# avg_period_counter

==> avg_period_counter/registers.png <==
Bar = 20 µm.
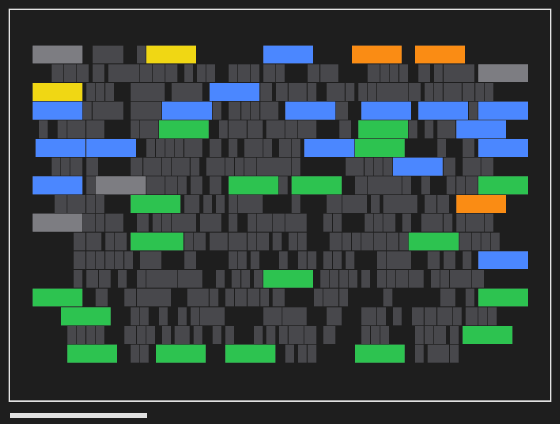
==> avg_period_counter/clock_map.png <==
Bar = 20 µm.
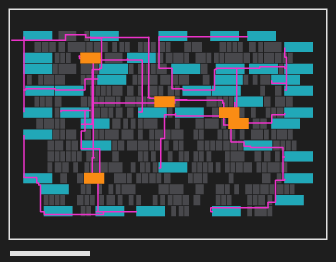
<file path="src/rtl/avg_period_pkg.sv">
// Shared definitions for avg_period_counter: FSM state encoding and accumulator sizing.
package avg_period_pkg;

  typedef enum logic [1:0] {
    ST_IDLE,
    ST_ARM,
    ST_MEAS,
    ST_DONE
  } state_t;

  // The accumulator holds the sum of 2**avg_log2 periods, so it needs avg_log2 extra bits.
  function automatic int acc_width(input int width, input int avg_log2);
    return width + avg_log2;
  endfunction

endpackage

</file>
<file path="src/rtl/sat_accum.sv">
// Saturating up-counter: sticks at all-ones and latches a flag on any increment beyond it.
module sat_accum
  import avg_period_pkg::*;
#(
  parameter int WIDTH = 18
) (
  input  logic             clk,
  input  logic             rst,
  input  logic             clear,
  input  logic             inc,
  output logic [WIDTH-1:0] value,
  output logic             saturated
);

  always_ff @(posedge clk) begin
    if (rst || clear) begin
      value     <= '0;
      saturated <= 1'b0;
    end else if (inc) begin
      if (value == '1) begin
        saturated <= 1'b1;
      end else begin
        value <= value + WIDTH'(1);
      end
    end
  end

endmodule

</file>
<file path="src/rtl/avg_period_counter.sv">
// Measures the average spacing of tick_i pulses over 2**AVG_LOG2 periods, in clk_i cycles.
// Optional abort on a stalled input is compiled in with `define AVG_PERIOD_TIMEOUT_EN.
module avg_period_counter
  import avg_period_pkg::*;
#(
  parameter int WIDTH          = 16,
  parameter int AVG_LOG2       = 2,
  parameter int TIMEOUT_CYCLES = 1048576
) (
  input  logic             clk_i,
  input  logic             reset_i,
  input  logic             start_i,
  input  logic             tick_i,
  output logic             ready_o,
  output logic             done_o,
  output logic [WIDTH-1:0] period_o,
  output logic             overflow_o
`ifdef AVG_PERIOD_TIMEOUT_EN
  ,
  output logic             timeout_o
`endif
);

  localparam int ACC_W = acc_width(WIDTH, AVG_LOG2);
  localparam int CNT_W = AVG_LOG2 + 1;
  localparam logic [CNT_W-1:0] LAST_TICK = CNT_W'((1 << AVG_LOG2) - 1);

  if (WIDTH < 1 || AVG_LOG2 < 0 || TIMEOUT_CYCLES < 1) begin : g_bad_params
    $error("avg_period_counter: invalid parameter values");
  end

  state_t           state;
  logic [ACC_W-1:0] acc;
  logic             acc_sat;
  logic [CNT_W-1:0] tick_cnt;
  logic             acc_clear;
  logic             acc_inc;
  logic             to_hit;

  // The arming tick starts a fresh sum; every MEAS cycle (tick cycles included) adds one.
  assign acc_clear = (state == ST_ARM) && tick_i;
  assign acc_inc   = (state == ST_MEAS);

  sat_accum #(
    .WIDTH(ACC_W)
  ) u_accum (
    .clk      (clk_i),
    .rst      (reset_i),
    .clear    (acc_clear),
    .inc      (acc_inc),
    .value    (acc),
    .saturated(acc_sat)
  );

`ifdef AVG_PERIOD_TIMEOUT_EN
  localparam int TO_W = $clog2(TIMEOUT_CYCLES + 1);
  logic [TO_W-1:0] to_cnt;

  assign to_hit = ((state == ST_ARM) || (state == ST_MEAS)) && !tick_i &&
                  (to_cnt == TO_W'(TIMEOUT_CYCLES - 1));

  // Counts cycles since the last tick (or since arming); idle states keep it at zero.
  always_ff @(posedge clk_i) begin
    if (reset_i || to_hit || tick_i || state == ST_IDLE || state == ST_DONE) begin
      to_cnt <= '0;
    end else begin
      to_cnt <= to_cnt + TO_W'(1);
    end
    timeout_o <= !reset_i && to_hit;
  end
`else
  assign to_hit = 1'b0;
`endif

  // The final tick's own increment lands in acc at the same edge the result is captured,
  // so the result is taken from the accumulator's next value to meet one-cycle latency.
  always_ff @(posedge clk_i) begin
    if (reset_i) begin
      state      <= ST_IDLE;
      ready_o    <= 1'b1;
      done_o     <= 1'b0;
      period_o   <= '0;
      overflow_o <= 1'b0;
      tick_cnt   <= '0;
    end else begin
      done_o <= 1'b0;
      case (state)
        ST_IDLE: begin
          if (start_i) begin
            state   <= ST_ARM;
            ready_o <= 1'b0;
          end
        end
        ST_ARM: begin
          if (tick_i) begin
            state    <= ST_MEAS;
            tick_cnt <= '0;
          end else if (to_hit) begin
            state   <= ST_IDLE;
            ready_o <= 1'b1;
          end
        end
        ST_MEAS: begin
          if (tick_i) begin
            if (tick_cnt == LAST_TICK) begin
              state      <= ST_DONE;
              done_o     <= 1'b1;
              period_o   <= WIDTH'(((acc == '1) ? acc : acc + ACC_W'(1)) >> AVG_LOG2);
              overflow_o <= acc_sat || (acc == '1);
            end else begin
              tick_cnt <= tick_cnt + CNT_W'(1);
            end
          end else if (to_hit) begin
            state   <= ST_IDLE;
            ready_o <= 1'b1;
          end
        end
        ST_DONE: begin
          state   <= ST_IDLE;
          ready_o <= 1'b1;
        end
        default: begin
          state   <= ST_IDLE;
          ready_o <= 1'b1;
        end
      endcase
    end
  end

endmodule

</file>
<file path="config.mk">
export PLATFORM = sky130hd
export DESIGN_NAME = avg_period_counter
export DESIGN_NICKNAME = d
export VERILOG_FILES = /design/src/rtl/avg_period_pkg.sv /design/src/rtl/sat_accum.sv /design/src/rtl/avg_period_counter.sv
export SDC_FILE = /design/constraint.sdc
export NUM_CORES = 1
export LEC_CHECK = 0
export ABC_AREA = 1
export CAP_MARGIN = 20
export CORE_ASPECT_RATIO = 0.7
export CORE_MARGIN = 3
export CORE_UTILIZATION = 63
export CTS_CLUSTER_SIZE = 28
export DETAILED_ROUTE_END_ITERATION = 8
export DONT_BUFFER_PORTS = 1
export PLACE_DENSITY = 0.79
export SLEW_MARGIN = 20
export SYNTH_ARGS = -nofsm -noshare
export SYNTH_HDL_FRONTEND = slang
export SYNTH_SLANG_ARGS = --single-unit
</file>
<file path="constraint.sdc">
create_clock -name clk_i -period 2 [get_ports clk_i]
set_input_delay 0.6 -clock clk_i [delete_from_list [all_inputs] [get_ports clk_i]]
set_output_delay 0.6 -clock clk_i [all_outputs]
set_load 0.02 [all_outputs]
</file>
==> out/summary.txt <==
status -> complete, no violations
Init Core Util -> 69.5%
Well-Tap Cells -> 47
detailed-routing iteration count for the pre-antenna-repair pass -> 5
total congestion overflow after global routing -> 0
static power due to leakage -> 1.20 nW
Synth cell types -> 25
required time at the worst-slack endpoint -> 2.23 ns
count of standard-cell rows -> 17
post-layout min period -> 1.73 ns
Layout Cells excl Fill -> 391
sequential cell count -> 43
Buffers excl. clock -> 8
maximum vdd drop -> 0.892 mV
count of instantiated cells in the yosys netlist -> 339
Finish-stage setup viols -> 0
combined buffer and inverter count along the critical path -> 1
startpoint of the tightest hold check path -> reset_i
PnR worst setup slack -> 0.269 ns
post-route total power -> 2.56 mW
most instantiated logic cells after routing -> sky130_fd_sc_hd__inv_1, sky130_fd_sc_hd__nand2_1, sky130_fd_sc_hd__dfxtp_1, sky130_fd_sc_hd__nor2_1, sky130_fd_sc_hd__o21ai_0
final antenna diode count -> 0
Notes on avg_period_counter/registers.png above:
Key: blue = period_o [flops 16]; yellow = state [flops 2]; green = u_accum.value [flops 18]; orange = tick_cnt [flops 3]

Notes on avg_period_counter/clock_map.png above:
Key: orange = cells driving clock nets [count 5]; magenta = clock wires [length 536 µm]; cyan = flip-flops [count 43]
There are 6 routed clock nets. Position of the flops: widely spread.

-- layer usage --
layer  part of all wire, %  GRT usage [%]  vias to the layer above  wire length, µm
met2                    43           38.0                       77             2240
met4                   1.8           7.73                        0               92
met3                   8.2           6.89                        9              429
li1                      -              -                     1067                -
met5                     0              0                        -                0
met1                    47           33.1                      931             2480
-- registers in the layout, indices dropped and copies added, names as in the netlist --
name	cells
u_accum.value	18
period_o	16
tick_cnt	3
state	2
done_o	1
overflow_o	1
ready_o	1
u_accum.saturated	1

# ecc_scrub_ctrl

==> ecc_scrub_ctrl/registers.png <==
Bar = 20 µm.
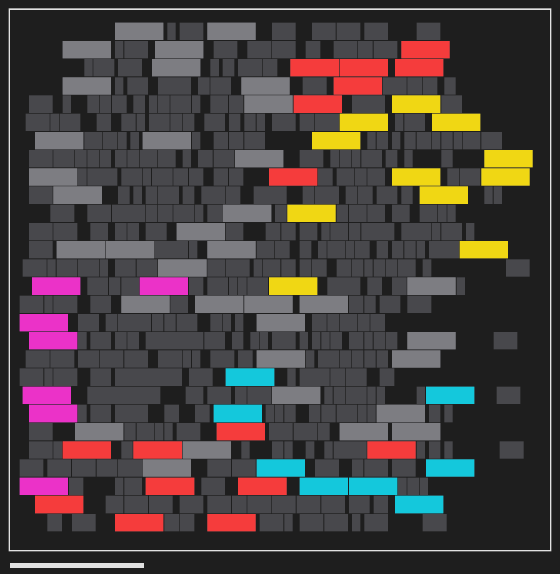
==> ecc_scrub_ctrl/drive_strength.png <==
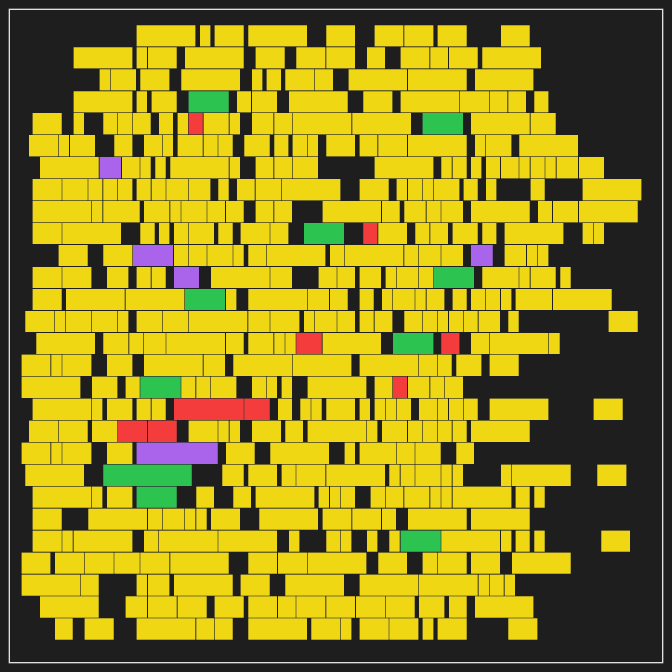
==> ecc_scrub_ctrl/final_placement.png <==
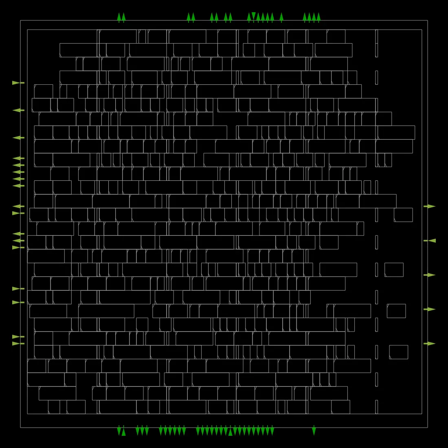
===== src/rtl/ecc_pkg.sv =====
// rtl/ecc_pkg.sv - shared types, constants and helpers for the ECC scrubber
package ecc_pkg;

    typedef enum logic [2:0] {
        S_IDLE,
        S_WAIT,
        S_RD_REQ,
        S_RD_WAIT,
        S_CHECK,
        S_WR_REQ
    } scrub_state_e;

    localparam int CNT_W = 16;

    function automatic int ham_syn_w(input int n, input int k);
        return n - k;
    endfunction

    function automatic logic [CNT_W-1:0] sat_inc(input logic [CNT_W-1:0] v);
        return (v == '1) ? v : v + CNT_W'(1);
    endfunction

endpackage


===== src/rtl/ham_dec_core.sv =====
// rtl/ham_dec_core.sv - combinational single-error-correcting Hamming decoder
module ham_dec_core
    import ecc_pkg::*;
#(
    parameter int N = 7,
    parameter int K = 4
) (
    input  logic [N-1:0]                cw,
    output logic [ham_syn_w(N, K)-1:0]  syn,
    output logic [N-1:0]                corr_cw,
    output logic                        err,
    output logic                        uncorr
);
    localparam int SW = ham_syn_w(N, K);

    always_comb begin
        syn = '0;
        for (int p = 1; p <= N; p++) begin
            for (int j = 0; j < SW; j++) begin
                if (((p >> j) & 1) != 0) begin
                    syn[j] = syn[j] ^ cw[p-1];
                end
            end
        end
        // Syndromes beyond N only exist for shortened codes and point at no real bit.
        uncorr  = int'(syn) > N;
        err     = (syn != '0) && !uncorr;
        corr_cw = cw;
        for (int i = 0; i < N; i++) begin
            if (err && (int'(syn) == i + 1)) begin
                corr_cw[i] = ~cw[i];
            end
        end
    end

endmodule


===== src/rtl/ecc_scrub_ctrl.sv =====
// rtl/ecc_scrub_ctrl.sv - background RAM scrubber: read, decode, write back corrected words
module ecc_scrub_ctrl
    import ecc_pkg::*;
#(
    parameter int N           = 7,
    parameter int K           = 4,
    parameter int AW          = 8,
    parameter int DEPTH       = 256,
    parameter int IDLE_CYCLES = 1024
) (
    input  logic             clk,
    input  logic             rst,
    input  logic             en,
    output logic             mem_req,
    output logic             mem_we,
    output logic [AW-1:0]    mem_addr,
    output logic [N-1:0]     mem_wdata,
    input  logic             mem_gnt,
    input  logic [N-1:0]     mem_rdata,
    output logic             busy,
    output logic             pass_done,
    output logic [CNT_W-1:0] corr_cnt,
    output logic [CNT_W-1:0] ucorr_cnt,
    output logic [AW-1:0]    last_err_addr
);
    localparam int SW = ham_syn_w(N, K);
    localparam int WW = $clog2(IDLE_CYCLES + 1);
    localparam logic [AW-1:0] LAST_ADDR = AW'(DEPTH - 1);

    scrub_state_e     state_q, state_d;
    logic [AW-1:0]    addr_q, addr_d;
    logic [AW-1:0]    last_err_q, last_err_d;
    logic [WW-1:0]    wait_q, wait_d;
    logic [N-1:0]     word_q, word_d;
    logic [N-1:0]     wdata_q, wdata_d;
    logic [CNT_W-1:0] corr_q, corr_d;
    logic [CNT_W-1:0] ucorr_q, ucorr_d;
    logic             pass_done_q, pass_done_d;
    logic             advance;

    logic [SW-1:0]    syn;
    logic [N-1:0]     corr_cw;
    logic             err;
    logic             uncorr;

    ham_dec_core #(.N(N), .K(K)) u_dec (
        .cw      (word_q),
        .syn     (syn),
        .corr_cw (corr_cw),
        .err     (err),
        .uncorr  (uncorr)
    );

    always_comb begin
        state_d     = state_q;
        addr_d      = addr_q;
        last_err_d  = last_err_q;
        wait_d      = wait_q;
        word_d      = word_q;
        wdata_d     = wdata_q;
        corr_d      = corr_q;
        ucorr_d     = ucorr_q;
        pass_done_d = 1'b0;
        advance     = 1'b0;

        unique case (state_q)
            S_IDLE: begin
                if (en) begin
                    state_d = S_RD_REQ;
                    addr_d  = '0;
                end
            end
            S_WAIT: begin
                if (!en) begin
                    state_d = S_IDLE;
                    addr_d  = '0;
                end else if (wait_q <= WW'(1)) begin
                    state_d = S_RD_REQ;
                end else begin
                    wait_d = wait_q - WW'(1);
                end
            end
            S_RD_REQ: begin
                if (mem_gnt) state_d = S_RD_WAIT;
            end
            S_RD_WAIT: begin
                word_d  = mem_rdata;
                state_d = S_CHECK;
            end
            S_CHECK: begin
                if (syn == '0) begin
                    advance = 1'b1;
                end else if (err) begin
                    wdata_d    = corr_cw;
                    corr_d     = sat_inc(corr_q);
                    last_err_d = addr_q;
                    state_d    = S_WR_REQ;
                end else begin
                    ucorr_d    = sat_inc(ucorr_q);
                    last_err_d = addr_q;
                    advance    = 1'b1;
                end
            end
            S_WR_REQ: begin
                if (mem_gnt) advance = 1'b1;
            end
            default: state_d = S_IDLE;
        endcase

        // Enable is only honoured between words so a started access always finishes.
        if (advance) begin
            if (addr_q == LAST_ADDR) begin
                pass_done_d = 1'b1;
                addr_d      = '0;
                wait_d      = WW'(IDLE_CYCLES);
                state_d     = en ? S_WAIT : S_IDLE;
            end else if (en) begin
                addr_d  = addr_q + AW'(1);
                state_d = S_RD_REQ;
            end else begin
                addr_d  = '0;
                state_d = S_IDLE;
            end
        end
    end

    always_ff @(posedge clk) begin
        if (rst) begin
            state_q     <= S_IDLE;
            addr_q      <= '0;
            last_err_q  <= '0;
            wait_q      <= '0;
            word_q      <= '0;
            wdata_q     <= '0;
            corr_q      <= '0;
            ucorr_q     <= '0;
            pass_done_q <= 1'b0;
        end else begin
            state_q     <= state_d;
            addr_q      <= addr_d;
            last_err_q  <= last_err_d;
            wait_q      <= wait_d;
            word_q      <= word_d;
            wdata_q     <= wdata_d;
            corr_q      <= corr_d;
            ucorr_q     <= ucorr_d;
            pass_done_q <= pass_done_d;
        end
    end

    assign mem_req       = (state_q == S_RD_REQ) || (state_q == S_WR_REQ);
    assign mem_we        = (state_q == S_WR_REQ);
    assign mem_addr      = addr_q;
    assign mem_wdata     = wdata_q;
    assign busy          = (state_q != S_IDLE) && (state_q != S_WAIT);
    assign pass_done     = pass_done_q;
    assign corr_cnt      = corr_q;
    assign ucorr_cnt     = ucorr_q;
    assign last_err_addr = last_err_q;

endmodule

===== config.mk =====
export PLATFORM = sky130hd
export DESIGN_NAME = ecc_scrub_ctrl
export DESIGN_NICKNAME = d
export VERILOG_FILES = /design/src/rtl/ecc_pkg.sv /design/src/rtl/ham_dec_core.sv /design/src/rtl/ecc_scrub_ctrl.sv
export SDC_FILE = /design/constraint.sdc
export NUM_CORES = 1
export LEC_CHECK = 0
export ABC_AREA = 0
export CORE_UTILIZATION = 55
export CTS_CLUSTER_DIAMETER = 80
export DETAILED_ROUTE_END_ITERATION = 8
export PLACE_DENSITY = 0.93
export RECOVER_POWER = 100
export SETUP_SLACK_MARGIN = 0.5
export SYNTH_ARGS = -nofsm -noshare
export SYNTH_HDL_FRONTEND = slang
export SYNTH_SLANG_ARGS = --single-unit

===== constraint.sdc =====
create_clock -name clk -period 5.7 [get_ports clk]
set_input_delay 1.71 -clock clk [delete_from_list [all_inputs] [get_ports clk]]
set_output_delay 1.71 -clock clk [all_outputs]
set_load 0.05 [all_outputs]

==> out/summary.txt <==
Ports -> 70
worst clock skew -> 0.0127 ns
Layout clock area frac -> 4.14%
Layout fillers -> 425
most frequent standard cell in the layout excluding fill and tap cells -> sky130_fd_sc_hd__dfxtp_1
violated checks -> max-capacitance violations, max-slew violations
cells taking the most area after synthesis -> sky130_fd_sc_hd__dfxtp_1, sky130_fd_sc_hd__nor2_1, sky130_fd_sc_hd__xor2_1
Synthesized Nets -> 404
gr busiest metal -> met2
category of the worst setup path capture point -> register
uppermost signal routing layer after detailed routing -> met4
MaxCap Viol Count -> 1
cell type with the highest aggregate area in the netlist -> sky130_fd_sc_hd__dfxtp_1
met2 usage in global routing -> 45.7%
DRT iter0 DRCs -> 235
count of tool warnings -> 27
sequential fraction of the synthesis area -> 45.2%
part of the total power dissipated in sequential elements -> 54.8%
wire length per cell -> 15.2 µm
count of standard-cell rows -> 28
die span in y -> 80.7 µm
Clock Power -> 390 µW
final antenna diode count -> 0
length of routed wiring on met1 -> 3.36 mm
number of port buffers -> 69
status -> complete, but fails checks
number of cells on the worst reg-to-reg path -> 6
final total negative setup slack -> 0 ns
Final Max Slew Viols -> 63
clock share of power -> 39.3%
post-layout min period -> 4.26 ns
CTS hold repair buffers -> 0
pin count of the biggest net entering global routing -> 63
placement-stage worst setup slack -> 1.89 ns
placed inst area -> 4120 µm²
Hold Path Cell Cnt -> 2
total number of vias -> 3073
remaining max-slew budget at the tightest pin -> -75.3%
warning count from the yosys run -> 0
largest fanout on the critical path -> 62
startpoint kind of the worst setup timing path -> input pin
maximum vdd drop -> 0.302 mV
Finish-stage setup viols -> 0
## Picture notes: ecc_scrub_ctrl/registers.png
Key: cyan = last_err_addr [flops 8]; red = ucorr_cnt [flops 16]; magenta = word_q [flops 7]; yellow = wait_q [flops 11]

## Picture notes: ecc_scrub_ctrl/drive_strength.png
Key: green = drive 6 and up [cells 10, most used clkbuf_8]; yellow = drive 1 or less [cells 430, most used dfxtp_1]; red = drive 2 [cells 9, most used clkinv_2]; purple = drive 3 to 4 [cells 5, most used buf_4]

## Picture notes: ecc_scrub_ctrl/final_placement.png
Well-Tap Cells: 75
Layout Cells excl Fill: 529
sequential cell count: 77
final core utilization: 72.1%

logic make-up after synthesis:
group	share of synthesized area, %
fa+ha+maj	1.47
simple gates	25.3
flops	45.2
mux	2.35
buf+inv	2.79
xor+xnor	9.73
compound gates	13.1
critical path, stage by stage:
cell and delay [ns]:
sky130_fd_sc_hd__clkbuf_1 1.83, sky130_fd_sc_hd__nor3_1 0.38, sky130_fd_sc_hd__a21oi_1 0.46, sky130_fd_sc_hd__nor2_1 0.09

# alu_arbiter

==> alu_arbiter/registers.png <==
Bar = 20 µm.
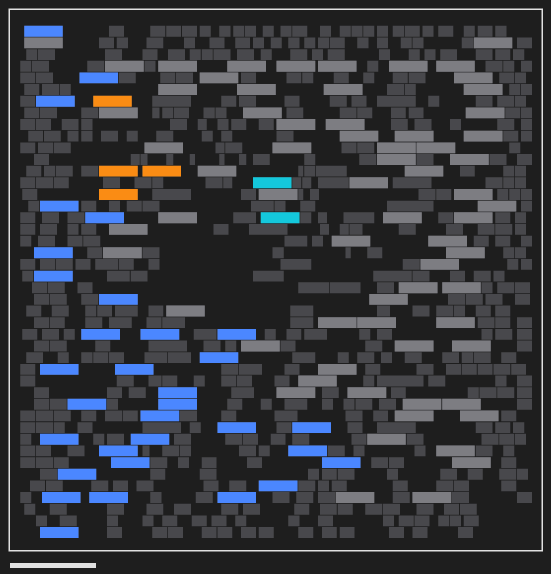
$ cat config.mk
export PLATFORM = sky130hd
export DESIGN_NAME = alu_arbiter
export DESIGN_NICKNAME = d
export VERILOG_FILES = /design/src/rtl/alu_arb_pkg.sv /design/src/rtl/rr_arb2.sv /design/src/rtl/alu_arbiter.sv
export SDC_FILE = /design/constraint.sdc
export NUM_CORES = 1
export LEC_CHECK = 0
export CAP_MARGIN = 20
export CORE_AREA = 2 2 122 124
export DETAILED_ROUTE_END_ITERATION = 12
export DIE_AREA = 0 0 124 126
export PLACE_DENSITY_LB_ADDON = 0.05
export SYNTH_ARGS = -nofsm -noshare
export SYNTH_HDL_FRONTEND = slang
export SYNTH_HIERARCHICAL = 1
export SYNTH_SLANG_ARGS = --single-unit
export TNS_END_PERCENT = 50
$ cat constraint.sdc
create_clock -name clk -period 2.5 [get_ports clk]
set_input_delay 0.375 -clock clk [delete_from_list [all_inputs] [get_ports clk]]
set_output_delay 0.375 -clock clk [all_outputs]
set_load 0.1 [all_outputs]
$ cat src/rtl/alu_arb_pkg.sv
`default_nettype none
// ---------------------------------------------------------------------------
// alu_arb_pkg : ALU function codes, arbiter states and SEL legality check
// Revision    : 1.0
// ---------------------------------------------------------------------------
package alu_arb_pkg;

  typedef enum logic [3:0] {
    SEL_ADD  = 4'b0000,
    SEL_SLL  = 4'b0001,
    SEL_SLT  = 4'b0010,
    SEL_SLTU = 4'b0011,
    SEL_XOR  = 4'b0100,
    SEL_SRL  = 4'b0101,
    SEL_OR   = 4'b0110,
    SEL_AND  = 4'b0111,
    SEL_SUB  = 4'b1000,
    SEL_PASS = 4'b1001,
    SEL_SRA  = 4'b1101
  } alu_sel_t;

  typedef enum logic [1:0] {
    IDLE = 2'd0,
    EXEC = 2'd1,
    RESP = 2'd2
  } arb_state_t;

  localparam logic [31:0] ALU_ILLEGAL_RESULT = 32'hDEADBEEF;

  function automatic logic is_legal_sel(input logic [3:0] sel);
    case (sel)
      SEL_ADD, SEL_SLL, SEL_SLT, SEL_SLTU, SEL_XOR, SEL_SRL,
      SEL_OR, SEL_AND, SEL_SUB, SEL_PASS, SEL_SRA: return 1'b1;
      default:                                     return 1'b0;
    endcase
  endfunction

endpackage
`default_nettype wire

$ cat src/rtl/rr_arb2.sv
`default_nettype none
// ---------------------------------------------------------------------------
// rr_arb2  : two-way round-robin arbiter with a one-hot grant
// Revision : 1.0
// ---------------------------------------------------------------------------
module rr_arb2 (
  input  logic       clk,
  input  logic       rst_n,
  input  logic [1:0] req,
  input  logic       advance,
  output logic [1:0] grant,
  output logic       grant_id
);

  logic r_ptr;

  // On advance the pointer moves away from the requester just granted, so a
  // lone requester being served never starves the other one afterwards.
  always_ff @(posedge clk or negedge rst_n) begin
    if (!rst_n)       r_ptr <= 1'b0;
    else if (advance) r_ptr <= ~grant_id;
  end

  always_comb begin
    grant = req;
    if (req == 2'b11) grant = r_ptr ? 2'b10 : 2'b01;
  end

  assign grant_id = grant[1];

endmodule
`default_nettype wire

$ cat src/rtl/alu_arbiter.sv
`default_nettype none
// ---------------------------------------------------------------------------
// alu_arbiter : shares one combinational ALU between two requesters
// Revision    : 1.0
// ---------------------------------------------------------------------------
module alu_arbiter
  import alu_arb_pkg::*;
#(
  parameter int WIDTH = 32,
  parameter int SEL_W = 4
) (
  input  logic             clk,
  input  logic             rst_n,
  input  logic             req0_valid,
  output logic             req0_ready,
  input  logic [WIDTH-1:0] req0_op1,
  input  logic [WIDTH-1:0] req0_op2,
  input  logic [SEL_W-1:0] req0_sel,
  input  logic             req1_valid,
  output logic             req1_ready,
  input  logic [WIDTH-1:0] req1_op1,
  input  logic [WIDTH-1:0] req1_op2,
  input  logic [SEL_W-1:0] req1_sel,
  output logic             rsp0_valid,
  input  logic             rsp0_ready,
  output logic [WIDTH-1:0] rsp0_result,
  output logic             rsp0_illegal,
  output logic             rsp1_valid,
  input  logic             rsp1_ready,
  output logic [WIDTH-1:0] rsp1_result,
  output logic             rsp1_illegal,
  output logic [WIDTH-1:0] alu_op1,
  output logic [WIDTH-1:0] alu_op2,
  output logic [SEL_W-1:0] alu_sel,
  input  logic [WIDTH-1:0] alu_result,
  output logic             busy
);

  arb_state_t       r_state, w_next;
  logic [WIDTH-1:0] r_op1, r_op2, r_result;
  logic [SEL_W-1:0] r_sel;
  logic             r_id, r_illegal;
  logic [1:0]       w_grant;
  logic             w_grant_id, w_accept, w_rsp_ack;

  rr_arb2 u_arb (
    .clk      (clk),
    .rst_n    (rst_n),
    .req      ({req1_valid, req0_valid}),
    .advance  (w_accept),
    .grant    (w_grant),
    .grant_id (w_grant_id)
  );

  assign w_accept  = (r_state == IDLE) && (w_grant != 2'b00);
  assign w_rsp_ack = r_id ? rsp1_ready : rsp0_ready;

  always_ff @(posedge clk or negedge rst_n) begin
    if (!rst_n) r_state <= IDLE;
    else        r_state <= w_next;
  end

  always_comb begin
    w_next = r_state;
    case (r_state)
      IDLE:    if (w_grant != 2'b00) w_next = EXEC;
      EXEC:    w_next = RESP;
      RESP:    if (w_rsp_ack) w_next = IDLE;
      default: w_next = IDLE;
    endcase
  end

  // READY is masked by rst_n so it stays low while reset is held with VALID up.
  always_comb begin
    req0_ready   = 1'b0;
    req1_ready   = 1'b0;
    rsp0_valid   = 1'b0;
    rsp1_valid   = 1'b0;
    rsp0_illegal = 1'b0;
    rsp1_illegal = 1'b0;
    case (r_state)
      IDLE: begin
        req0_ready = rst_n & w_grant[0];
        req1_ready = rst_n & w_grant[1];
      end
      RESP: begin
        rsp0_valid   = ~r_id;
        rsp1_valid   = r_id;
        rsp0_illegal = ~r_id & r_illegal;
        rsp1_illegal = r_id & r_illegal;
      end
      default: ;
    endcase
  end

  always_ff @(posedge clk or negedge rst_n) begin
    if (!rst_n) begin
      r_op1     <= '0;
      r_op2     <= '0;
      r_sel     <= '0;
      r_id      <= 1'b0;
      r_result  <= '0;
      r_illegal <= 1'b0;
    end else begin
      if (w_accept) begin
        r_op1 <= w_grant_id ? req1_op1 : req0_op1;
        r_op2 <= w_grant_id ? req1_op2 : req0_op2;
        r_sel <= w_grant_id ? req1_sel : req0_sel;
        r_id  <= w_grant_id;
      end
      if (r_state == EXEC) begin
        r_result  <= alu_result;
        r_illegal <= ~is_legal_sel(4'(r_sel));
      end
    end
  end

  assign alu_op1     = r_op1;
  assign alu_op2     = r_op2;
  assign alu_sel     = r_sel;
  assign rsp0_result = r_result;
  assign rsp1_result = r_result;
  assign busy        = (r_state != IDLE);

endmodule
`default_nettype wire

==> out/summary.txt <==
full die area -> 15600 µm²
final antenna diode count -> 0
gr busiest metal -> met2
max incr delay on CP -> 0.42 ns
Mux cell area share -> 38.5%
Init Core Util -> 36.0%
Met3 Wirelength -> 1.39 mm
Synth async-reset ratio -> 100%
Detail Placement HPWL -> 10.4 mm
uppermost signal routing layer after detailed routing -> met4
pin count of the biggest net entering global routing -> 105
average vias per placed instance -> 4.59
die width -> 124 µm
startpoint kind of the worst setup timing path -> input pin
most common flop cell mapped by yosys -> sky130_fd_sc_hd__dfrtp_1
CTS root buf -> sky130_fd_sc_hd__clkbuf_16
Data arrival, critical path -> 1.69 ns
category of the worst setup path capture point -> output pin
most common library cells after synthesis -> sky130_fd_sc_hd__mux2_2, sky130_fd_sc_hd__dfrtp_1, sky130_fd_sc_hd__buf_4
reg2reg start -> u_arb/r_ptr
CTS hold repair buffers -> 1
number of port buffers -> 312
number of buffers created by CTS -> 9
combined buffer and inverter count along the critical path -> 3
Finish-stage setup viols -> 0
status -> complete, no violations
area fraction in full adders, half adders and majority gates -> 0%
sequential fraction of the synthesis area -> 51.0%
synthesis-stage register bit count -> 105
dominant kind of cell by area -> non-clock buffers
EDFF count, synth -> 0
most frequent cell after synthesis -> sky130_fd_sc_hd__mux2_2
via count of the first global-routing pass -> 3964
number of antenna violations at the first check in global routing -> 0
final core utilization -> 57.4%
count of instantiated cells in the yosys netlist -> 351
combined flip-flop and latch cell area -> 2630 µm²
highest clock frequency the design can meet -> 0.485 GHz
library cell contributing the largest single delay on the critical path -> sky130_fd_sc_hd__clkdlybuf4s50_1
count of mapped cells out of synthesis -> 351
About alu_arbiter/registers.png:
Key: blue = alu_op1 [flops 32]; orange = alu_sel [flops 4]; cyan = r_state [flops 2]
Another 67 sequential cells are not colored.

## registers in the layout, summed over array words and instances, names as in the netlist
| signal | count |
|---|---|
| r_state | 2 |
| alu_op2 | 32 |
| rsp0_result | 32 |
| r_id | 1 |
| alu_op1 | 32 |
| alu_sel | 4 |
| u_arb/r_ptr | 1 |
| r_illegal | 1 |
## kinds of logic (layout without fill, tap and decap cells)
logic type,after synthesis,in the layout
buffers and inverters,55,337
muxes,170,170
DFF,105,105
AOI/OAI and AO/OA,7,7
and+or+nand+nor,14,14

# bcd_sevenseg_scan

==> bcd_sevenseg_scan/final_placement.png <==
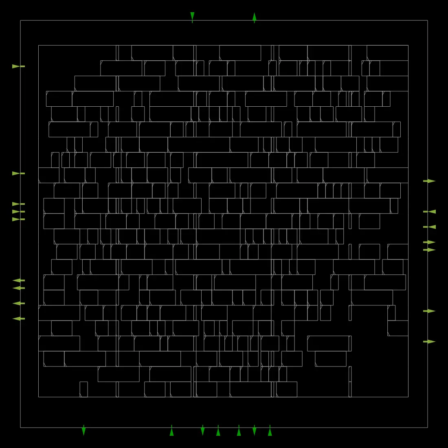
==> bcd_sevenseg_scan/wire_density.png <==
14 x 14 tiles, from dark blue (low) to red (high), scaled to the fullest tile. Values are wire area over tile area, all layers added.
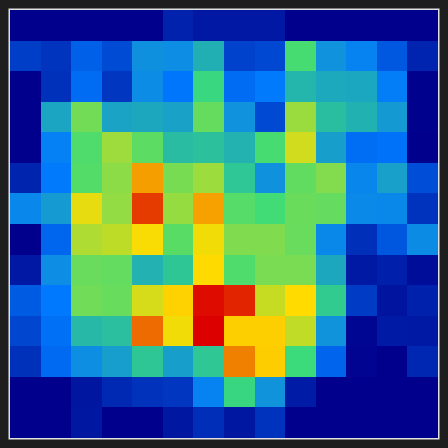
<file path="config.mk">
export PLATFORM = sky130hd
export DESIGN_NAME = bcd_sevenseg_scan
export DESIGN_NICKNAME = d
export VERILOG_FILES = /design/src/rtl/sevenseg_pkg.sv /design/src/rtl/bcd_to_seg.sv /design/src/rtl/bcd_sevenseg_scan.sv
export SDC_FILE = /design/constraint.sdc
export NUM_CORES = 1
export LEC_CHECK = 0
export ABC_CLOCK_PERIOD_IN_PS = 2650
export CAP_MARGIN = 10
export CORE_MARGIN = 3
export CORE_UTILIZATION = 53
export CTS_BUF_LIST = sky130_fd_sc_hd__clkbuf_2 sky130_fd_sc_hd__clkbuf_4 sky130_fd_sc_hd__clkbuf_8
export DETAILED_ROUTE_END_ITERATION = 10
export PLACE_DENSITY = 0.78
export SKIP_LAST_GASP = 1
export SLEW_MARGIN = 20
export SYNTH_ARGS = -nofsm -noshare
export SYNTH_HDL_FRONTEND = slang
export SYNTH_SLANG_ARGS = --single-unit
</file>
<file path="constraint.sdc">
create_clock -name CLK -period 2.65 [get_ports CLK]
set_input_delay 0.3975 -clock CLK [delete_from_list [all_inputs] [get_ports CLK]]
set_output_delay 0.3975 -clock CLK [all_outputs]
set_load 0.02 [all_outputs]
</file>
<file path="src/rtl/sevenseg_pkg.sv">
// Shared constants for the seven-segment display blocks: segment patterns
// (active-low, {g,f,e,d,c,b,a}), per-slot anode masks and the scan slot type.
package sevenseg_pkg;

  localparam int SLOT_W = 2;

  typedef enum logic [SLOT_W-1:0] {
    SLOT_ONES = 2'd0,
    SLOT_TENS = 2'd1,
    SLOT_PAD2 = 2'd2,
    SLOT_PAD3 = 2'd3
  } slot_t;

  localparam logic [6:0] SEG_0     = 7'b1000000;
  localparam logic [6:0] SEG_1     = 7'b1111001;
  localparam logic [6:0] SEG_2     = 7'b0100100;
  localparam logic [6:0] SEG_3     = 7'b0110000;
  localparam logic [6:0] SEG_4     = 7'b0011001;
  localparam logic [6:0] SEG_5     = 7'b0010010;
  localparam logic [6:0] SEG_6     = 7'b0000010;
  localparam logic [6:0] SEG_7     = 7'b1111000;
  localparam logic [6:0] SEG_8     = 7'b0000000;
  localparam logic [6:0] SEG_9     = 7'b0010000;
  localparam logic [6:0] SEG_DASH  = 7'b0111111;
  localparam logic [6:0] SEG_BLANK = 7'b1111111;

  localparam logic [3:0] AN_ONES = 4'b1110;
  localparam logic [3:0] AN_TENS = 4'b1101;
  localparam logic [3:0] AN_NONE = 4'b1111;

endpackage

</file>
<file path="src/rtl/bcd_to_seg.sv">
// BCD digit to active-low seven-segment pattern; non-decimal codes show a dash.
module bcd_to_seg
  import sevenseg_pkg::*;
(
  input  logic [3:0] bcd,
  output logic [6:0] seg
);

  // Pure lookup, shared by any display block that needs a digit glyph.
  always_comb begin
    seg = SEG_DASH;
    case (bcd)
      4'd0:    seg = SEG_0;
      4'd1:    seg = SEG_1;
      4'd2:    seg = SEG_2;
      4'd3:    seg = SEG_3;
      4'd4:    seg = SEG_4;
      4'd5:    seg = SEG_5;
      4'd6:    seg = SEG_6;
      4'd7:    seg = SEG_7;
      4'd8:    seg = SEG_8;
      4'd9:    seg = SEG_9;
      default: seg = SEG_DASH;
    endcase
  end

endmodule

</file>
<file path="src/rtl/bcd_sevenseg_scan.sv">
// Four-slot multiplexed display scanner for the two-digit BCD counter.
// Inputs are snapshotted once per frame so a counter update never tears
// the display; all outputs are registered and switch together.
//
// state     | meaning
// SLOT_ONES | ones digit on AN[0]
// SLOT_TENS | tens digit on AN[1], carry on DP, optional leading-zero blank
// SLOT_PAD2 | all anodes off (keeps scan rate uniform)
// SLOT_PAD3 | all anodes off; tick here wraps the frame and loads snapshots
module bcd_sevenseg_scan
  import sevenseg_pkg::*;
#(
  parameter int unsigned REFRESH_DIV = 100000
) (
  input  logic       CLK,
  input  logic       RST,
  input  logic [3:0] Q1,
  input  logic [3:0] Q2,
  input  logic       CO,
  input  logic       LZB,
  output logic [6:0] SEG,
  output logic       DP,
  output logic [3:0] AN,
  output logic       FRAME
);

  localparam int unsigned PRE_W = (REFRESH_DIV > 1) ? $clog2(REFRESH_DIV) : 1;
  localparam logic [PRE_W-1:0] PRE_LAST = PRE_W'(REFRESH_DIV - 1);

  logic [PRE_W-1:0] pre, pre_nxt;
  slot_t            slot, slot_nxt;
  logic [3:0]       s_q1, s_q2, s_q1_nxt, s_q2_nxt;
  logic             s_co, s_lzb, s_co_nxt, s_lzb_nxt;
  logic             slot_tick, wrap;
  logic [6:0]       seg_ones, seg_tens;
  logic [6:0]       seg_nxt;
  logic [3:0]       an_nxt;
  logic             dp_nxt;
  logic             tens_blank;

  // Output registers are loaded from next-state decode so SEG/AN/DP line up
  // with the slot they belong to, with no extra cycle of latency.
  bcd_to_seg u_dec_ones (.bcd(s_q1_nxt), .seg(seg_ones));
  bcd_to_seg u_dec_tens (.bcd(s_q2_nxt), .seg(seg_tens));

  // Prescaler, slot sequencing and frame-wrap snapshot selection.
  always_comb begin
    slot_tick = (pre == PRE_LAST);
    pre_nxt   = slot_tick ? '0 : pre + 1'b1;
    slot_nxt  = slot;
    if (slot_tick) begin
      case (slot)
        SLOT_ONES: slot_nxt = SLOT_TENS;
        SLOT_TENS: slot_nxt = SLOT_PAD2;
        SLOT_PAD2: slot_nxt = SLOT_PAD3;
        SLOT_PAD3: slot_nxt = SLOT_ONES;
        default:   slot_nxt = SLOT_ONES;
      endcase
    end
    wrap      = slot_tick && (slot == SLOT_PAD3);
    s_q1_nxt  = wrap ? Q1  : s_q1;
    s_q2_nxt  = wrap ? Q2  : s_q2;
    s_co_nxt  = wrap ? CO  : s_co;
    s_lzb_nxt = wrap ? LZB : s_lzb;
  end

  // Anode, segment and decimal-point selection for the upcoming slot.
  always_comb begin
    tens_blank = s_lzb_nxt && (s_q2_nxt == 4'd0);
    an_nxt     = AN_NONE;
    seg_nxt    = SEG_BLANK;
    dp_nxt     = 1'b1;
    case (slot_nxt)
      SLOT_ONES: begin
        an_nxt  = AN_ONES;
        seg_nxt = seg_ones;
      end
      SLOT_TENS: begin
        seg_nxt = seg_tens;
        an_nxt  = tens_blank ? AN_NONE : AN_TENS;
        dp_nxt  = tens_blank ? 1'b1 : ~s_co_nxt;
      end
      default: begin
        an_nxt  = AN_NONE;
        seg_nxt = SEG_BLANK;
        dp_nxt  = 1'b1;
      end
    endcase
  end

  // State and output registers; reset wins over a coincident slot tick.
  always_ff @(posedge CLK) begin
    if (RST) begin
      pre   <= '0;
      slot  <= SLOT_ONES;
      s_q1  <= 4'd0;
      s_q2  <= 4'd0;
      s_co  <= 1'b0;
      s_lzb <= 1'b0;
      AN    <= AN_ONES;
      SEG   <= SEG_0;
      DP    <= 1'b1;
      FRAME <= 1'b1;
    end else begin
      pre   <= pre_nxt;
      slot  <= slot_nxt;
      s_q1  <= s_q1_nxt;
      s_q2  <= s_q2_nxt;
      s_co  <= s_co_nxt;
      s_lzb <= s_lzb_nxt;
      AN    <= an_nxt;
      SEG   <= seg_nxt;
      DP    <= dp_nxt;
      FRAME <= wrap;
    end
  end

endmodule
</file>
==> out/summary.txt <==
worst reg2reg setup slack -> 0.19 ns
total number of vias -> 1977
placed inst area -> 2630 µm²
Clock Power -> 498 µW
ratio of cells with drive above 1 in the final layout -> 15.4%
number of cells on the worst reg-to-reg path -> 10
status -> complete, no violations
All-Layer GR Usage -> 22.9%
post-CTS setup buffer count -> 0
main combinational cell family by area after synthesis -> simple AND/OR/NAND/NOR gates
critical path startpoint -> pre[1]
CTS hold repair buffers -> 0
Synth async-reset ratio -> 0%
layout net count -> 319
internal cell power -> 910 µW
chip area estimate from yosys synthesis -> 2340 µm²
Notes on bcd_sevenseg_scan/final_placement.png above:
standard cell core area: 4120 µm²
Layout Cells excl Fill: 342
Layout fillers: 364
Well-Tap Cells: 50

Notes on bcd_sevenseg_scan/wire_density.png above:
The emptiest ninth of the die: bottom right. 18% of the tiles are nearly empty. The densest ninth of the die: middle. 28% of the tiles are over half the peak.

## layout make-up
type	count	area, µm²
multi-input combinational	196	1440
fill	364	1350
sequential	40	802
timing repair buffer	32	295
clock buffer	5	68.8
tap	50	62.6
inverter	16	60.1
clock inverter	3	42.5
## per-layer routing
metal | track usage (%) | routed length (µm) | part of all wire, %
met1 | 32.6 | 2630 | 48
met2 | 34.5 | 2350 | 43
met3 | 4.71 | 361 | 6.6
met4 | 7.58 | 128 | 2.3
met5 | 0 | 0 | 0

# apb_master_flat

<file path="src/rtl/apb_pkg.sv">
// Shared APB constants, FSM state encoding and response record used by the
// master, its bus interface and the downstream slave.
package apb_pkg;

    localparam int D_WIDTH   = 32;
    localparam int MEM_DEPTH = 16;

    typedef enum logic [1:0] {
        IDLE   = 2'd0,
        SETUP  = 2'd1,
        ACCESS = 2'd2
    } apb_state_e;

    typedef struct packed {
        logic [D_WIDTH-1:0] rdata;
        logic               err;
        logic               timeout;
    } apb_rsp_t;

endpackage

</file>
<file path="src/rtl/apb_master_if.sv">
// Command, response and APB signal bundle between a command source, the APB
// master and the APB slave.
interface apb_master_if
    import apb_pkg::*;
#(
    parameter int D_WIDTH = apb_pkg::D_WIDTH
);

    logic               cmd_valid;
    logic               cmd_ready;
    logic               cmd_write;
    logic [D_WIDTH-1:0] cmd_addr;
    logic [D_WIDTH-1:0] cmd_wdata;
    logic [2:0]         cmd_prot;

    logic               rsp_valid;
    logic               rsp_ready;
    logic [D_WIDTH-1:0] rsp_rdata;
    logic               rsp_err;
    logic               rsp_timeout;

    logic               psel;
    logic               penable;
    logic               pwrite;
    logic [D_WIDTH-1:0] paddr;
    logic [D_WIDTH-1:0] pwdata;
    logic [2:0]         pprot;
    logic               pready;
    logic               pslverr;
    logic [D_WIDTH-1:0] prdata;

    modport master (
        input  cmd_valid, cmd_write, cmd_addr, cmd_wdata, cmd_prot,
        output cmd_ready,
        output rsp_valid, rsp_rdata, rsp_err, rsp_timeout,
        input  rsp_ready,
        output psel, penable, pwrite, paddr, pwdata, pprot,
        input  pready, pslverr, prdata
    );

    modport slave (
        input  psel, penable, pwrite, paddr, pwdata, pprot,
        output pready, pslverr, prdata
    );

endinterface

</file>
<file path="src/rtl/apb_wait_timer.sv">
// Saturating ACCESS wait-state counter; flags the cycle in which the slave is
// still stalling after TIMEOUT wait states. TIMEOUT = 0 disables it.
module apb_wait_timer #(
    parameter int TIMEOUT = 16
) (
    input  logic clk,
    input  logic rst,
    input  logic clear,
    input  logic enable,
    output logic expired
);

    localparam int                CNT_W = (TIMEOUT > 0) ? $clog2(TIMEOUT + 1) : 1;
    localparam logic [CNT_W-1:0]  LIMIT = CNT_W'(TIMEOUT);

    logic [CNT_W-1:0] cnt_q;
    logic [CNT_W-1:0] cnt_d;

    // Saturates at LIMIT so a long stall can never wrap back to zero.
    always_comb begin
        cnt_d = cnt_q;
        if (clear) begin
            cnt_d = '0;
        end else if (enable && (cnt_q != LIMIT)) begin
            cnt_d = cnt_q + CNT_W'(1);
        end
    end

    always_ff @(posedge clk) begin
        if (rst) begin
            cnt_q <= '0;
        end else begin
            cnt_q <= cnt_d;
        end
    end

    assign expired = (TIMEOUT != 0) && enable && (cnt_q == LIMIT);

endmodule

</file>
<file path="src/rtl/apb_master.sv">
// Single-outstanding APB master: one valid/ready command becomes one
// SETUP/ACCESS transfer and one held response, with a wait-state timeout.
module apb_master
    import apb_pkg::*;
#(
    parameter int D_WIDTH = apb_pkg::D_WIDTH,
    parameter int TIMEOUT = 16
) (
    input  logic          pclk,
    input  logic          preset,
    apb_master_if.master  bus
);

    apb_state_e         state_q,     state_d;
    logic [D_WIDTH-1:0] paddr_q,     paddr_d;
    logic [D_WIDTH-1:0] pwdata_q,    pwdata_d;
    logic               pwrite_q,    pwrite_d;
    logic [2:0]         pprot_q,     pprot_d;
    logic               rsp_valid_q, rsp_valid_d;
    apb_rsp_t           rsp_q,       rsp_d;
    logic               alive_q,     alive_d;

    logic cmd_ready;
    logic accept;
    logic wait_en;
    logic expired;

    // alive_q keeps cmd_ready low in the cycle right after a reset edge.
    assign cmd_ready = alive_q && (state_q == IDLE) && (!rsp_valid_q || bus.rsp_ready);
    assign accept    = bus.cmd_valid && cmd_ready;
    assign wait_en   = (state_q == ACCESS) && !bus.pready;

    apb_wait_timer #(
        .TIMEOUT (TIMEOUT)
    ) u_wait_timer (
        .clk     (pclk),
        .rst     (preset),
        .clear   (accept),
        .enable  (wait_en),
        .expired (expired)
    );

    always_comb begin
        state_d     = state_q;
        paddr_d     = paddr_q;
        pwdata_d    = pwdata_q;
        pwrite_d    = pwrite_q;
        pprot_d     = pprot_q;
        rsp_valid_d = rsp_valid_q;
        rsp_d       = rsp_q;
        alive_d     = 1'b1;

        if (rsp_valid_q && bus.rsp_ready) begin
            rsp_valid_d = 1'b0;
        end

        unique case (state_q)
            IDLE: begin
                if (accept) begin
                    state_d  = SETUP;
                    paddr_d  = bus.cmd_addr;
                    pwdata_d = bus.cmd_wdata;
                    pwrite_d = bus.cmd_write;
                    pprot_d  = bus.cmd_prot;
                end
            end
            SETUP: begin
                state_d = ACCESS;
            end
            ACCESS: begin
                // pready is tested first so it wins over a coincident timeout.
                if (bus.pready) begin
                    state_d       = IDLE;
                    rsp_valid_d   = 1'b1;
                    rsp_d.rdata   = (!pwrite_q && !bus.pslverr) ? bus.prdata : '0;
                    rsp_d.err     = bus.pslverr;
                    rsp_d.timeout = 1'b0;
                end else if (expired) begin
                    state_d       = IDLE;
                    rsp_valid_d   = 1'b1;
                    rsp_d.rdata   = '0;
                    rsp_d.err     = 1'b1;
                    rsp_d.timeout = 1'b1;
                end
            end
            default: begin
                state_d = IDLE;
            end
        endcase
    end

    always_ff @(posedge pclk) begin
        if (preset) begin
            state_q     <= IDLE;
            paddr_q     <= '0;
            pwdata_q    <= '0;
            pwrite_q    <= 1'b0;
            pprot_q     <= '0;
            rsp_valid_q <= 1'b0;
            rsp_q       <= '0;
            alive_q     <= 1'b0;
        end else begin
            state_q     <= state_d;
            paddr_q     <= paddr_d;
            pwdata_q    <= pwdata_d;
            pwrite_q    <= pwrite_d;
            pprot_q     <= pprot_d;
            rsp_valid_q <= rsp_valid_d;
            rsp_q       <= rsp_d;
            alive_q     <= alive_d;
        end
    end

    assign bus.cmd_ready   = cmd_ready;
    assign bus.psel        = (state_q != IDLE);
    assign bus.penable     = (state_q == ACCESS);
    assign bus.paddr       = paddr_q;
    assign bus.pwdata      = pwdata_q;
    assign bus.pwrite      = pwrite_q;
    assign bus.pprot       = pprot_q;
    assign bus.rsp_valid   = rsp_valid_q;
    assign bus.rsp_rdata   = rsp_q.rdata;
    assign bus.rsp_err     = rsp_q.err;
    assign bus.rsp_timeout = rsp_q.timeout;

endmodule

</file>
<file path="src/flat_wrapper.sv">
// flat-port wrapper written by rule: the top's interface ports become plain ports
module apb_master_flat import apb_pkg::*;
#(
    parameter int D_WIDTH = apb_pkg::D_WIDTH,
    parameter int TIMEOUT = 16
)
  (pclk, preset, bus_cmd_valid, bus_cmd_write, bus_cmd_addr, bus_cmd_wdata, bus_cmd_prot, bus_cmd_ready, bus_rsp_valid, bus_rsp_rdata, bus_rsp_err, bus_rsp_timeout, bus_rsp_ready, bus_psel, bus_penable, bus_pwrite, bus_paddr, bus_pwdata, bus_pprot, bus_pready, bus_pslverr, bus_prdata);
  apb_master_if #(.D_WIDTH(D_WIDTH)) bus_i ();
  input  logic pclk;
  input  logic preset;
  input wire logic [$bits(bus_i.cmd_valid)-1:0] bus_cmd_valid;
  input wire logic [$bits(bus_i.cmd_write)-1:0] bus_cmd_write;
  input wire logic [$bits(bus_i.cmd_addr)-1:0] bus_cmd_addr;
  input wire logic [$bits(bus_i.cmd_wdata)-1:0] bus_cmd_wdata;
  input wire logic [$bits(bus_i.cmd_prot)-1:0] bus_cmd_prot;
  output wire logic [$bits(bus_i.cmd_ready)-1:0] bus_cmd_ready;
  output wire logic [$bits(bus_i.rsp_valid)-1:0] bus_rsp_valid;
  output wire logic [$bits(bus_i.rsp_rdata)-1:0] bus_rsp_rdata;
  output wire logic [$bits(bus_i.rsp_err)-1:0] bus_rsp_err;
  output wire logic [$bits(bus_i.rsp_timeout)-1:0] bus_rsp_timeout;
  input wire logic [$bits(bus_i.rsp_ready)-1:0] bus_rsp_ready;
  output wire logic [$bits(bus_i.psel)-1:0] bus_psel;
  output wire logic [$bits(bus_i.penable)-1:0] bus_penable;
  output wire logic [$bits(bus_i.pwrite)-1:0] bus_pwrite;
  output wire logic [$bits(bus_i.paddr)-1:0] bus_paddr;
  output wire logic [$bits(bus_i.pwdata)-1:0] bus_pwdata;
  output wire logic [$bits(bus_i.pprot)-1:0] bus_pprot;
  input wire logic [$bits(bus_i.pready)-1:0] bus_pready;
  input wire logic [$bits(bus_i.pslverr)-1:0] bus_pslverr;
  input wire logic [$bits(bus_i.prdata)-1:0] bus_prdata;
  assign bus_i.cmd_valid = bus_cmd_valid;
  assign bus_i.cmd_write = bus_cmd_write;
  assign bus_i.cmd_addr = bus_cmd_addr;
  assign bus_i.cmd_wdata = bus_cmd_wdata;
  assign bus_i.cmd_prot = bus_cmd_prot;
  assign bus_cmd_ready = bus_i.cmd_ready;
  assign bus_rsp_valid = bus_i.rsp_valid;
  assign bus_rsp_rdata = bus_i.rsp_rdata;
  assign bus_rsp_err = bus_i.rsp_err;
  assign bus_rsp_timeout = bus_i.rsp_timeout;
  assign bus_i.rsp_ready = bus_rsp_ready;
  assign bus_psel = bus_i.psel;
  assign bus_penable = bus_i.penable;
  assign bus_pwrite = bus_i.pwrite;
  assign bus_paddr = bus_i.paddr;
  assign bus_pwdata = bus_i.pwdata;
  assign bus_pprot = bus_i.pprot;
  assign bus_i.pready = bus_pready;
  assign bus_i.pslverr = bus_pslverr;
  assign bus_i.prdata = bus_prdata;
  apb_master #(.D_WIDTH(D_WIDTH), .TIMEOUT(TIMEOUT)) u_core (.pclk(pclk), .preset(preset), .bus(bus_i));
endmodule
</file>
<file path="config.mk">
export PLATFORM = sky130hd
export DESIGN_NAME = apb_master_flat
export DESIGN_NICKNAME = d
export VERILOG_FILES = /design/src/rtl/apb_pkg.sv /design/src/rtl/apb_master_if.sv /design/src/rtl/apb_wait_timer.sv /design/src/rtl/apb_master.sv /design/src/flat_wrapper.sv
export SDC_FILE = /design/constraint.sdc
export NUM_CORES = 1
export LEC_CHECK = 0
export CAP_MARGIN = 5
export CELL_PAD_IN_SITES_DETAIL_PLACEMENT = 1
export CELL_PAD_IN_SITES_GLOBAL_PLACEMENT = 1
export CORE_MARGIN = 3
export CORE_UTILIZATION = 31
export CTS_CLUSTER_DIAMETER = 100
export DETAILED_ROUTE_END_ITERATION = 10
export MAX_ROUTING_LAYER = met4
export PLACE_DENSITY_LB_ADDON = 0.25
export SLEW_MARGIN = 0
export SYNTH_ARGS = -nofsm -noshare
export SYNTH_HDL_FRONTEND = slang
export SYNTH_SLANG_ARGS = --single-unit
</file>
<file path="constraint.sdc">
create_clock -name pclk -period 3.45 [get_ports pclk]
set_clock_uncertainty 0.05 [all_clocks]
set_input_delay 0.8625 -clock pclk [delete_from_list [all_inputs] [get_ports pclk]]
set_output_delay 0.8625 -clock pclk [all_outputs]
set_load 0.02 [all_outputs]
</file>
==> apb_master_flat/drive_strength.png <==
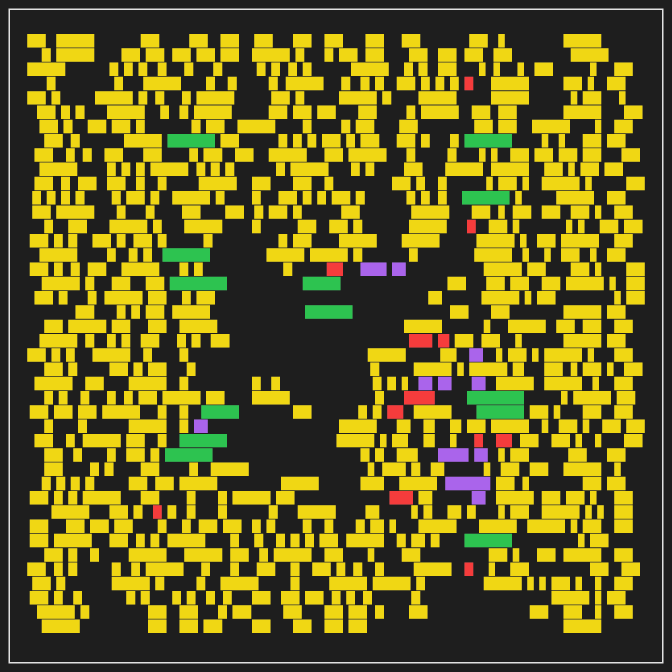
Key: red = drive 2 [cells 12, most used clkinv_2]; purple = drive 3 to 4 [cells 11, most used buf_4]; yellow = drive 1 or less [cells 659, most used clkdlybuf4s50_1]; green = drive 6 and up [cells 13, most used clkbuf_16]

==> out/summary.txt <==
total length of routed wires -> 15.4 mm
number of port buffers -> 211
via count of the first global-routing pass -> 4681
Well-Tap Cells -> 176
count of instantiated cells in the yosys netlist -> 507
category of the worst setup path capture point -> output pin
final total negative setup slack -> 0 ns
Layout fillers -> 1536
dominant power group -> registers
Synth cell types -> 31
number of buffers created by CTS -> 9
Ports -> 212
status -> complete, no violations
type of the worst setup path -> input pin to output pin
logic depth of the worst setup path including buffers -> 4
Worst Max-Slew Pin Slew -> 0.811 ns
Combinational Area -> 1920 µm²
Max-area cell share -> 51.3%
library cell appearing most often on the critical path -> sky130_fd_sc_hd__clkdlybuf4s50_1
gr busiest metal -> met2
clock edge transition at the registers on the reported setup and hold paths -> 0.07 ns
most frequent cell after synthesis -> sky130_fd_sc_hd__dfxtp_1
combined buffer and inverter count along the critical path -> 2
most instantiated logic cells after routing -> sky130_fd_sc_hd__clkdlybuf4s50_1, sky130_fd_sc_hd__dfxtp_1, sky130_fd_sc_hd__a21oi_1, sky130_fd_sc_hd__o21ai_0, sky130_fd_sc_hd__nand3_1
Post-Syn Area -> 4330 µm²
post-layout min period -> 3.22 ns
startpoint kind of the worst setup timing path -> input pin
combined flip-flop and latch cell area -> 2220 µm²
==> apb_master_flat/wire_density.png <==
25 x 25 tiles, from dark blue (low) to red (high), scaled to the fullest tile. Values are wire area over tile area, all layers added.
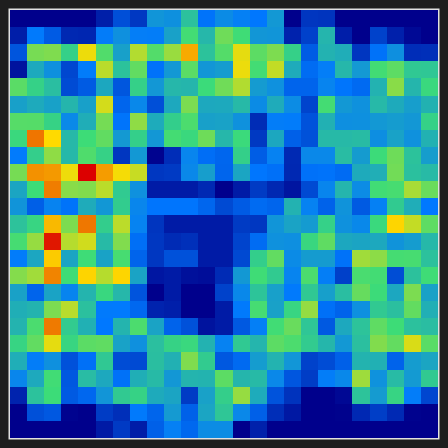
20% of the tiles are over half the peak. The emptiest ninth of the die: middle. The densest ninth of the die: left middle. 7.8% of the tiles are nearly empty. The fullest tile reaches 0.49. The mean over all tiles is 0.16.

==> flip-flops by register name (all words and copies together) (netlist names) <==
| signal | flops |
|---|---|
| u_core.bus.rsp_valid | 1 |
| u_core.state_q | 2 |
| u_core.bus.pwrite | 1 |
| u_core.bus.rsp_rdata | 32 |
| u_core.bus.rsp_err | 1 |
| u_core.bus.pprot | 3 |
| u_core.bus.paddr | 32 |
| u_core.bus.pwdata | 32 |
| u_core.u_wait_timer.cnt_q | 5 |
| u_core.bus.rsp_timeout | 1 |
| u_core.alive_q | 1 |

# multicycle_control

==> multicycle_control/final_placement.png <==
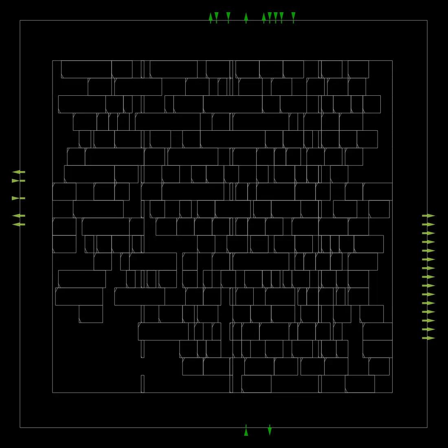
==> multicycle_control/clock_map.png <==
Bar = 20 µm.
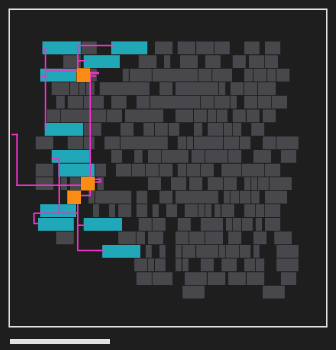
===== config.mk =====
export PLATFORM = sky130hd
export DESIGN_NAME = multicycle_control
export DESIGN_NICKNAME = d
export VERILOG_FILES = /design/src/rtl/mc_pkg.sv /design/src/rtl/mc_wait_timer.sv /design/src/rtl/multicycle_control.sv
export SDC_FILE = /design/constraint.sdc
export NUM_CORES = 1
export LEC_CHECK = 0
export ABC_CLOCK_PERIOD_IN_PS = 2300
export CAP_MARGIN = 10
export CORE_MARGIN = 5
export CORE_UTILIZATION = 40
export CTS_CLUSTER_DIAMETER = 120
export DETAILED_ROUTE_END_ITERATION = 16
export PLACE_DENSITY = 0.71
export SLEW_MARGIN = 20
export SYNTH_ARGS = -nofsm -noshare
export SYNTH_HDL_FRONTEND = slang
export SYNTH_SLANG_ARGS = --single-unit

===== constraint.sdc =====
create_clock -name clk -period 2.3 [get_ports clk]
set_clock_uncertainty 0.15 [all_clocks]
set_input_delay 0.345 -clock clk [delete_from_list [all_inputs] [get_ports clk]]
set_output_delay 0.345 -clock clk [all_outputs]
set_load 0.02 [all_outputs]

===== src/rtl/mc_pkg.sv =====
// Shared types and encodings for the multicycle MIPS control FSM and the
// ALU-control decoder that consumes alu_op.
package mc_pkg;

  typedef enum logic [3:0] {
    S_FETCH  = 4'd0,
    S_DECODE = 4'd1,
    S_MEMADR = 4'd2,
    S_MEMRD  = 4'd3,
    S_MEMWB  = 4'd4,
    S_MEMWR  = 4'd5,
    S_EXEC   = 4'd6,
    S_ALUWB  = 4'd7,
    S_BRANCH = 4'd8,
    S_JUMP   = 4'd9,
    S_ADDIEX = 4'd10,
    S_ADDIWB = 4'd11,
    S_FAULT  = 4'd15
  } state_e;

  localparam logic [5:0] OP_RTYPE = 6'h00;
  localparam logic [5:0] OP_LW    = 6'h23;
  localparam logic [5:0] OP_SW    = 6'h2B;
  localparam logic [5:0] OP_BEQ   = 6'h04;
  localparam logic [5:0] OP_J     = 6'h02;
  localparam logic [5:0] OP_ADDI  = 6'h08;

  localparam logic [1:0] ALUOP_ADD   = 2'b00;
  localparam logic [1:0] ALUOP_SUB   = 2'b01;
  localparam logic [1:0] ALUOP_FUNCT = 2'b10;

  localparam logic [1:0] FAULT_NONE    = 2'b00;
  localparam logic [1:0] FAULT_ILLEGAL = 2'b01;
  localparam logic [1:0] FAULT_TIMEOUT = 2'b10;

  localparam logic [1:0] SRCB_REGB   = 2'b00;
  localparam logic [1:0] SRCB_FOUR   = 2'b01;
  localparam logic [1:0] SRCB_IMM    = 2'b10;
  localparam logic [1:0] SRCB_IMM_SH = 2'b11;

  localparam logic [1:0] PCSRC_ALU    = 2'b00;
  localparam logic [1:0] PCSRC_ALUOUT = 2'b01;
  localparam logic [1:0] PCSRC_JUMP   = 2'b10;

  // States that wait on the memory handshake and therefore run the timer.
  function automatic logic is_mem_wait(input state_e s);
    logic r;
    case (s)
      S_FETCH, S_MEMRD, S_MEMWR: r = 1'b1;
      default:                   r = 1'b0;
    endcase
    return r;
  endfunction

endpackage


===== src/rtl/mc_wait_timer.sv =====
// Consecutive memory-wait counter; flags a timeout on the last tolerated
// wait cycle so the FSM can divert to FAULT at the next edge.
module mc_wait_timer
  import mc_pkg::*;
#(
  parameter int unsigned TIMEOUT_CYCLES = 16
) (
  input  logic clk,
  input  logic rst_n,
  input  logic count_en_i,
  input  logic clear_i,
  output logic timeout_o
);

  localparam int unsigned CNT_W   = (TIMEOUT_CYCLES > 32'd0) ? $clog2(TIMEOUT_CYCLES + 32'd1) : 1;
  localparam logic        TO_EN   = (TIMEOUT_CYCLES != 32'd0);
  localparam logic [CNT_W-1:0] CNT_MAX  = '1;
  localparam logic [CNT_W-1:0] CNT_LAST = TO_EN ? CNT_W'(TIMEOUT_CYCLES - 32'd1) : '0;

  logic [CNT_W-1:0] cnt_q;
  logic [CNT_W-1:0] cnt_d;

  // Saturating increment so a disabled timeout never wraps.
  always_comb begin
    cnt_d = cnt_q;
    if (clear_i) begin
      cnt_d = '0;
    end else if (count_en_i && (cnt_q != CNT_MAX)) begin
      cnt_d = cnt_q + {{(CNT_W-1){1'b0}}, 1'b1};
    end else begin
      cnt_d = cnt_q;
    end
  end

  always_ff @(posedge clk) begin
    if (!rst_n) begin
      cnt_q <= '0;
    end else begin
      cnt_q <= cnt_d;
    end
  end

  assign timeout_o = TO_EN && count_en_i && (cnt_q == CNT_LAST);

endmodule


===== src/rtl/multicycle_control.sv =====
// Main control FSM of the multicycle MIPS datapath: sequences fetch, decode,
// execute, memory and writeback and decodes every datapath strobe/select.
module multicycle_control
  import mc_pkg::*;
#(
  parameter int unsigned TIMEOUT_CYCLES = 16
) (
  input  logic       clk,
  input  logic       rst_n,
  input  logic [5:0] opcode,
  input  logic       mem_ready,
  output logic       pc_write,
  output logic       pc_write_cond,
  output logic       i_or_d,
  output logic       mem_read,
  output logic       mem_write,
  output logic       ir_write,
  output logic       mem_to_reg,
  output logic       reg_dst,
  output logic       reg_write,
  output logic       alu_src_a,
  output logic [1:0] alu_src_b,
  output logic [1:0] alu_op,
  output logic [1:0] pc_source,
  output logic [1:0] fault,
  output logic [3:0] state
);

  state_e     state_q, state_d;
  logic [1:0] fault_q, fault_d;
  logic       timeout_s;
  logic       wait_en_s;
  logic       wait_clr_s;

  assign wait_en_s  = is_mem_wait(state_q) && !mem_ready;
  assign wait_clr_s = mem_ready || (state_d != state_q);

  mc_wait_timer #(
    .TIMEOUT_CYCLES(TIMEOUT_CYCLES)
  ) u_wait_timer (
    .clk        (clk),
    .rst_n      (rst_n),
    .count_en_i (wait_en_s),
    .clear_i    (wait_clr_s),
    .timeout_o  (timeout_s)
  );

  always_ff @(posedge clk) begin
    if (!rst_n) begin
      state_q <= S_FETCH;
      fault_q <= FAULT_NONE;
    end else begin
      state_q <= state_d;
      fault_q <= fault_d;
    end
  end

  // FAULT is absorbing, so fault_q is only ever written on entry and the first cause sticks.
  always_comb begin
    state_d = state_q;
    fault_d = fault_q;
    case (state_q)
      S_FETCH, S_MEMRD, S_MEMWR: begin
        if (mem_ready) begin
          if (state_q == S_FETCH) begin
            state_d = S_DECODE;
          end else if (state_q == S_MEMRD) begin
            state_d = S_MEMWB;
          end else begin
            state_d = S_FETCH;
          end
        end else if (timeout_s) begin
          state_d = S_FAULT;
          fault_d = FAULT_TIMEOUT;
        end else begin
          state_d = state_q;
        end
      end
      S_DECODE: begin
        case (opcode)
          OP_LW, OP_SW: state_d = S_MEMADR;
          OP_RTYPE:     state_d = S_EXEC;
          OP_BEQ:       state_d = S_BRANCH;
          OP_J:         state_d = S_JUMP;
          OP_ADDI:      state_d = S_ADDIEX;
          default: begin
            state_d = S_FAULT;
            fault_d = FAULT_ILLEGAL;
          end
        endcase
      end
      S_MEMADR: begin
        if (opcode == OP_LW) begin
          state_d = S_MEMRD;
        end else if (opcode == OP_SW) begin
          state_d = S_MEMWR;
        end else begin
          state_d = S_FAULT;
          fault_d = FAULT_ILLEGAL;
        end
      end
      S_EXEC:   state_d = S_ALUWB;
      S_ADDIEX: state_d = S_ADDIWB;
      S_MEMWB, S_ALUWB, S_BRANCH, S_JUMP, S_ADDIWB: state_d = S_FETCH;
      S_FAULT:  state_d = S_FAULT;
      default: begin
        state_d = S_FAULT;
        fault_d = FAULT_ILLEGAL;
      end
    endcase
  end

  // Moore decode; only the FETCH PC/IR loads follow mem_ready directly.
  always_comb begin
    pc_write      = 1'b0;
    pc_write_cond = 1'b0;
    i_or_d        = 1'b0;
    mem_read      = 1'b0;
    mem_write     = 1'b0;
    ir_write      = 1'b0;
    mem_to_reg    = 1'b0;
    reg_dst       = 1'b0;
    reg_write     = 1'b0;
    alu_src_a     = 1'b0;
    alu_src_b     = SRCB_REGB;
    alu_op        = ALUOP_ADD;
    pc_source     = PCSRC_ALU;
    case (state_q)
      S_FETCH: begin
        mem_read  = 1'b1;
        alu_src_b = SRCB_FOUR;
        pc_write  = mem_ready;
        ir_write  = mem_ready;
      end
      S_DECODE: alu_src_b = SRCB_IMM_SH;
      S_MEMADR, S_ADDIEX: begin
        alu_src_a = 1'b1;
        alu_src_b = SRCB_IMM;
      end
      S_MEMRD: begin
        mem_read = 1'b1;
        i_or_d   = 1'b1;
      end
      S_MEMWB: begin
        reg_write  = 1'b1;
        mem_to_reg = 1'b1;
      end
      S_MEMWR: begin
        mem_write = 1'b1;
        i_or_d    = 1'b1;
      end
      S_EXEC: begin
        alu_src_a = 1'b1;
        alu_op    = ALUOP_FUNCT;
      end
      S_ALUWB: begin
        reg_write = 1'b1;
        reg_dst   = 1'b1;
      end
      S_BRANCH: begin
        alu_src_a     = 1'b1;
        alu_op        = ALUOP_SUB;
        pc_write_cond = 1'b1;
        pc_source     = PCSRC_ALUOUT;
      end
      S_JUMP: begin
        pc_write  = 1'b1;
        pc_source = PCSRC_JUMP;
      end
      S_ADDIWB: reg_write = 1'b1;
      default: begin
        pc_write = 1'b0;
      end
    endcase
  end

  assign fault = fault_q;
  assign state = state_q;

endmodule


==> out/summary.txt <==
status -> complete, but fails checks
violated checks -> negative setup slack
post-route total power -> 2.20 mW
most common library cells after synthesis -> sky130_fd_sc_hd__nor2_1, sky130_fd_sc_hd__dfxtp_1, sky130_fd_sc_hd__nor3_1
Non-clock buffering overhead -> 32.6%
most instantiated logic cells after routing -> sky130_fd_sc_hd__buf_4, sky130_fd_sc_hd__nor2_1, sky130_fd_sc_hd__clkdlybuf4s50_1
count of standard-cell rows -> 19
WHS Endpoint -> fault[1]
startpoint of the tightest hold check path -> fault[1]
placed inst area -> 1710 µm²
Finish-stage setup viols -> 5
PnR worst setup slack -> -0.134 ns
met2 usage in global routing -> 31.5%
clock latency on the worst-skew pair -> 0.27 ns
uppermost signal routing layer after detailed routing -> met4
About multicycle_control/final_placement.png:
Layout Cells excl Fill: 232
final core utilization: 67.7%
sequential cell count: 11

About multicycle_control/clock_map.png:
Key: cyan = flip-flops [count 11]; magenta = clock wires [length 145 µm]; orange = cells driving clock nets [count 3]
There are 4 routed clock nets.

## worst max path at each step
stage                                     start               endpoint  slack, ns  depth (start not counted)
after floorplan                        state[3]               pc_write       0.03                          5
after global placement                opcode[0]  u_wait_timer.cnt_q[4]      -0.42                          7
after CTS                 u_wait_timer.cnt_q[0]  u_wait_timer.cnt_q[4]      -0.06                          9
final                     u_wait_timer.cnt_q[1]  u_wait_timer.cnt_q[4]      -0.13                         10
after global routing      u_wait_timer.cnt_q[1]  u_wait_timer.cnt_q[4]      -0.25                         10
after detailed placement              opcode[0]  u_wait_timer.cnt_q[4]      -0.48                          7

# am_envelope_demod_flat

==> am_envelope_demod_flat/wire_density.png <==
31 x 31 tiles, from dark blue (low) to red (high), scaled to the fullest tile. Values are wire area over tile area, all layers added.
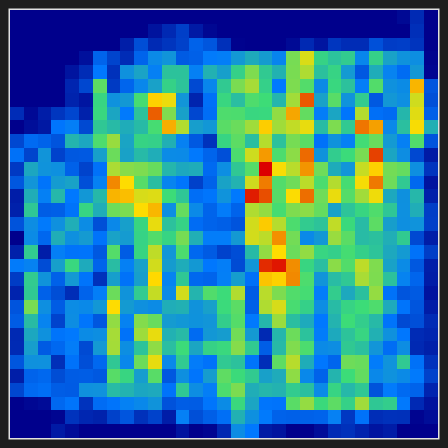
==> am_envelope_demod_flat/final_placement.png <==
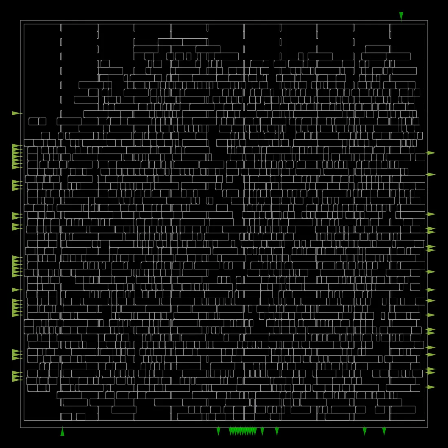
`config.mk`:
```
export PLATFORM = sky130hd
export DESIGN_NAME = am_envelope_demod_flat
export DESIGN_NICKNAME = d
export VERILOG_FILES = /design/src/rtl/am_envelope_demod_if.sv /design/src/rtl/am_envelope_demod.sv /design/src/flat_wrapper.sv
export SDC_FILE = /design/constraint.sdc
export NUM_CORES = 1
export LEC_CHECK = 0
export CORE_UTILIZATION = 55
export CTS_CLUSTER_SIZE = 24
export DETAILED_ROUTE_END_ITERATION = 8
export PLACE_DENSITY_LB_ADDON = 0.3
export REMOVE_ABC_BUFFERS = 1
export SLEW_MARGIN = 20
export SYNTH_ARGS = -nofsm -noshare
export SYNTH_HDL_FRONTEND = slang
export SYNTH_SLANG_ARGS = --single-unit
```
`constraint.sdc`:
```
create_clock -name clk -period 5.4 [get_ports clk]
set_clock_uncertainty 0.15 [all_clocks]
set_input_delay 0.54 -clock clk [delete_from_list [all_inputs] [get_ports clk]]
set_output_delay 0.54 -clock clk [all_outputs]
set_load 0.05 [all_outputs]
```
`src/rtl/am_envelope_demod_if.sv`:
```
// Sample stream in, decimated envelope results out, grouped for the AM demodulator.
// No latency of its own; the demodulator side (slave) defines timing.
// No backpressure: in_valid is accepted every cycle, out_valid is a one-cycle pulse.
interface am_envelope_demod_if #(
    parameter int IN_W  = 32,
    parameter int OUT_W = 16
);
    logic                    in_valid;
    logic signed [IN_W-1:0]  in_sample;
    logic                    out_valid;
    logic signed [OUT_W-1:0] env_out;
    logic signed [OUT_W-1:0] env_ac;
    logic                    sat_flag;

    modport master (
        output in_valid,
        output in_sample,
        input  out_valid,
        input  env_out,
        input  env_ac,
        input  sat_flag
    );

    modport slave (
        input  in_valid,
        input  in_sample,
        output out_valid,
        output env_out,
        output env_ac,
        output sat_flag
    );
endinterface

```
`src/rtl/am_envelope_demod.sv`:
```
// AM envelope detector: rectify, integrate-and-dump over 2^LOG2_DECIM samples, DC-block.
// Latency: last sample of a block captured at edge k, out_valid high after edge k+2.
// No backpressure: every in_valid sample is consumed; gaps simply pause the block count.
module am_envelope_demod #(
    parameter int IN_W       = 32,
    parameter int LOG2_DECIM = 6,
    parameter int DC_SHIFT   = 4,
    parameter int OUT_W      = 16
) (
    input  logic                  clk,
    input  logic                  rst,
    am_envelope_demod_if.slave    bus
);
    localparam int RECT_W = IN_W - 1;
    localparam int ACC_W  = RECT_W + LOG2_DECIM;
    localparam int DC_W   = IN_W + 2;

    localparam logic [IN_W-1:0]       IN_ONE  = IN_W'(1);
    localparam logic [LOG2_DECIM-1:0] CNT_MAX = '1;
    localparam logic [LOG2_DECIM-1:0] CNT_ONE = LOG2_DECIM'(1);
    localparam logic [RECT_W-1:0]     ENV_MAX = RECT_W'(2 ** (OUT_W - 1) - 1);
    localparam logic signed [DC_W-1:0] AC_MAX = DC_W'(2 ** (OUT_W - 1) - 1);
    localparam logic signed [DC_W-1:0] AC_MIN = ~AC_MAX;

    logic [RECT_W-1:0]       rect_q, rect_d;
    logic                    rect_valid_q, rect_valid_d;
    logic [ACC_W-1:0]        acc_q, acc_d;
    logic [LOG2_DECIM-1:0]   cnt_q, cnt_d;
    logic [RECT_W-1:0]       avg_q, avg_d;
    logic                    avg_valid_q, avg_valid_d;
    logic signed [DC_W-1:0]  dc_est_q, dc_est_d;
    logic signed [OUT_W-1:0] env_out_q, env_out_d;
    logic signed [OUT_W-1:0] env_ac_q, env_ac_d;
    logic                    out_valid_q, out_valid_d;
    logic                    sat_flag_q, sat_flag_d;

    logic [IN_W-1:0]         raw;
    logic [IN_W-1:0]         mag;
    logic [RECT_W-1:0]       rect_val;
    logic [ACC_W-1:0]        sum;
    logic signed [DC_W-1:0]  diff;
    logic                    env_sat;
    logic                    ac_hi;
    logic                    ac_lo;
    logic                    unused_sum_lsbs;

    assign unused_sum_lsbs = ^sum[LOG2_DECIM-1:0];

    always_comb begin
        raw = bus.in_sample;
        mag = raw[IN_W-1] ? (~raw + IN_ONE) : raw;
        // Only the most negative input still has its top bit set after negation.
        rect_val = mag[IN_W-1] ? '1 : mag[RECT_W-1:0];
        sum      = acc_q + {{LOG2_DECIM{1'b0}}, rect_q};
        diff     = $signed({3'b000, avg_q}) - dc_est_q;
        env_sat  = (avg_q > ENV_MAX);
        ac_hi    = (diff > AC_MAX);
        ac_lo    = (diff < AC_MIN);

        rect_d       = rect_q;
        rect_valid_d = bus.in_valid;
        acc_d        = acc_q;
        cnt_d        = cnt_q;
        avg_d        = avg_q;
        avg_valid_d  = 1'b0;
        dc_est_d     = dc_est_q;
        env_out_d    = env_out_q;
        env_ac_d     = env_ac_q;
        out_valid_d  = 1'b0;
        sat_flag_d   = sat_flag_q;

        if (bus.in_valid) begin
            rect_d = rect_val;
        end

        if (rect_valid_q) begin
            if (cnt_q == CNT_MAX) begin
                avg_d       = sum[ACC_W-1:LOG2_DECIM];
                acc_d       = '0;
                cnt_d       = '0;
                avg_valid_d = 1'b1;
            end else begin
                acc_d = sum;
                cnt_d = cnt_q + CNT_ONE;
            end
        end

        if (avg_valid_q) begin
            env_out_d = env_sat ? OUT_W'(ENV_MAX) : avg_q[OUT_W-1:0];
            if (ac_hi) begin
                env_ac_d = AC_MAX[OUT_W-1:0];
            end else if (ac_lo) begin
                env_ac_d = AC_MIN[OUT_W-1:0];
            end else begin
                env_ac_d = diff[OUT_W-1:0];
            end
            // Leaky integrator: arithmetic shift floors toward minus infinity.
            dc_est_d    = dc_est_q + (diff >>> DC_SHIFT);
            out_valid_d = 1'b1;
            sat_flag_d  = sat_flag_q | env_sat | ac_hi | ac_lo;
        end
    end

    always_ff @(posedge clk or posedge rst) begin
        if (rst) begin
            rect_q       <= '0;
            rect_valid_q <= 1'b0;
            acc_q        <= '0;
            cnt_q        <= '0;
            avg_q        <= '0;
            avg_valid_q  <= 1'b0;
            dc_est_q     <= '0;
            env_out_q    <= '0;
            env_ac_q     <= '0;
            out_valid_q  <= 1'b0;
            sat_flag_q   <= 1'b0;
        end else begin
            rect_q       <= rect_d;
            rect_valid_q <= rect_valid_d;
            acc_q        <= acc_d;
            cnt_q        <= cnt_d;
            avg_q        <= avg_d;
            avg_valid_q  <= avg_valid_d;
            dc_est_q     <= dc_est_d;
            env_out_q    <= env_out_d;
            env_ac_q     <= env_ac_d;
            out_valid_q  <= out_valid_d;
            sat_flag_q   <= sat_flag_d;
        end
    end

    assign bus.out_valid = out_valid_q;
    assign bus.env_out   = env_out_q;
    assign bus.env_ac    = env_ac_q;
    assign bus.sat_flag  = sat_flag_q;
endmodule

```
`src/flat_wrapper.sv`:
```
// flat-port wrapper written by rule: the top's interface ports become plain ports
module am_envelope_demod_flat 
#(
    parameter int IN_W       = 32,
    parameter int LOG2_DECIM = 6,
    parameter int DC_SHIFT   = 4,
    parameter int OUT_W      = 16
)
  (clk, rst, bus_in_valid, bus_in_sample, bus_out_valid, bus_env_out, bus_env_ac, bus_sat_flag);
  am_envelope_demod_if #(.IN_W(IN_W), .OUT_W(OUT_W)) bus_i ();
  input  logic clk;
  input  logic rst;
  input wire logic [$bits(bus_i.in_valid)-1:0] bus_in_valid;
  input wire logic [$bits(bus_i.in_sample)-1:0] bus_in_sample;
  output wire logic [$bits(bus_i.out_valid)-1:0] bus_out_valid;
  output wire logic [$bits(bus_i.env_out)-1:0] bus_env_out;
  output wire logic [$bits(bus_i.env_ac)-1:0] bus_env_ac;
  output wire logic [$bits(bus_i.sat_flag)-1:0] bus_sat_flag;
  assign bus_i.in_valid = bus_in_valid;
  assign bus_i.in_sample = bus_in_sample;
  assign bus_out_valid = bus_i.out_valid;
  assign bus_env_out = bus_i.env_out;
  assign bus_env_ac = bus_i.env_ac;
  assign bus_sat_flag = bus_i.sat_flag;
  am_envelope_demod #(.IN_W(IN_W), .LOG2_DECIM(LOG2_DECIM), .DC_SHIFT(DC_SHIFT), .OUT_W(OUT_W)) u_core (.clk(clk), .rst(rst), .bus(bus_i));
endmodule
```
==> out/summary.txt <==
Hold Path Cell Cnt -> 2
die width -> 154 µm
share of cell area taken by multi-input logic gates -> 54.9%
status -> complete, no violations
Gates resized, CTS repair -> 0
cells taking the most area after synthesis -> sky130_fd_sc_hd__dfrtp_1, sky130_fd_sc_hd__ha_1, sky130_fd_sc_hd__a21oi_1
warning count from the yosys run -> 0
Finish-stage setup viols -> 0
number of nets still failing antenna checks after routing -> 0
placement-stage worst setup slack -> 0.154 ns
logic depth of the worst setup path including buffers -> 19
Buffers excl. clock -> 84
hold crit path type -> register to register
clock tree from TritonCTS -> yes
Pwr Density -> 574 nW/µm²
Detail Placement HPWL -> 22.4 mm
combined flip-flop and latch cell area -> 4380 µm²
final core utilization -> 62.6%
reg2reg start -> u_core.dc_est_q[15]
maximum vdd drop -> 0.304 mV
most common flop cell mapped by yosys -> sky130_fd_sc_hd__dfrtp_1
number of port buffers -> 68
Notes on am_envelope_demod_flat/wire_density.png above:
21% of the tiles are over half the peak. The emptiest ninth of the die: top left. 12% of the tiles are nearly empty. The fullest tile reaches 0.62. The mean over all tiles is 0.20.

Notes on am_envelope_demod_flat/final_placement.png above:
count of standard-cell rows: 55
Well-Tap Cells: 285
sequential cell count: 175
Layout fillers: 1975

[layer usage]
metal  track usage [%]  share of wire [%]
met5                 0                  0
met4              8.10                1.8
met1              36.7                 48
met2              42.8                 46
met3              2.65                4.5
[sequential cells by signal, summed over array words and instances, names as in the netlist]
register              count
u_core.bus.sat_flag       1
u_core.avg_valid_q        1
u_core.bus.env_out       16
u_core.bus.env_ac        16
u_core.cnt_q              6
u_core.rect_valid_q       1
u_core.dc_est_q          34
u_core.bus.out_valid      1
u_core.acc_q             37
u_core.avg_q             31
u_core.rect_q            31

# mtimer

==> mtimer/final_placement.png <==
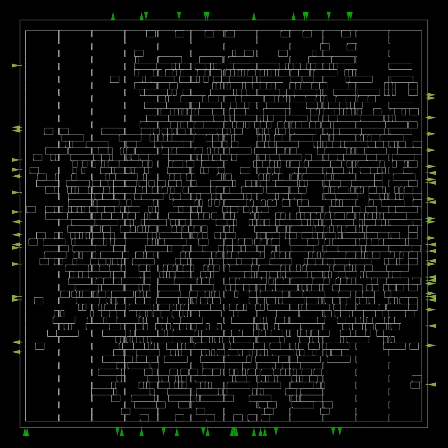
==> mtimer/wire_density.png <==
34 x 34 tiles, from dark blue (low) to red (high), scaled to the fullest tile. Values are wire area over tile area, all layers added.
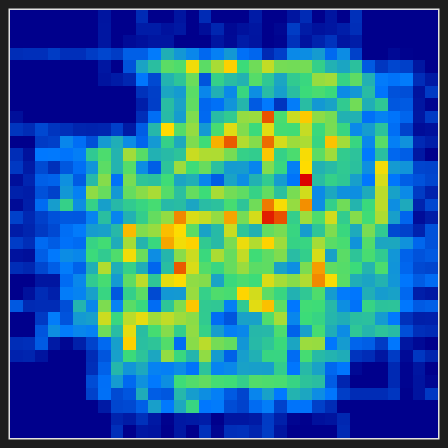
File: src/rtl/mtimer.sv
// Machine timer / software-interrupt block: 64-bit mtime, mtimecmp, msip and a single-outstanding bus port.
// Optional tick prescaler enabled by defining MTIMER_PRESCALE_EN (divider set by PRESCALE_DIV).
module mtimer #(
    parameter int unsigned PRESCALE_DIV = 8
) (
    input  logic        clk,
    input  logic        reset,
    input  logic        bus_req,
    input  logic        bus_we,
    input  logic [4:0]  bus_addr,
    input  logic [31:0] bus_wdata,
    output logic [31:0] bus_rdata,
    output logic        bus_ready,
    output logic        timer_irq,
    output logic        sw_irq
);

    typedef enum logic {
        S_IDLE,
        S_ACK
    } state_t;

    state_t      state_q, state_d;
    logic        access;
    logic        ready_d, ready_q;
    logic [2:0]  sel;
    logic        wr, rd;
    logic        wr_mtime;
    logic        tick;

    logic [63:0] mtime_q, mtime_d;
    logic [63:0] mtimecmp_q, mtimecmp_d;
    logic        msip_q, msip_d;
    logic [31:0] hi_shadow_q, hi_shadow_d;
    logic [31:0] rdata_q, rdata_d;
    logic        irq_q, irq_d;

    logic        unused_addr_bits;
    assign unused_addr_bits = ^bus_addr[1:0];

    // ---------------- bus FSM ----------------
    always_ff @(posedge clk or posedge reset) begin
        if (reset) begin
            state_q <= S_IDLE;
        end else begin
            state_q <= state_d;
        end
    end

    always_comb begin
        state_d = state_q;
        case (state_q)
            S_IDLE:  if (bus_req) state_d = S_ACK;
            S_ACK:   state_d = S_IDLE;
            default: state_d = S_IDLE;
        endcase
    end

    always_comb begin
        access  = 1'b0;
        ready_d = 1'b0;
        case (state_q)
            S_IDLE:  access  = bus_req;
            S_ACK:   ready_d = 1'b1;
            default: ;
        endcase
    end

    assign sel      = bus_addr[4:2];
    assign wr       = access && bus_we;
    assign rd       = access && !bus_we;
    assign wr_mtime = wr && (sel == 3'd0 || sel == 3'd1);

    // ---------------- tick generation ----------------
`ifdef MTIMER_PRESCALE_EN
    logic [15:0] pre_q, pre_d;

    assign tick = (pre_q == 16'(PRESCALE_DIV - 1));

    always_comb begin
        pre_d = pre_q + 16'd1;
        if (wr_mtime || tick) pre_d = '0;
    end

    always_ff @(posedge clk or posedge reset) begin
        if (reset) begin
            pre_q <= '0;
        end else begin
            pre_q <= pre_d;
        end
    end
`else
    logic [15:0] unused_prescale;
    assign unused_prescale = 16'(PRESCALE_DIV);
    assign tick = 1'b1;
`endif

    // ---------------- register datapath ----------------
    always_comb begin
        mtime_d     = tick ? mtime_q + 64'd1 : mtime_q;
        mtimecmp_d  = mtimecmp_q;
        msip_d      = msip_q;
        hi_shadow_d = hi_shadow_q;
        rdata_d     = rdata_q;

        // A write to either mtime half replaces the increment for that cycle.
        if (wr) begin
            case (sel)
                3'd0:    mtime_d = {mtime_q[63:32], bus_wdata};
                3'd1:    mtime_d = {bus_wdata, mtime_q[31:0]};
                3'd2:    mtimecmp_d[31:0]  = bus_wdata;
                3'd3:    mtimecmp_d[63:32] = bus_wdata;
                3'd4:    msip_d = bus_wdata[0];
                default: ;
            endcase
        end

        if (rd) begin
            case (sel)
                3'd0: begin
                    rdata_d     = mtime_q[31:0];
                    hi_shadow_d = mtime_q[63:32];
                end
                3'd1:    rdata_d = hi_shadow_q;
                3'd2:    rdata_d = mtimecmp_q[31:0];
                3'd3:    rdata_d = mtimecmp_q[63:32];
                3'd4:    rdata_d = {31'd0, msip_q};
                default: rdata_d = '0;
            endcase
        end

        irq_d = (mtime_q >= mtimecmp_q);
    end

    always_ff @(posedge clk or posedge reset) begin
        if (reset) begin
            mtime_q     <= '0;
            mtimecmp_q  <= '1;
            msip_q      <= 1'b0;
            hi_shadow_q <= '0;
            rdata_q     <= '0;
            ready_q     <= 1'b0;
            irq_q       <= 1'b0;
        end else begin
            mtime_q     <= mtime_d;
            mtimecmp_q  <= mtimecmp_d;
            msip_q      <= msip_d;
            hi_shadow_q <= hi_shadow_d;
            rdata_q     <= rdata_d;
            ready_q     <= ready_d;
            irq_q       <= irq_d;
        end
    end

    assign bus_rdata = rdata_q;
    assign bus_ready = ready_q;
    assign timer_irq = irq_q;
    assign sw_irq    = msip_q;

endmodule

File: config.mk
export PLATFORM = sky130hd
export DESIGN_NAME = mtimer
export DESIGN_NICKNAME = d
export VERILOG_FILES = /design/src/rtl/mtimer.sv
export SDC_FILE = /design/constraint.sdc
export NUM_CORES = 1
export LEC_CHECK = 0
export ABC_AREA = 0
export CAP_MARGIN = 20
export CORE_MARGIN = 2
export CORE_UTILIZATION = 40
export CTS_CLUSTER_DIAMETER = 100
export CTS_CLUSTER_SIZE = 40
export DETAILED_ROUTE_END_ITERATION = 8
export PLACE_DENSITY = 0.66
export SYNTH_ARGS = -nofsm -noshare
export SYNTH_HDL_FRONTEND = slang
export SYNTH_SLANG_ARGS = --single-unit
File: constraint.sdc
create_clock -name clk -period 15 [get_ports clk]
set_input_delay 2.25 -clock clk [delete_from_list [all_inputs] [get_ports clk]]
set_output_delay 2.25 -clock clk [all_outputs]
set_load 0.02 [all_outputs]
==> out/summary.txt <==
warning count from the yosys run -> 0
largest fanout on the critical path -> 64
final core utilization -> 47.0%
Met3 Wirelength -> 1.70 mm
placement-stage worst setup slack -> 9.64 ns
most common library cells after synthesis -> sky130_fd_sc_hd__nand2_1, sky130_fd_sc_hd__o21ai_0, sky130_fd_sc_hd__dfrtp_1
average vias per placed instance -> 5.96
total congestion overflow after global routing -> 0
number of cells on the worst reg-to-reg path -> 6
clock edge transition at the registers on the reported setup and hold paths -> 0.07 ns
remaining max-slew budget at the tightest pin -> 32.2%
final antenna diode count -> 0
chip area estimate from yosys synthesis -> 11100 µm²
Gates resized, CTS repair -> 0
Ports -> 76
EDFF count, synth -> 0
max incr delay on CP -> 0.81 ns
most frequent standard cell in the layout excluding fill and tap cells -> sky130_fd_sc_hd__nand2_1
fraction of met1 tracks used by global routing -> 31.8%
wire length per cell -> 19.9 µm
WHS Endpoint -> bus_ready
status -> complete, no violations
length of routed wiring on met1 -> 15.0 mm
worst clock skew -> 0.00931 ns
worst reg2reg setup slack -> 11.87 ns
combined buffer and inverter count along the critical path -> 2
final total negative setup slack -> 0 ns
main combinational cell family by area after synthesis -> AND-OR/OR-AND gates
post-synthesis average cell area -> 9.19 µm²
Data arrival, critical path -> 5.33 ns
hold crit path type -> register to register
met2 usage in global routing -> 34.7%
cells taking the most area after synthesis -> sky130_fd_sc_hd__dfrtp_1, sky130_fd_sc_hd__dfstp_2, sky130_fd_sc_hd__ha_1
wire length on met2 -> 14.2 mm
count of mapped cells out of synthesis -> 1204
Synthesized Nets -> 1310
die width -> 170 µm
final cycle utilization of the critical path -> 33.4%
detailed-routing iteration count for the pre-antenna-repair pass -> 5
CTS hold repair buffers -> 0
## Picture notes: mtimer/final_placement.png
count of standard-cell rows: 60
Layout fillers: 2536
sequential cell count: 196
register fraction of the total cell area: 39.2%
standard cell core area: 27000 µm²

## Picture notes: mtimer/wire_density.png
The fullest tile reaches 0.61. The mean over all tiles is 0.17. 21% of the tiles are over half the peak. The emptiest ninth of the die: top left.

-- report_power, final --
group | switching [mW] | internal [mW] | total, mW
registers | 0.148 | 0.696 | 0.844
logic | 0.273 | 0.221 | 0.494
clock network | 0.230 | 0.222 | 0.452
total | 0.651 | 1.14 | 1.79
-- final cells by class --
cell class                 instances  area (µm²)
fill                            2536       14300
sequential                       196        4980
clock buffer                      18         429
inverter                          70         270
clock inverter                    14         138
tap                              341         427
multi-input combinational        860        5560
timing repair buffer              92         903

# sha3_squeeze

==> sha3_squeeze/registers.png <==
Bar = 100 µm.
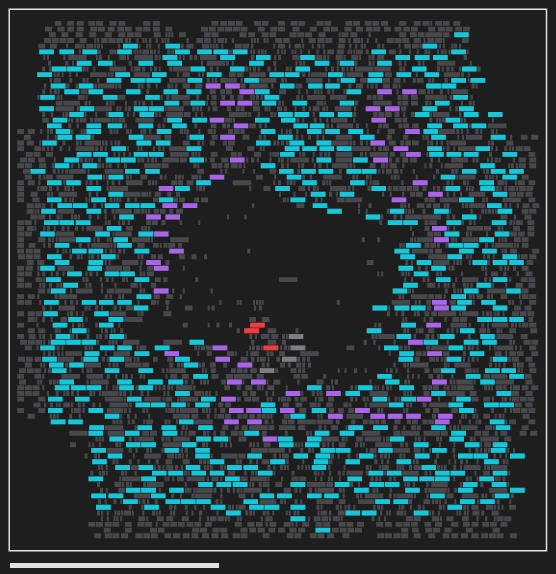
==> sha3_squeeze/clock_map.png <==
Bar = 100 µm.
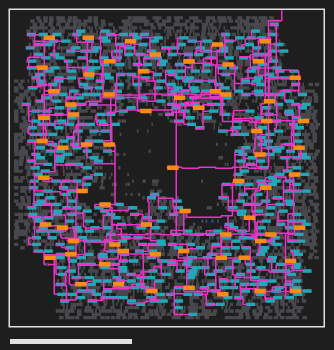
File: src/rtl/sha3_pkg.sv
// Shared widths and FSM state type for the SHA3-512 squeeze stage.
package sha3_pkg;

  localparam int unsigned RATE_W       = 576;
  localparam int unsigned LANE_W       = 64;
  localparam int unsigned DIGEST_LANES = 8;
  localparam int unsigned DIGEST_W     = LANE_W * DIGEST_LANES;
  localparam int unsigned LANE_IDX_W   = 3;

  localparam logic [LANE_IDX_W-1:0] LAST_LANE = LANE_IDX_W'(DIGEST_LANES - 1);

  typedef enum logic {
    ST_IDLE = 1'b0,
    ST_EMIT = 1'b1
  } sha3_state_e;

endpackage : sha3_pkg

File: src/rtl/sha3_squeeze.sv
// SHA3-512 squeeze: captures the rate portion of a permuted Keccak state and
// emits the 512-bit digest as eight 64-bit lanes over a valid/ready stream.
//
// Ports:
//   clk          - sole clock, rising edge
//   rst          - synchronous active-low reset
//   state_in     - rate portion of the state, lane k = state_in[64k+63:64k]
//   state_valid  - state_in valid this cycle
//   state_ready  - block can capture a new state (registered)
//   dout         - current digest lane (registered)
//   dout_valid   - dout holds a valid lane (registered)
//   dout_ready   - sink accepts dout this cycle
//   dout_last    - dout is lane 7 of the digest (registered)
//   busy         - a digest is being emitted (registered)
//
// Build option: define SHA3_SQUEEZE_ZEROIZE_EN to clear the captured digest
// and dout once the final lane has been transferred.
module sha3_squeeze
  import sha3_pkg::*;
(
  input  logic              clk,
  input  logic              rst,
  input  logic [RATE_W-1:0] state_in,
  input  logic              state_valid,
  output logic              state_ready,
  output logic [LANE_W-1:0] dout,
  output logic              dout_valid,
  input  logic              dout_ready,
  output logic              dout_last,
  output logic              busy
);

  sha3_state_e           state_q, state_d;
  logic [LANE_IDX_W-1:0] lane_q, lane_d, lane_nxt;
  logic [DIGEST_W-1:0]   cap_q, cap_d;
  logic [LANE_W-1:0]     dout_d;
  logic                  dout_valid_d, dout_last_d, busy_d, state_ready_d;

  assign lane_nxt = lane_q + LANE_IDX_W'(1);

  // Next-state and next-output logic; every output is the registered copy.
  always_comb begin
    state_d       = state_q;
    lane_d        = lane_q;
    cap_d         = cap_q;
    dout_d        = dout;
    dout_valid_d  = dout_valid;
    dout_last_d   = dout_last;
    busy_d        = busy;
    state_ready_d = state_ready;

    unique case (state_q)
      ST_IDLE: begin
        if (state_valid && state_ready) begin
          // Only the first 512 bits of the rate form the digest.
          cap_d         = state_in[DIGEST_W-1:0];
          lane_d        = '0;
          state_d       = ST_EMIT;
          dout_d        = state_in[LANE_W-1:0];
          dout_valid_d  = 1'b1;
          dout_last_d   = 1'b0;
          busy_d        = 1'b1;
          state_ready_d = 1'b0;
        end
      end
      ST_EMIT: begin
        if (dout_valid && dout_ready) begin
          if (lane_q == LAST_LANE) begin
            state_d       = ST_IDLE;
            lane_d        = '0;
            dout_valid_d  = 1'b0;
            dout_last_d   = 1'b0;
            busy_d        = 1'b0;
            state_ready_d = 1'b1;
`ifdef SHA3_SQUEEZE_ZEROIZE_EN
            cap_d         = '0;
            dout_d        = '0;
`endif
          end else begin
            lane_d      = lane_nxt;
            dout_d      = cap_q[LANE_W*32'(lane_nxt) +: LANE_W];
            dout_last_d = (lane_nxt == LAST_LANE);
          end
        end
      end
      default: begin
        state_d = ST_IDLE;
      end
    endcase
  end

  // State and output registers with synchronous reset.
  always_ff @(posedge clk) begin
    if (!rst) begin
      state_q     <= ST_IDLE;
      lane_q      <= '0;
      cap_q       <= '0;
      dout        <= '0;
      dout_valid  <= 1'b0;
      dout_last   <= 1'b0;
      busy        <= 1'b0;
      state_ready <= 1'b1;
    end else begin
      state_q     <= state_d;
      lane_q      <= lane_d;
      cap_q       <= cap_d;
      dout        <= dout_d;
      dout_valid  <= dout_valid_d;
      dout_last   <= dout_last_d;
      busy        <= busy_d;
      state_ready <= state_ready_d;
    end
  end

endmodule : sha3_squeeze

File: config.mk
export PLATFORM = sky130hd
export DESIGN_NAME = sha3_squeeze
export DESIGN_NICKNAME = d
export VERILOG_FILES = /design/src/rtl/sha3_pkg.sv /design/src/rtl/sha3_squeeze.sv
export SDC_FILE = /design/constraint.sdc
export NUM_CORES = 1
export LEC_CHECK = 0
export CORE_AREA = 3 3 253 255
export CTS_CLUSTER_DIAMETER = 120
export CTS_CLUSTER_SIZE = 10
export DETAILED_ROUTE_END_ITERATION = 10
export DIE_AREA = 0 0 256 258
export GPL_TIMING_DRIVEN = 0
export PLACE_DENSITY = 0.67
export SYNTH_ARGS = -nofsm -noshare
export SYNTH_HDL_FRONTEND = slang
export SYNTH_SLANG_ARGS = --single-unit
File: constraint.sdc
create_clock -name clk -period 7.08 [get_ports clk]
set_input_delay 1.77 -clock clk [delete_from_list [all_inputs] [get_ports clk]]
set_output_delay 1.77 -clock clk [all_outputs]
set_load 0.03 [all_outputs]
==> out/summary.txt <==
Area Growth Syn to Fin -> 35.6%
highest clock frequency the design can meet -> 0.262 GHz
remaining max-slew budget at the tightest pin -> 3.35%
ratio of cells with drive above 1 in the final layout -> 8.93%
clock edge transition at the registers on the reported setup and hold paths -> 0.06 ns
CTS root buf -> sky130_fd_sc_hd__clkbuf_16
final cycle utilization of the critical path -> 54.0%
Mux cell area share -> 14.4%
Layout Cells excl Fill -> 4298
post-CTS setup buffer count -> 0
post-layout min period -> 3.82 ns
count of instantiated cells in the yosys netlist -> 2793
detailed-routing iteration count for the pre-antenna-repair pass -> 5
CTS Buffer Depth -> 3
count of mapped cells out of synthesis -> 2793
die span in y -> 258 µm
most instantiated logic cells after routing -> sky130_fd_sc_hd__nand2_1, sky130_fd_sc_hd__dfxtp_1, sky130_fd_sc_hd__clkdlybuf4s50_1, sky130_fd_sc_hd__a21oi_1, sky130_fd_sc_hd__clkbuf_1
startpoint kind of the worst setup timing path -> register
Hold Path Cell Cnt -> 2
critical path startpoint -> busy
reg-to-reg endpoint -> dout[19]
Comb. pwr -> 1.31 mW
DR DRC count -> 0
status -> complete, no violations
combined buffer and inverter count along the critical path -> 2
Finish-stage setup viols -> 0
maximum vdd drop -> 0.149 mV
largest delay contributor family on the critical path -> buffers and inverters
Synth cell types -> 26
Synth async-reset ratio -> 0%
placed inst area -> 31300 µm²
Ports -> 648
EDFF count, synth -> 0
via count of the first global-routing pass -> 23400
clock latency on the worst-skew pair -> 0.61 ns
Notes on sha3_squeeze/registers.png above:
Key: purple = dout [flops 64]; cyan = cap_q [flops 512, where widely spread]; red = lane_q [flops 3]
Another 4 sequential cells are not colored.

Notes on sha3_squeeze/clock_map.png above:
Key: orange = cells driving clock nets [count 68]; cyan = flip-flops [count 583]; magenta = clock wires [length 7750 µm]
There are 69 routed clock nets.

-- final cells by class --
| cell class | instances | share of cell area, % |
|---|---|---|
| Sequential cell | 583 | 35.2 |
| Multi-Input combinational cell | 1951 | 35.0 |
| Timing Repair Buffer | 582 | 17.6 |
| Clock buffer | 71 | 5.36 |
| Buffer | 257 | 3.53 |
| Tap cell | 837 | 3.16 |
| Antenna cell | 13 | 0.0982 |
| Clock inverter | 2 | 0.0529 |
| Inverter | 2 | 0.0227 |
-- per-layer routing --
metal  GRT usage [%]  wire [µm]
met5               0         12
met4            11.2       3840
met3            5.33       7740
met2            51.7      50600
met1            39.8      42500

# bcd_convert_scheduler

==> bcd_convert_scheduler/wire_density.png <==
39 x 39 tiles, from dark blue (low) to red (high), scaled to the fullest tile. Values are wire area over tile area, all layers added.
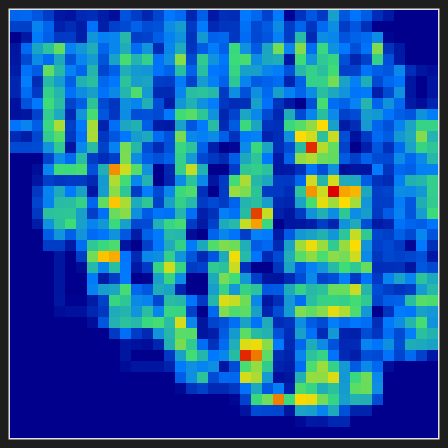
==> config.mk <==
export PLATFORM = sky130hd
export DESIGN_NAME = bcd_convert_scheduler
export DESIGN_NICKNAME = d
export VERILOG_FILES = /design/src/rtl/bcd_convert_scheduler.sv
export SDC_FILE = /design/constraint.sdc
export NUM_CORES = 1
export LEC_CHECK = 0
export ABC_CLOCK_PERIOD_IN_PS = 18300
export CAP_MARGIN = 10
export CORE_MARGIN = 2
export CORE_UTILIZATION = 36
export DETAILED_ROUTE_END_ITERATION = 16
export MAX_ROUTING_LAYER = met4
export PLACE_DENSITY_LB_ADDON = 0.2
export SLEW_MARGIN = 20
export SYNTH_ARGS = -nofsm -noshare
export SYNTH_HDL_FRONTEND = slang
export SYNTH_SLANG_ARGS = --single-unit
==> constraint.sdc <==
create_clock -name clk -period 18.3 [get_ports clk]
set_input_delay 1.83 -clock clk [delete_from_list [all_inputs] [get_ports clk]]
set_output_delay 1.83 -clock clk [all_outputs]
set_load 0.01 [all_outputs]
==> src/rtl/bcd_convert_scheduler.sv <==
// Round-robin scheduler sharing one combinational binary-to-BCD converter
// among N_REQ requesters. The operand is registered and held for
// SETTLE_CYCLES so the add-3 chain can be timed as a multicycle path.
module bcd_convert_scheduler #(
  parameter int N_REQ         = 3,
  parameter int BIN_BITS      = 20,
  parameter int BCD_BITS      = 24,
  parameter int SETTLE_CYCLES = 2,
  parameter int ID_BITS       = 2
) (
  input  logic                      clk,
  input  logic                      rst_n,
  input  logic [N_REQ-1:0]          req,
  input  logic [N_REQ*BIN_BITS-1:0] bin_in,
  output logic [N_REQ-1:0]          ack,
  output logic [N_REQ*BCD_BITS-1:0] bcd_out,
  output logic                      busy,
  output logic [ID_BITS-1:0]        grant_id
);

  localparam int DIGITS       = BCD_BITS / 4;
  // Enough digits to hold any BIN_BITS value (31/100 over-estimates log10(2))
  localparam int FULL_DIG_RAW = (BIN_BITS * 31) / 100 + 1;
  localparam int FULL_DIG     = (FULL_DIG_RAW > DIGITS) ? FULL_DIG_RAW : DIGITS;
  localparam int CNT_BITS     = $clog2(SETTLE_CYCLES + 1);

  typedef enum logic [1:0] {IDLE, SETTLE, DONE} state_t;

  state_t              state_reg;
  logic [BIN_BITS-1:0] operand_reg;
  logic [CNT_BITS-1:0] cnt_reg;
  logic [ID_BITS-1:0]  rr_ptr_reg;
  logic [ID_BITS-1:0]  grant_id_reg;
  logic                busy_reg;
  logic [N_REQ-1:0]    ack_reg;
  logic [BCD_BITS-1:0] bcd_reg [N_REQ];
  logic [BIN_BITS-1:0] bin_arr [N_REQ];

  logic [N_REQ-1:0]    eff;
  logic                grant_valid;
  logic [ID_BITS-1:0]  grant_sel;
  logic [BCD_BITS-1:0] conv_result;

  // Double-dabble over the full digit range; the low DIGITS digits are the
  // result modulo 10^DIGITS, so truncation falls out of the slice.
  function automatic logic [BCD_BITS-1:0] bin2bcd(input logic [BIN_BITS-1:0] b);
    logic [4*FULL_DIG-1:0] acc;
    acc = '0;
    for (int i = BIN_BITS - 1; i >= 0; i--) begin
      for (int d = 0; d < FULL_DIG; d++) begin
        if (acc[4*d +: 4] >= 4'd5) acc[4*d +: 4] = acc[4*d +: 4] + 4'd3;
      end
      acc = {acc[4*FULL_DIG-2:0], b[i]};
    end
    return acc[BCD_BITS-1:0];
  endfunction

  // The converter only ever sees the held operand register
  assign conv_result = bin2bcd(operand_reg);

  // A requester whose ack is high this cycle is not eligible again yet
  assign eff = req & ~ack_reg;

  // Round-robin pick: first eligible requester at or after rr_ptr, wrapping
  always_comb begin
    int idx;
    grant_valid = 1'b0;
    grant_sel   = '0;
    idx         = 0;
    for (int k = 0; k < N_REQ; k++) begin
      idx = int'(rr_ptr_reg) + k;
      if (idx >= N_REQ) idx = idx - N_REQ;
      for (int j = 0; j < N_REQ; j++) begin
        if (!grant_valid && (j == idx) && eff[j]) begin
          grant_valid = 1'b1;
          grant_sel   = ID_BITS'(j);
        end
      end
    end
  end

  // Scheduler FSM with registered busy/grant/ack outputs
  always_ff @(posedge clk) begin
    if (!rst_n) begin
      state_reg    <= IDLE;
      operand_reg  <= '0;
      cnt_reg      <= '0;
      rr_ptr_reg   <= '0;
      grant_id_reg <= '0;
      busy_reg     <= 1'b0;
      ack_reg      <= '0;
    end else begin
      ack_reg <= '0;
      case (state_reg)
        IDLE: begin
          if (grant_valid) begin
            operand_reg  <= bin_arr[grant_sel];
            grant_id_reg <= grant_sel;
            cnt_reg      <= '0;
            busy_reg     <= 1'b1;
            state_reg    <= SETTLE;
          end
        end
        SETTLE: begin
          cnt_reg <= cnt_reg + 1'b1;
          if (cnt_reg == CNT_BITS'(SETTLE_CYCLES - 1)) state_reg <= DONE;
        end
        DONE: begin
          ack_reg[grant_id_reg] <= 1'b1;
          if (int'(grant_id_reg) == N_REQ - 1) rr_ptr_reg <= '0;
          else rr_ptr_reg <= grant_id_reg + 1'b1;
          busy_reg  <= 1'b0;
          state_reg <= IDLE;
        end
        default: begin
          busy_reg  <= 1'b0;
          state_reg <= IDLE;
        end
      endcase
    end
  end

  generate
    for (genvar gi = 0; gi < N_REQ; gi++) begin : g_slice
      assign bin_arr[gi] = bin_in[gi*BIN_BITS +: BIN_BITS];

      // Result slice changes only when this requester's conversion completes
      always_ff @(posedge clk) begin
        if (!rst_n) begin
          bcd_reg[gi] <= '0;
        end else if (state_reg == DONE && grant_id_reg == ID_BITS'(gi)) begin
          bcd_reg[gi] <= conv_result;
        end
      end

      assign bcd_out[gi*BCD_BITS +: BCD_BITS] = bcd_reg[gi];
    end
  endgenerate

  assign ack      = ack_reg;
  assign busy     = busy_reg;
  assign grant_id = grant_id_reg;

endmodule

==> out/summary.txt <==
length of routed wiring on met1 -> 16.5 mm
remaining max-slew budget at the tightest pin -> 45.2%
All-Layer GR Usage -> 18.7%
dominant kind of cell by area -> logic gates
MaxCap Viol Count -> 0
library cell contributing the largest single delay on the critical path -> sky130_fd_sc_hd__xnor2_1
weighted congestion at the end of routability-driven global placement -> 0.874
number of cells on the worst reg-to-reg path -> 70
reg2reg start -> operand_reg[18]
wire length per cell -> 15.4 µm
Max-area cell share -> 16.8%
total number of vias -> 13200
type of the worst setup path -> register to register
library cell appearing most often on the critical path -> sky130_fd_sc_hd__ha_1
warning count from the yosys run -> 0
Post-Syn Area -> 12900 µm²
clock latency on the worst-skew pair -> 0.37 ns
Mux cell area share -> 8.74%
number of port buffers -> 142
via count of the first global-routing pass -> 12100
status -> complete, no violations
number of clock buffers in the layout -> 9
worst clock skew -> 0.0183 ns
chip area estimate from yosys synthesis -> 12900 µm²
Met3 Wirelength -> 1.76 mm
Detail Placement HPWL -> 26.3 mm
Layout clock area frac -> 2.12%
Synth cell types -> 115
Layout Cells excl Fill -> 2256
wire length on met2 -> 16.2 mm
die span in y -> 193 µm
Notes on bcd_convert_scheduler/wire_density.png above:
The fullest tile reaches 0.65. The densest ninth of the die: right middle. 21% of the tiles are nearly empty.

## worst max-delay path: cells and delay by family (launching register included)
family / cells / cell delay, ns
AOI/OAI and AO/OA: 21 / 5.42
xor gates and xnor gates: 6 / 1.96
adders and majority gates: 12 / 3.19
buffers and inverters: 12 / 1.14
DFF: 1 / 0.52
muxes: 1 / 0.29
and+or+nand+nor: 18 / 3.98

# pwm_decoder

===== src/rtl/pwm_dec_pkg.sv =====
// pwm_dec_pkg: shared FSM states, sample width and duty scaling for the PWM decoder.
package pwm_dec_pkg;
  localparam int SAMPLE_W = 8;
  localparam int DEFAULT_PERIOD = 256;
  localparam logic [31:0] SAMPLE_MAX = 32'(2 ** SAMPLE_W - 1);
  typedef enum logic [1:0] {IDLE, HUNT, MEASURE} state_t;
  // Scales a high count to the 8-bit duty range; period is a constant at every call site.
  function automatic logic [SAMPLE_W-1:0] scale_duty(input logic [31:0] count, input logic [31:0] period);
    logic [31:0] q;
    q = (count << SAMPLE_W) / period;
    return (q > SAMPLE_MAX) ? SAMPLE_MAX[SAMPLE_W-1:0] : q[SAMPLE_W-1:0];
  endfunction
endpackage


===== src/rtl/pwm_dec_sync.sv =====
// pwm_dec_sync: synchronizer, optional majority filter (PWM_DEC_GLITCH_FILTER_EN) and edge detect.
module pwm_dec_sync
  import pwm_dec_pkg::*;
#(
  parameter int SYNC_STAGES = 2
) (
  input  logic clk,
  input  logic rst,
  input  logic pwm_in,
  output logic s,
  output logic rise
);
  logic [SYNC_STAGES-1:0] r_sync;
  logic r_s;
  logic r_rise;
  logic w_in;
`ifdef PWM_DEC_GLITCH_FILTER_EN
  logic [1:0] r_tap;
  // Majority of the newest synced bit and two older ones: adds one cycle, drops 1-cycle pulses.
  always_ff @(posedge clk) r_tap <= rst ? 2'b00 : {r_tap[0], r_sync[SYNC_STAGES-1]};
  assign w_in = (r_sync[SYNC_STAGES-1] & r_tap[0]) | (r_sync[SYNC_STAGES-1] & r_tap[1]) | (r_tap[0] & r_tap[1]);
`else
  assign w_in = r_sync[SYNC_STAGES-1];
`endif
  always_ff @(posedge clk) begin
    r_sync <= rst ? '0 : {r_sync[SYNC_STAGES-2:0], pwm_in};
    r_s <= rst ? 1'b0 : w_in;
    r_rise <= rst ? 1'b0 : w_in & ~r_s;
  end
  assign s = r_s;
  assign rise = r_rise;
endmodule


===== src/rtl/pwm_decoder.sv =====
// pwm_decoder: recovers 8-bit duty samples from a PWM stream in PERIOD-cycle windows aligned to rising edges.
// Define PWM_DEC_GLITCH_FILTER_EN to add a 3-tap majority filter on the input.
module pwm_decoder
  import pwm_dec_pkg::*;
#(
  parameter int PERIOD = DEFAULT_PERIOD,
  parameter int SYNC_STAGES = 2
) (
  input  logic                clk,
  input  logic                rst,
  input  logic                pwm_in,
  input  logic                enable,
  output logic [SAMPLE_W-1:0] sample,
  output logic                sample_valid,
  output logic                locked,
  output logic                phase_err
);
  localparam int CW = $clog2(PERIOD);
  localparam int HW = CW + 1;
  localparam logic [CW-1:0] LAST = CW'(PERIOD - 1);
  state_t r_state;
  logic [CW-1:0] r_cnt;
  logic [HW-1:0] r_high;
  logic r_seen;
  logic r_valid;
  logic r_locked;
  logic r_perr;
  logic [SAMPLE_W-1:0] r_sample;
  logic w_s;
  logic w_rise;
  logic w_first;
  logic w_last;
  logic w_seen;
  logic [HW-1:0] w_high;

  pwm_dec_sync #(.SYNC_STAGES(SYNC_STAGES)) u_sync (
    .clk(clk),
    .rst(rst),
    .pwm_in(pwm_in),
    .s(w_s),
    .rise(w_rise)
  );

  // Count and rise history restart on window cycle 0 so back-to-back windows need no gap.
  assign w_first = r_cnt == '0;
  assign w_last = r_cnt == LAST;
  assign w_high = (w_first ? '0 : r_high) + HW'(w_s);
  assign w_seen = (!w_first && r_seen) || w_rise;

  always_ff @(posedge clk) begin
    if (rst) begin
      r_state <= IDLE;
      r_cnt <= '0;
      r_high <= '0;
      r_seen <= 1'b0;
      r_sample <= '0;
      r_valid <= 1'b0;
      r_locked <= 1'b0;
      r_perr <= 1'b0;
    end else if (!enable) begin
      r_state <= IDLE;
      r_cnt <= '0;
      r_high <= '0;
      r_seen <= 1'b0;
      r_valid <= 1'b0;
      r_locked <= 1'b0;
      r_perr <= 1'b0;
    end else begin
      r_valid <= 1'b0;
      case (r_state)
        IDLE: r_state <= HUNT;
        HUNT: if (w_rise) begin
          r_state <= MEASURE;
          r_cnt <= CW'(1);
          r_high <= HW'(1);
          r_seen <= 1'b1;
        end
        default: begin
          r_cnt <= w_last ? '0 : r_cnt + CW'(1);
          r_high <= w_high;
          r_seen <= w_seen;
          // A continuing window always follows one that held a rise, so a rise on cycle 0 means aligned.
          if (w_first) r_locked <= w_rise;
          else if (w_rise) begin
            r_locked <= 1'b0;
            r_perr <= 1'b1;
          end
          if (w_last) begin
            r_sample <= scale_duty(32'(w_high), 32'(PERIOD));
            r_valid <= 1'b1;
            if (!w_seen) begin
              r_state <= HUNT;
              r_locked <= 1'b0;
            end
          end
        end
      endcase
    end
  end

  assign sample = r_sample;
  assign sample_valid = r_valid;
  assign locked = r_locked;
  assign phase_err = r_perr;
endmodule


===== config.mk =====
export PLATFORM = sky130hd
export DESIGN_NAME = pwm_decoder
export DESIGN_NICKNAME = d
export VERILOG_FILES = /design/src/rtl/pwm_dec_pkg.sv /design/src/rtl/pwm_dec_sync.sv /design/src/rtl/pwm_decoder.sv
export SDC_FILE = /design/constraint.sdc
export NUM_CORES = 1
export LEC_CHECK = 0
export ABC_AREA = 0
export CORE_MARGIN = 2
export CORE_UTILIZATION = 55
export DETAILED_ROUTE_END_ITERATION = 8
export PLACE_DENSITY = 0.74
export SKIP_CTS_REPAIR_TIMING = 1
export SLEW_MARGIN = 20
export SYNTH_ARGS = -nofsm -noshare
export SYNTH_HDL_FRONTEND = slang
export SYNTH_SLANG_ARGS = --single-unit

===== constraint.sdc =====
create_clock -name clk -period 5.1 [get_ports clk]
set_input_delay 0.51 -clock clk [delete_from_list [all_inputs] [get_ports clk]]
set_output_delay 0.51 -clock clk [all_outputs]
set_load 0.005 [all_outputs]

==> out/summary.txt <==
total length of routed wires -> 3.72 mm
number of clock buffers in the layout -> 6
RSZ-0062 raised after global routing -> false
post-synthesis average cell area -> 8.80 µm²
Init Core Util -> 56.8%
combined buffer and inverter count along the critical path -> 1
number of port buffers -> 14
number of nets still failing antenna checks after routing -> 0
DRT iter0 DRCs -> 105
ratio of cells with drive above 1 in the final layout -> 6.97%
Non-clock buffering overhead -> 7.50%
final antenna diode count -> 0
critical path startpoint -> r_cnt[0]
met3 Use GR -> 5.84%
Buffers excl. clock -> 14
most common flop cell mapped by yosys -> sky130_fd_sc_hd__dfxtp_1
All-Layer GR Usage -> 23.0%
CTS root buf -> sky130_fd_sc_hd__clkbuf_4
cells along the critical path -> inv_1, ha_1, nor4b_4, a21oi_1, ha_1, ha_1, nand3_1, o21a_1, o41ai_1, a211oi_1
met2 usage in global routing -> 35.6%
number of flip-flops in the largest register -> 9
Met3 Wirelength -> 180 µm
PnR worst setup slack -> 2.54 ns
die width -> 59.7 µm
standard cell core area -> 3000 µm²
MaxCap Viol Count -> 0
number of antenna violations at the first check in global routing -> 0
uppermost signal routing layer after detailed routing -> met4
layout net count -> 209
cell area after layout -> 1870 µm²
number of cells on the worst reg-to-reg path -> 10
Non-CTS inverters -> 9
CTS sink cnt -> 35
final core utilization -> 62.2%
Layout fillers -> 271
Placed Cells -> 227
type of the worst setup path -> register to register
Synth cell types -> 46
Final Max Slew Viols -> 0
maximum vdd drop -> 0.193 mV
most common library cells after synthesis -> sky130_fd_sc_hd__dfxtp_1, sky130_fd_sc_hd__nand2_1, sky130_fd_sc_hd__nor2_1
fraction of met1 tracks used by global routing -> 31.7%
reg-to-reg endpoint -> sample[5]
status -> complete, no violations
weighted congestion at the end of routability-driven global placement -> 0.907
-- report_power, final --
| group | internal (mW) | switching (mW) |
|---|---|---|
| logic | 0.00465 | 0.00772 |
| clock network | 0.0638 | 0.0846 |
| registers | 0.275 | 0.00143 |
| total | 0.343 | 0.0937 |
-- cells by family after synthesis --
kind of cell | Yosys count | share of synthesized area [%]
AND/OR/NAND/NOR | 63 | 21.2
buffers and inverters | 23 | 6.45
AND-OR/OR-AND | 65 | 26.3
adder cells (fa/ha/maj) | 4 | 2.93
flip-flops | 35 | 41.1
XOR/XNOR | 4 | 2.05
==> pwm_decoder/drive_strength.png <==
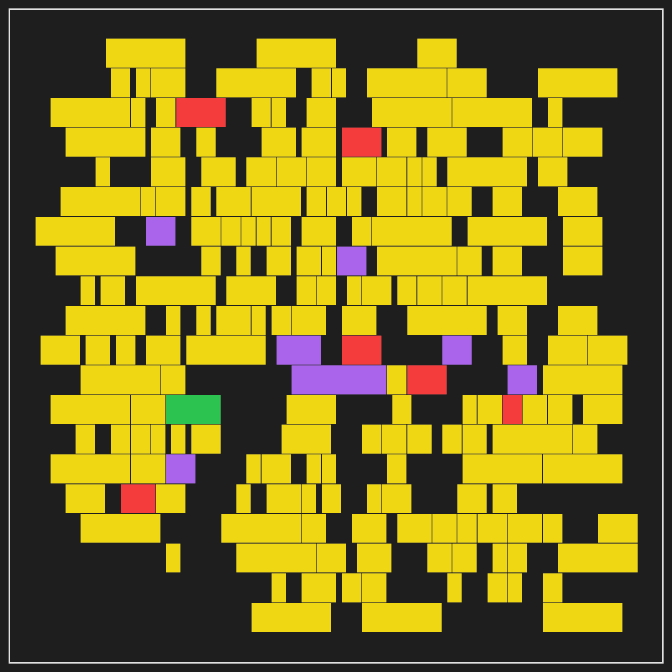
Key: purple = drive 3 to 4 [cells 7, most used clkbuf_4]; yellow = drive 1 or less [cells 187, most used dfxtp_1]; green = drive 6 and up [cells 1, most used clkbuf_8]; red = drive 2 [cells 6, most used nor3_2]

==> pwm_decoder/clock_map.png <==
Bar = 20 µm.
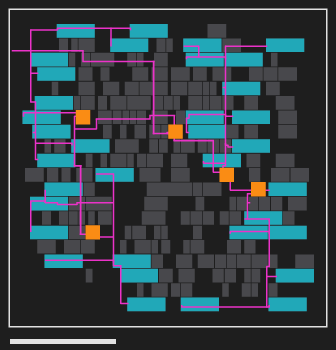
Key: orange = cells driving clock nets [count 5]; magenta = clock wires [length 395 µm]; cyan = flip-flops [count 35]
There are 6 routed clock nets.


# stream_block_source

===== src/rtl/stream_block_source.sv =====
// stream_block_source: seeded counting AXI-stream source emitting SDIM blocks of BDIM beats per frame
module stream_block_source #(
   parameter int m_axis_output_BDIM = 16,
   parameter int m_axis_output_SDIM = 256,
   parameter int DATA_WIDTH = 32
) (
   input  logic                  ap_clk,
   input  logic                  ap_rst_n,
   input  logic                  ap_start,
   input  logic [DATA_WIDTH-1:0] seed,
   input  logic [3:0]            idle_gap,
   output logic                  ap_idle,
   output logic                  ap_done,
   output logic [DATA_WIDTH-1:0] m_axis_output_tdata,
   output logic                  m_axis_output_tvalid,
   input  logic                  m_axis_output_tready,
   output logic                  m_axis_output_tlast
);
   localparam int BW = m_axis_output_BDIM > 1 ? $clog2(m_axis_output_BDIM) : 1;
   localparam int KW = m_axis_output_SDIM > 1 ? $clog2(m_axis_output_SDIM) : 1;
   localparam logic [BW-1:0] BEAT_LAST = BW'(m_axis_output_BDIM - 1);
   localparam logic [KW-1:0] BLK_LAST = KW'(m_axis_output_SDIM - 1);
   typedef enum logic [1:0] {IDLE, RUN, GAP, DONE} state_t;
   state_t state, state_d;
   logic [BW-1:0] beat, beat_d;
   logic [KW-1:0] blk, blk_d;
   logic [3:0] gap_n, gap_n_d, gap_cnt, gap_cnt_d;
   logic [DATA_WIDTH-1:0] data_d;
   logic xfer, final_beat;
   assign xfer = m_axis_output_tvalid && m_axis_output_tready;
   assign final_beat = m_axis_output_tlast && blk == BLK_LAST;
   // state, counters and all outputs registered; outputs follow the next state
   always_ff @(posedge ap_clk or negedge ap_rst_n)
      if (!ap_rst_n) begin
         state <= IDLE;
         beat <= '0;
         blk <= '0;
         gap_n <= '0;
         gap_cnt <= '0;
         m_axis_output_tdata <= '0;
         m_axis_output_tvalid <= 1'b0;
         m_axis_output_tlast <= 1'b0;
         ap_done <= 1'b0;
         ap_idle <= 1'b1;
      end else begin
         state <= state_d;
         beat <= beat_d;
         blk <= blk_d;
         gap_n <= gap_n_d;
         gap_cnt <= gap_cnt_d;
         m_axis_output_tdata <= data_d;
         m_axis_output_tvalid <= state_d == RUN;
         m_axis_output_tlast <= state_d == RUN && beat_d == BEAT_LAST;
         ap_done <= state_d == DONE;
         ap_idle <= state_d == IDLE;
      end
   // next state: start from IDLE, leave RUN only on a transfer, GAP counts down
   always_comb begin
      state_d = state;
      case (state)
         IDLE: if (ap_start) state_d = RUN;
         RUN: if (xfer) state_d = final_beat ? DONE : (gap_n != 0 ? GAP : RUN);
         GAP: if (gap_cnt == 4'd1) state_d = RUN;
         default: state_d = IDLE;
      endcase
   end
   // next counter/data values: latch at start, advance on each transfer
   always_comb begin
      beat_d = beat;
      blk_d = blk;
      gap_n_d = gap_n;
      data_d = m_axis_output_tdata;
      gap_cnt_d = state == GAP ? gap_cnt - 4'd1 : gap_n;
      if (state == IDLE && ap_start) begin
         beat_d = '0;
         blk_d = '0;
         gap_n_d = idle_gap;
         data_d = seed;
      end else if (xfer) begin
         beat_d = beat == BEAT_LAST ? '0 : beat + BW'(1);
         blk_d = beat == BEAT_LAST ? blk + KW'(1) : blk;
         data_d = m_axis_output_tdata + DATA_WIDTH'(1);
      end
   end
endmodule


===== config.mk =====
export PLATFORM = sky130hd
export DESIGN_NAME = stream_block_source
export DESIGN_NICKNAME = d
export VERILOG_FILES = /design/src/rtl/stream_block_source.sv
export SDC_FILE = /design/constraint.sdc
export NUM_CORES = 1
export LEC_CHECK = 0
export CAP_MARGIN = 20
export CORE_ASPECT_RATIO = 1.2
export CORE_MARGIN = 2
export CORE_UTILIZATION = 45
export CTS_BUF_LIST = sky130_fd_sc_hd__clkbuf_4
export DETAILED_ROUTE_END_ITERATION = 10
export HOLD_SLACK_MARGIN = 0.02
export PLACE_DENSITY = 0.74
export SETUP_SLACK_MARGIN = 0.1
export SYNTH_ARGS = -nofsm -noshare
export SYNTH_HDL_FRONTEND = slang
export SYNTH_SLANG_ARGS = --single-unit

===== constraint.sdc =====
create_clock -name ap_clk -period 3.4 [get_ports ap_clk]
set_input_delay 0.34 -clock ap_clk [delete_from_list [all_inputs] [get_ports ap_clk]]
set_output_delay 0.34 -clock ap_clk [all_outputs]
set_load 0.02 [all_outputs]

==> stream_block_source/wire_density.png <==
16 x 19 tiles, from dark blue (low) to red (high), scaled to the fullest tile. Values are wire area over tile area, all layers added.
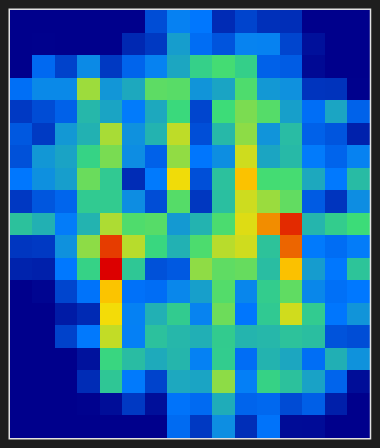
16% of the tiles are nearly empty. 17% of the tiles are over half the peak. The emptiest ninth of the die: bottom left. The mean over all tiles is 0.15. The fullest tile reaches 0.51.

==> out/summary.txt <==
most frequent standard cell in the layout excluding fill and tap cells -> sky130_fd_sc_hd__clkdlybuf4s50_1
post-route worst hold slack -> 0.451 ns
Synthesized Nets -> 364
combined buffer and inverter count along the critical path -> 1
worst reg2reg setup slack -> 1.49 ns
maximum vdd drop -> 0.419 mV
chip area estimate from yosys synthesis -> 3130 µm²
hold crit path type -> input pin to register
final total negative setup slack -> 0 ns
part of the total power dissipated in sequential elements -> 40.7%
Worst Max-Slew Pin Slew -> 0.649 ns
wire length per cell -> 14.5 µm
post-CTS setup buffer count -> 0
net switching power -> 1.32 mW
status -> complete, no violations
reg2reg start -> m_axis_output_tdata[11]
count of tool warnings -> 27
post-layout min period -> 1.99 ns
full die area -> 7640 µm²
Non-CTS inverters -> 5
Detail Placement HPWL -> 5.34 mm
cell area after layout -> 4110 µm²
sequential cell count -> 58
share of cell area taken by multi-input logic gates -> 39.0%
startpoint of the tightest hold check path -> seed[29]
Clock Power -> 544 µW
==> stream_block_source/drive_strength.png <==
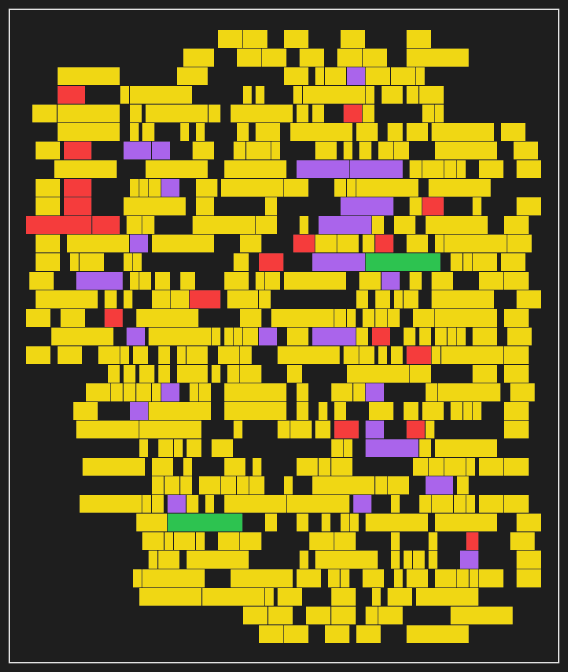
Key: red = drive 2 [cells 18, most used mux2_2]; purple = drive 3 to 4 [cells 24, most used clkbuf_4]; yellow = drive 1 or less [cells 357, most used clkdlybuf4s50_1]; green = drive 6 and up [cells 2, most used bufinv_16]

-- cells in the mapped netlist (all sizes together) --
cell	count
or3	1
nor3	9
o21bai	1
nor4	9
and2	4
or4	1
o21ai	37
a21oi	6
nor3b	2
and3	8
nand4	12
ha	5
nor2b	2
dfrtp	57
o211ai	1
dfstp	1
clkbuf	6
nor2	18
and4	6
inv	5
a31oi	1
mux2	5
xnor2	30
buf	6
mux2i	2
nand2	50
xor2	12
nand2b	1
nand3	21


==> gallery <==
Placement view.
picture 1
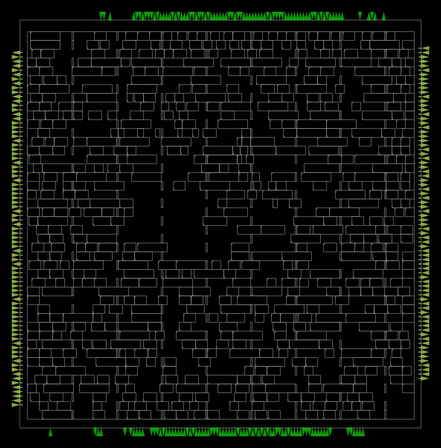
picture 2
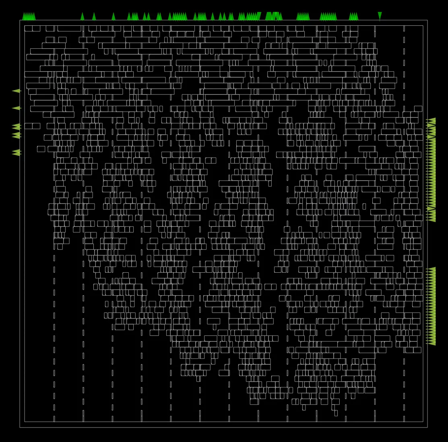
picture 3
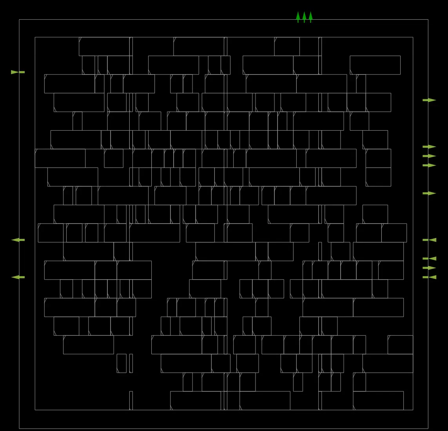
picture 4
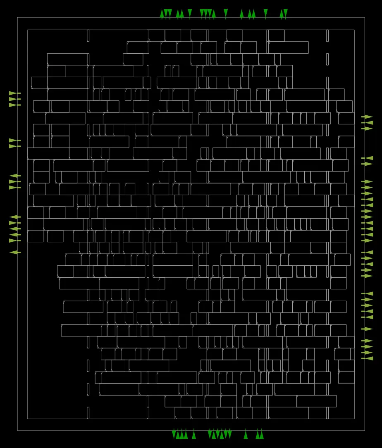
picture 5
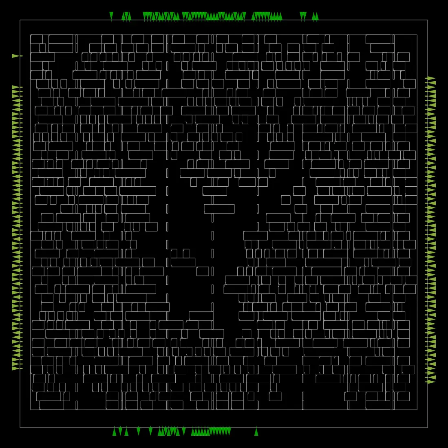
picture 6
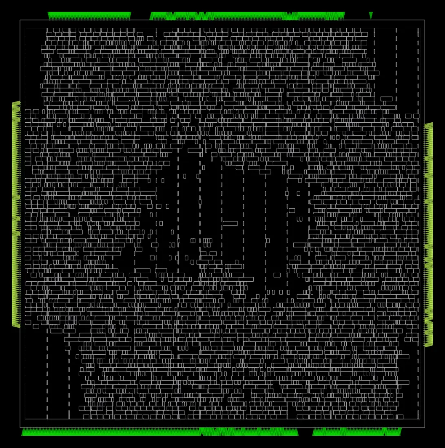
Of these, fewest sequential cells: picture 3
- picture 4 = stream_block_source
- picture 6 = sha3_squeeze
- picture 5 = apb_master_flat
- picture 3 = pwm_decoder
- picture 1 = alu_arbiter
- picture 2 = bcd_convert_scheduler


==> gallery <==
Routed clock nets over the placement.
(a)
Bar = 50 µm.
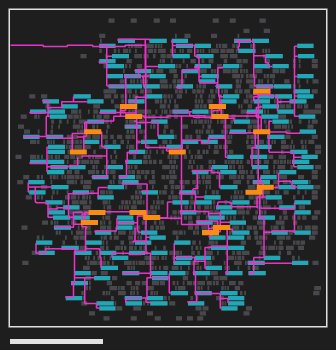
(b)
Bar = 50 µm.
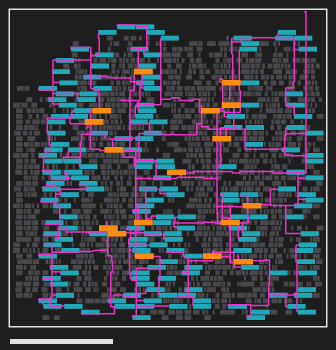
(c)
Bar = 20 µm.
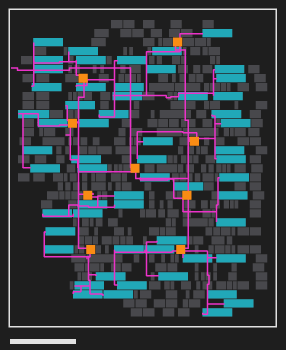
(d)
Bar = 20 µm.
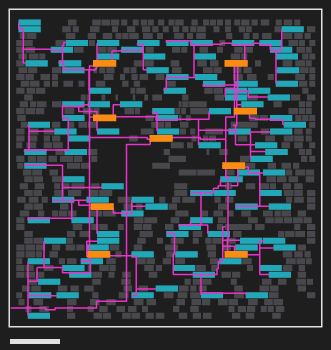
(e)
Bar = 20 µm.
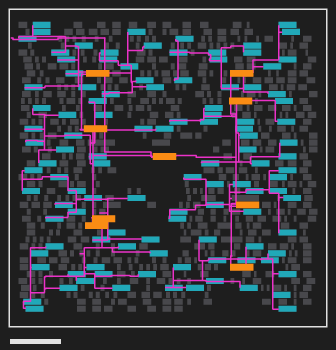
(f)
Bar = 20 µm.
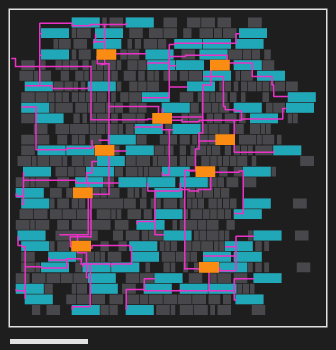
apb_master_flat: (e)
am_envelope_demod_flat: (b)
stream_block_source: (c)
alu_arbiter: (d)
ecc_scrub_ctrl: (f)
mtimer: (a)
The one with the largest die is (a).

Key to (d):
Key: cyan = flip-flops [count 105]; orange = cells driving clock nets [count 9]; magenta = clock wires [length 1390 µm]
There are 10 routed clock nets. Position of the flops: widely spread.

Power is estimated from default activity; no workload was simulated.
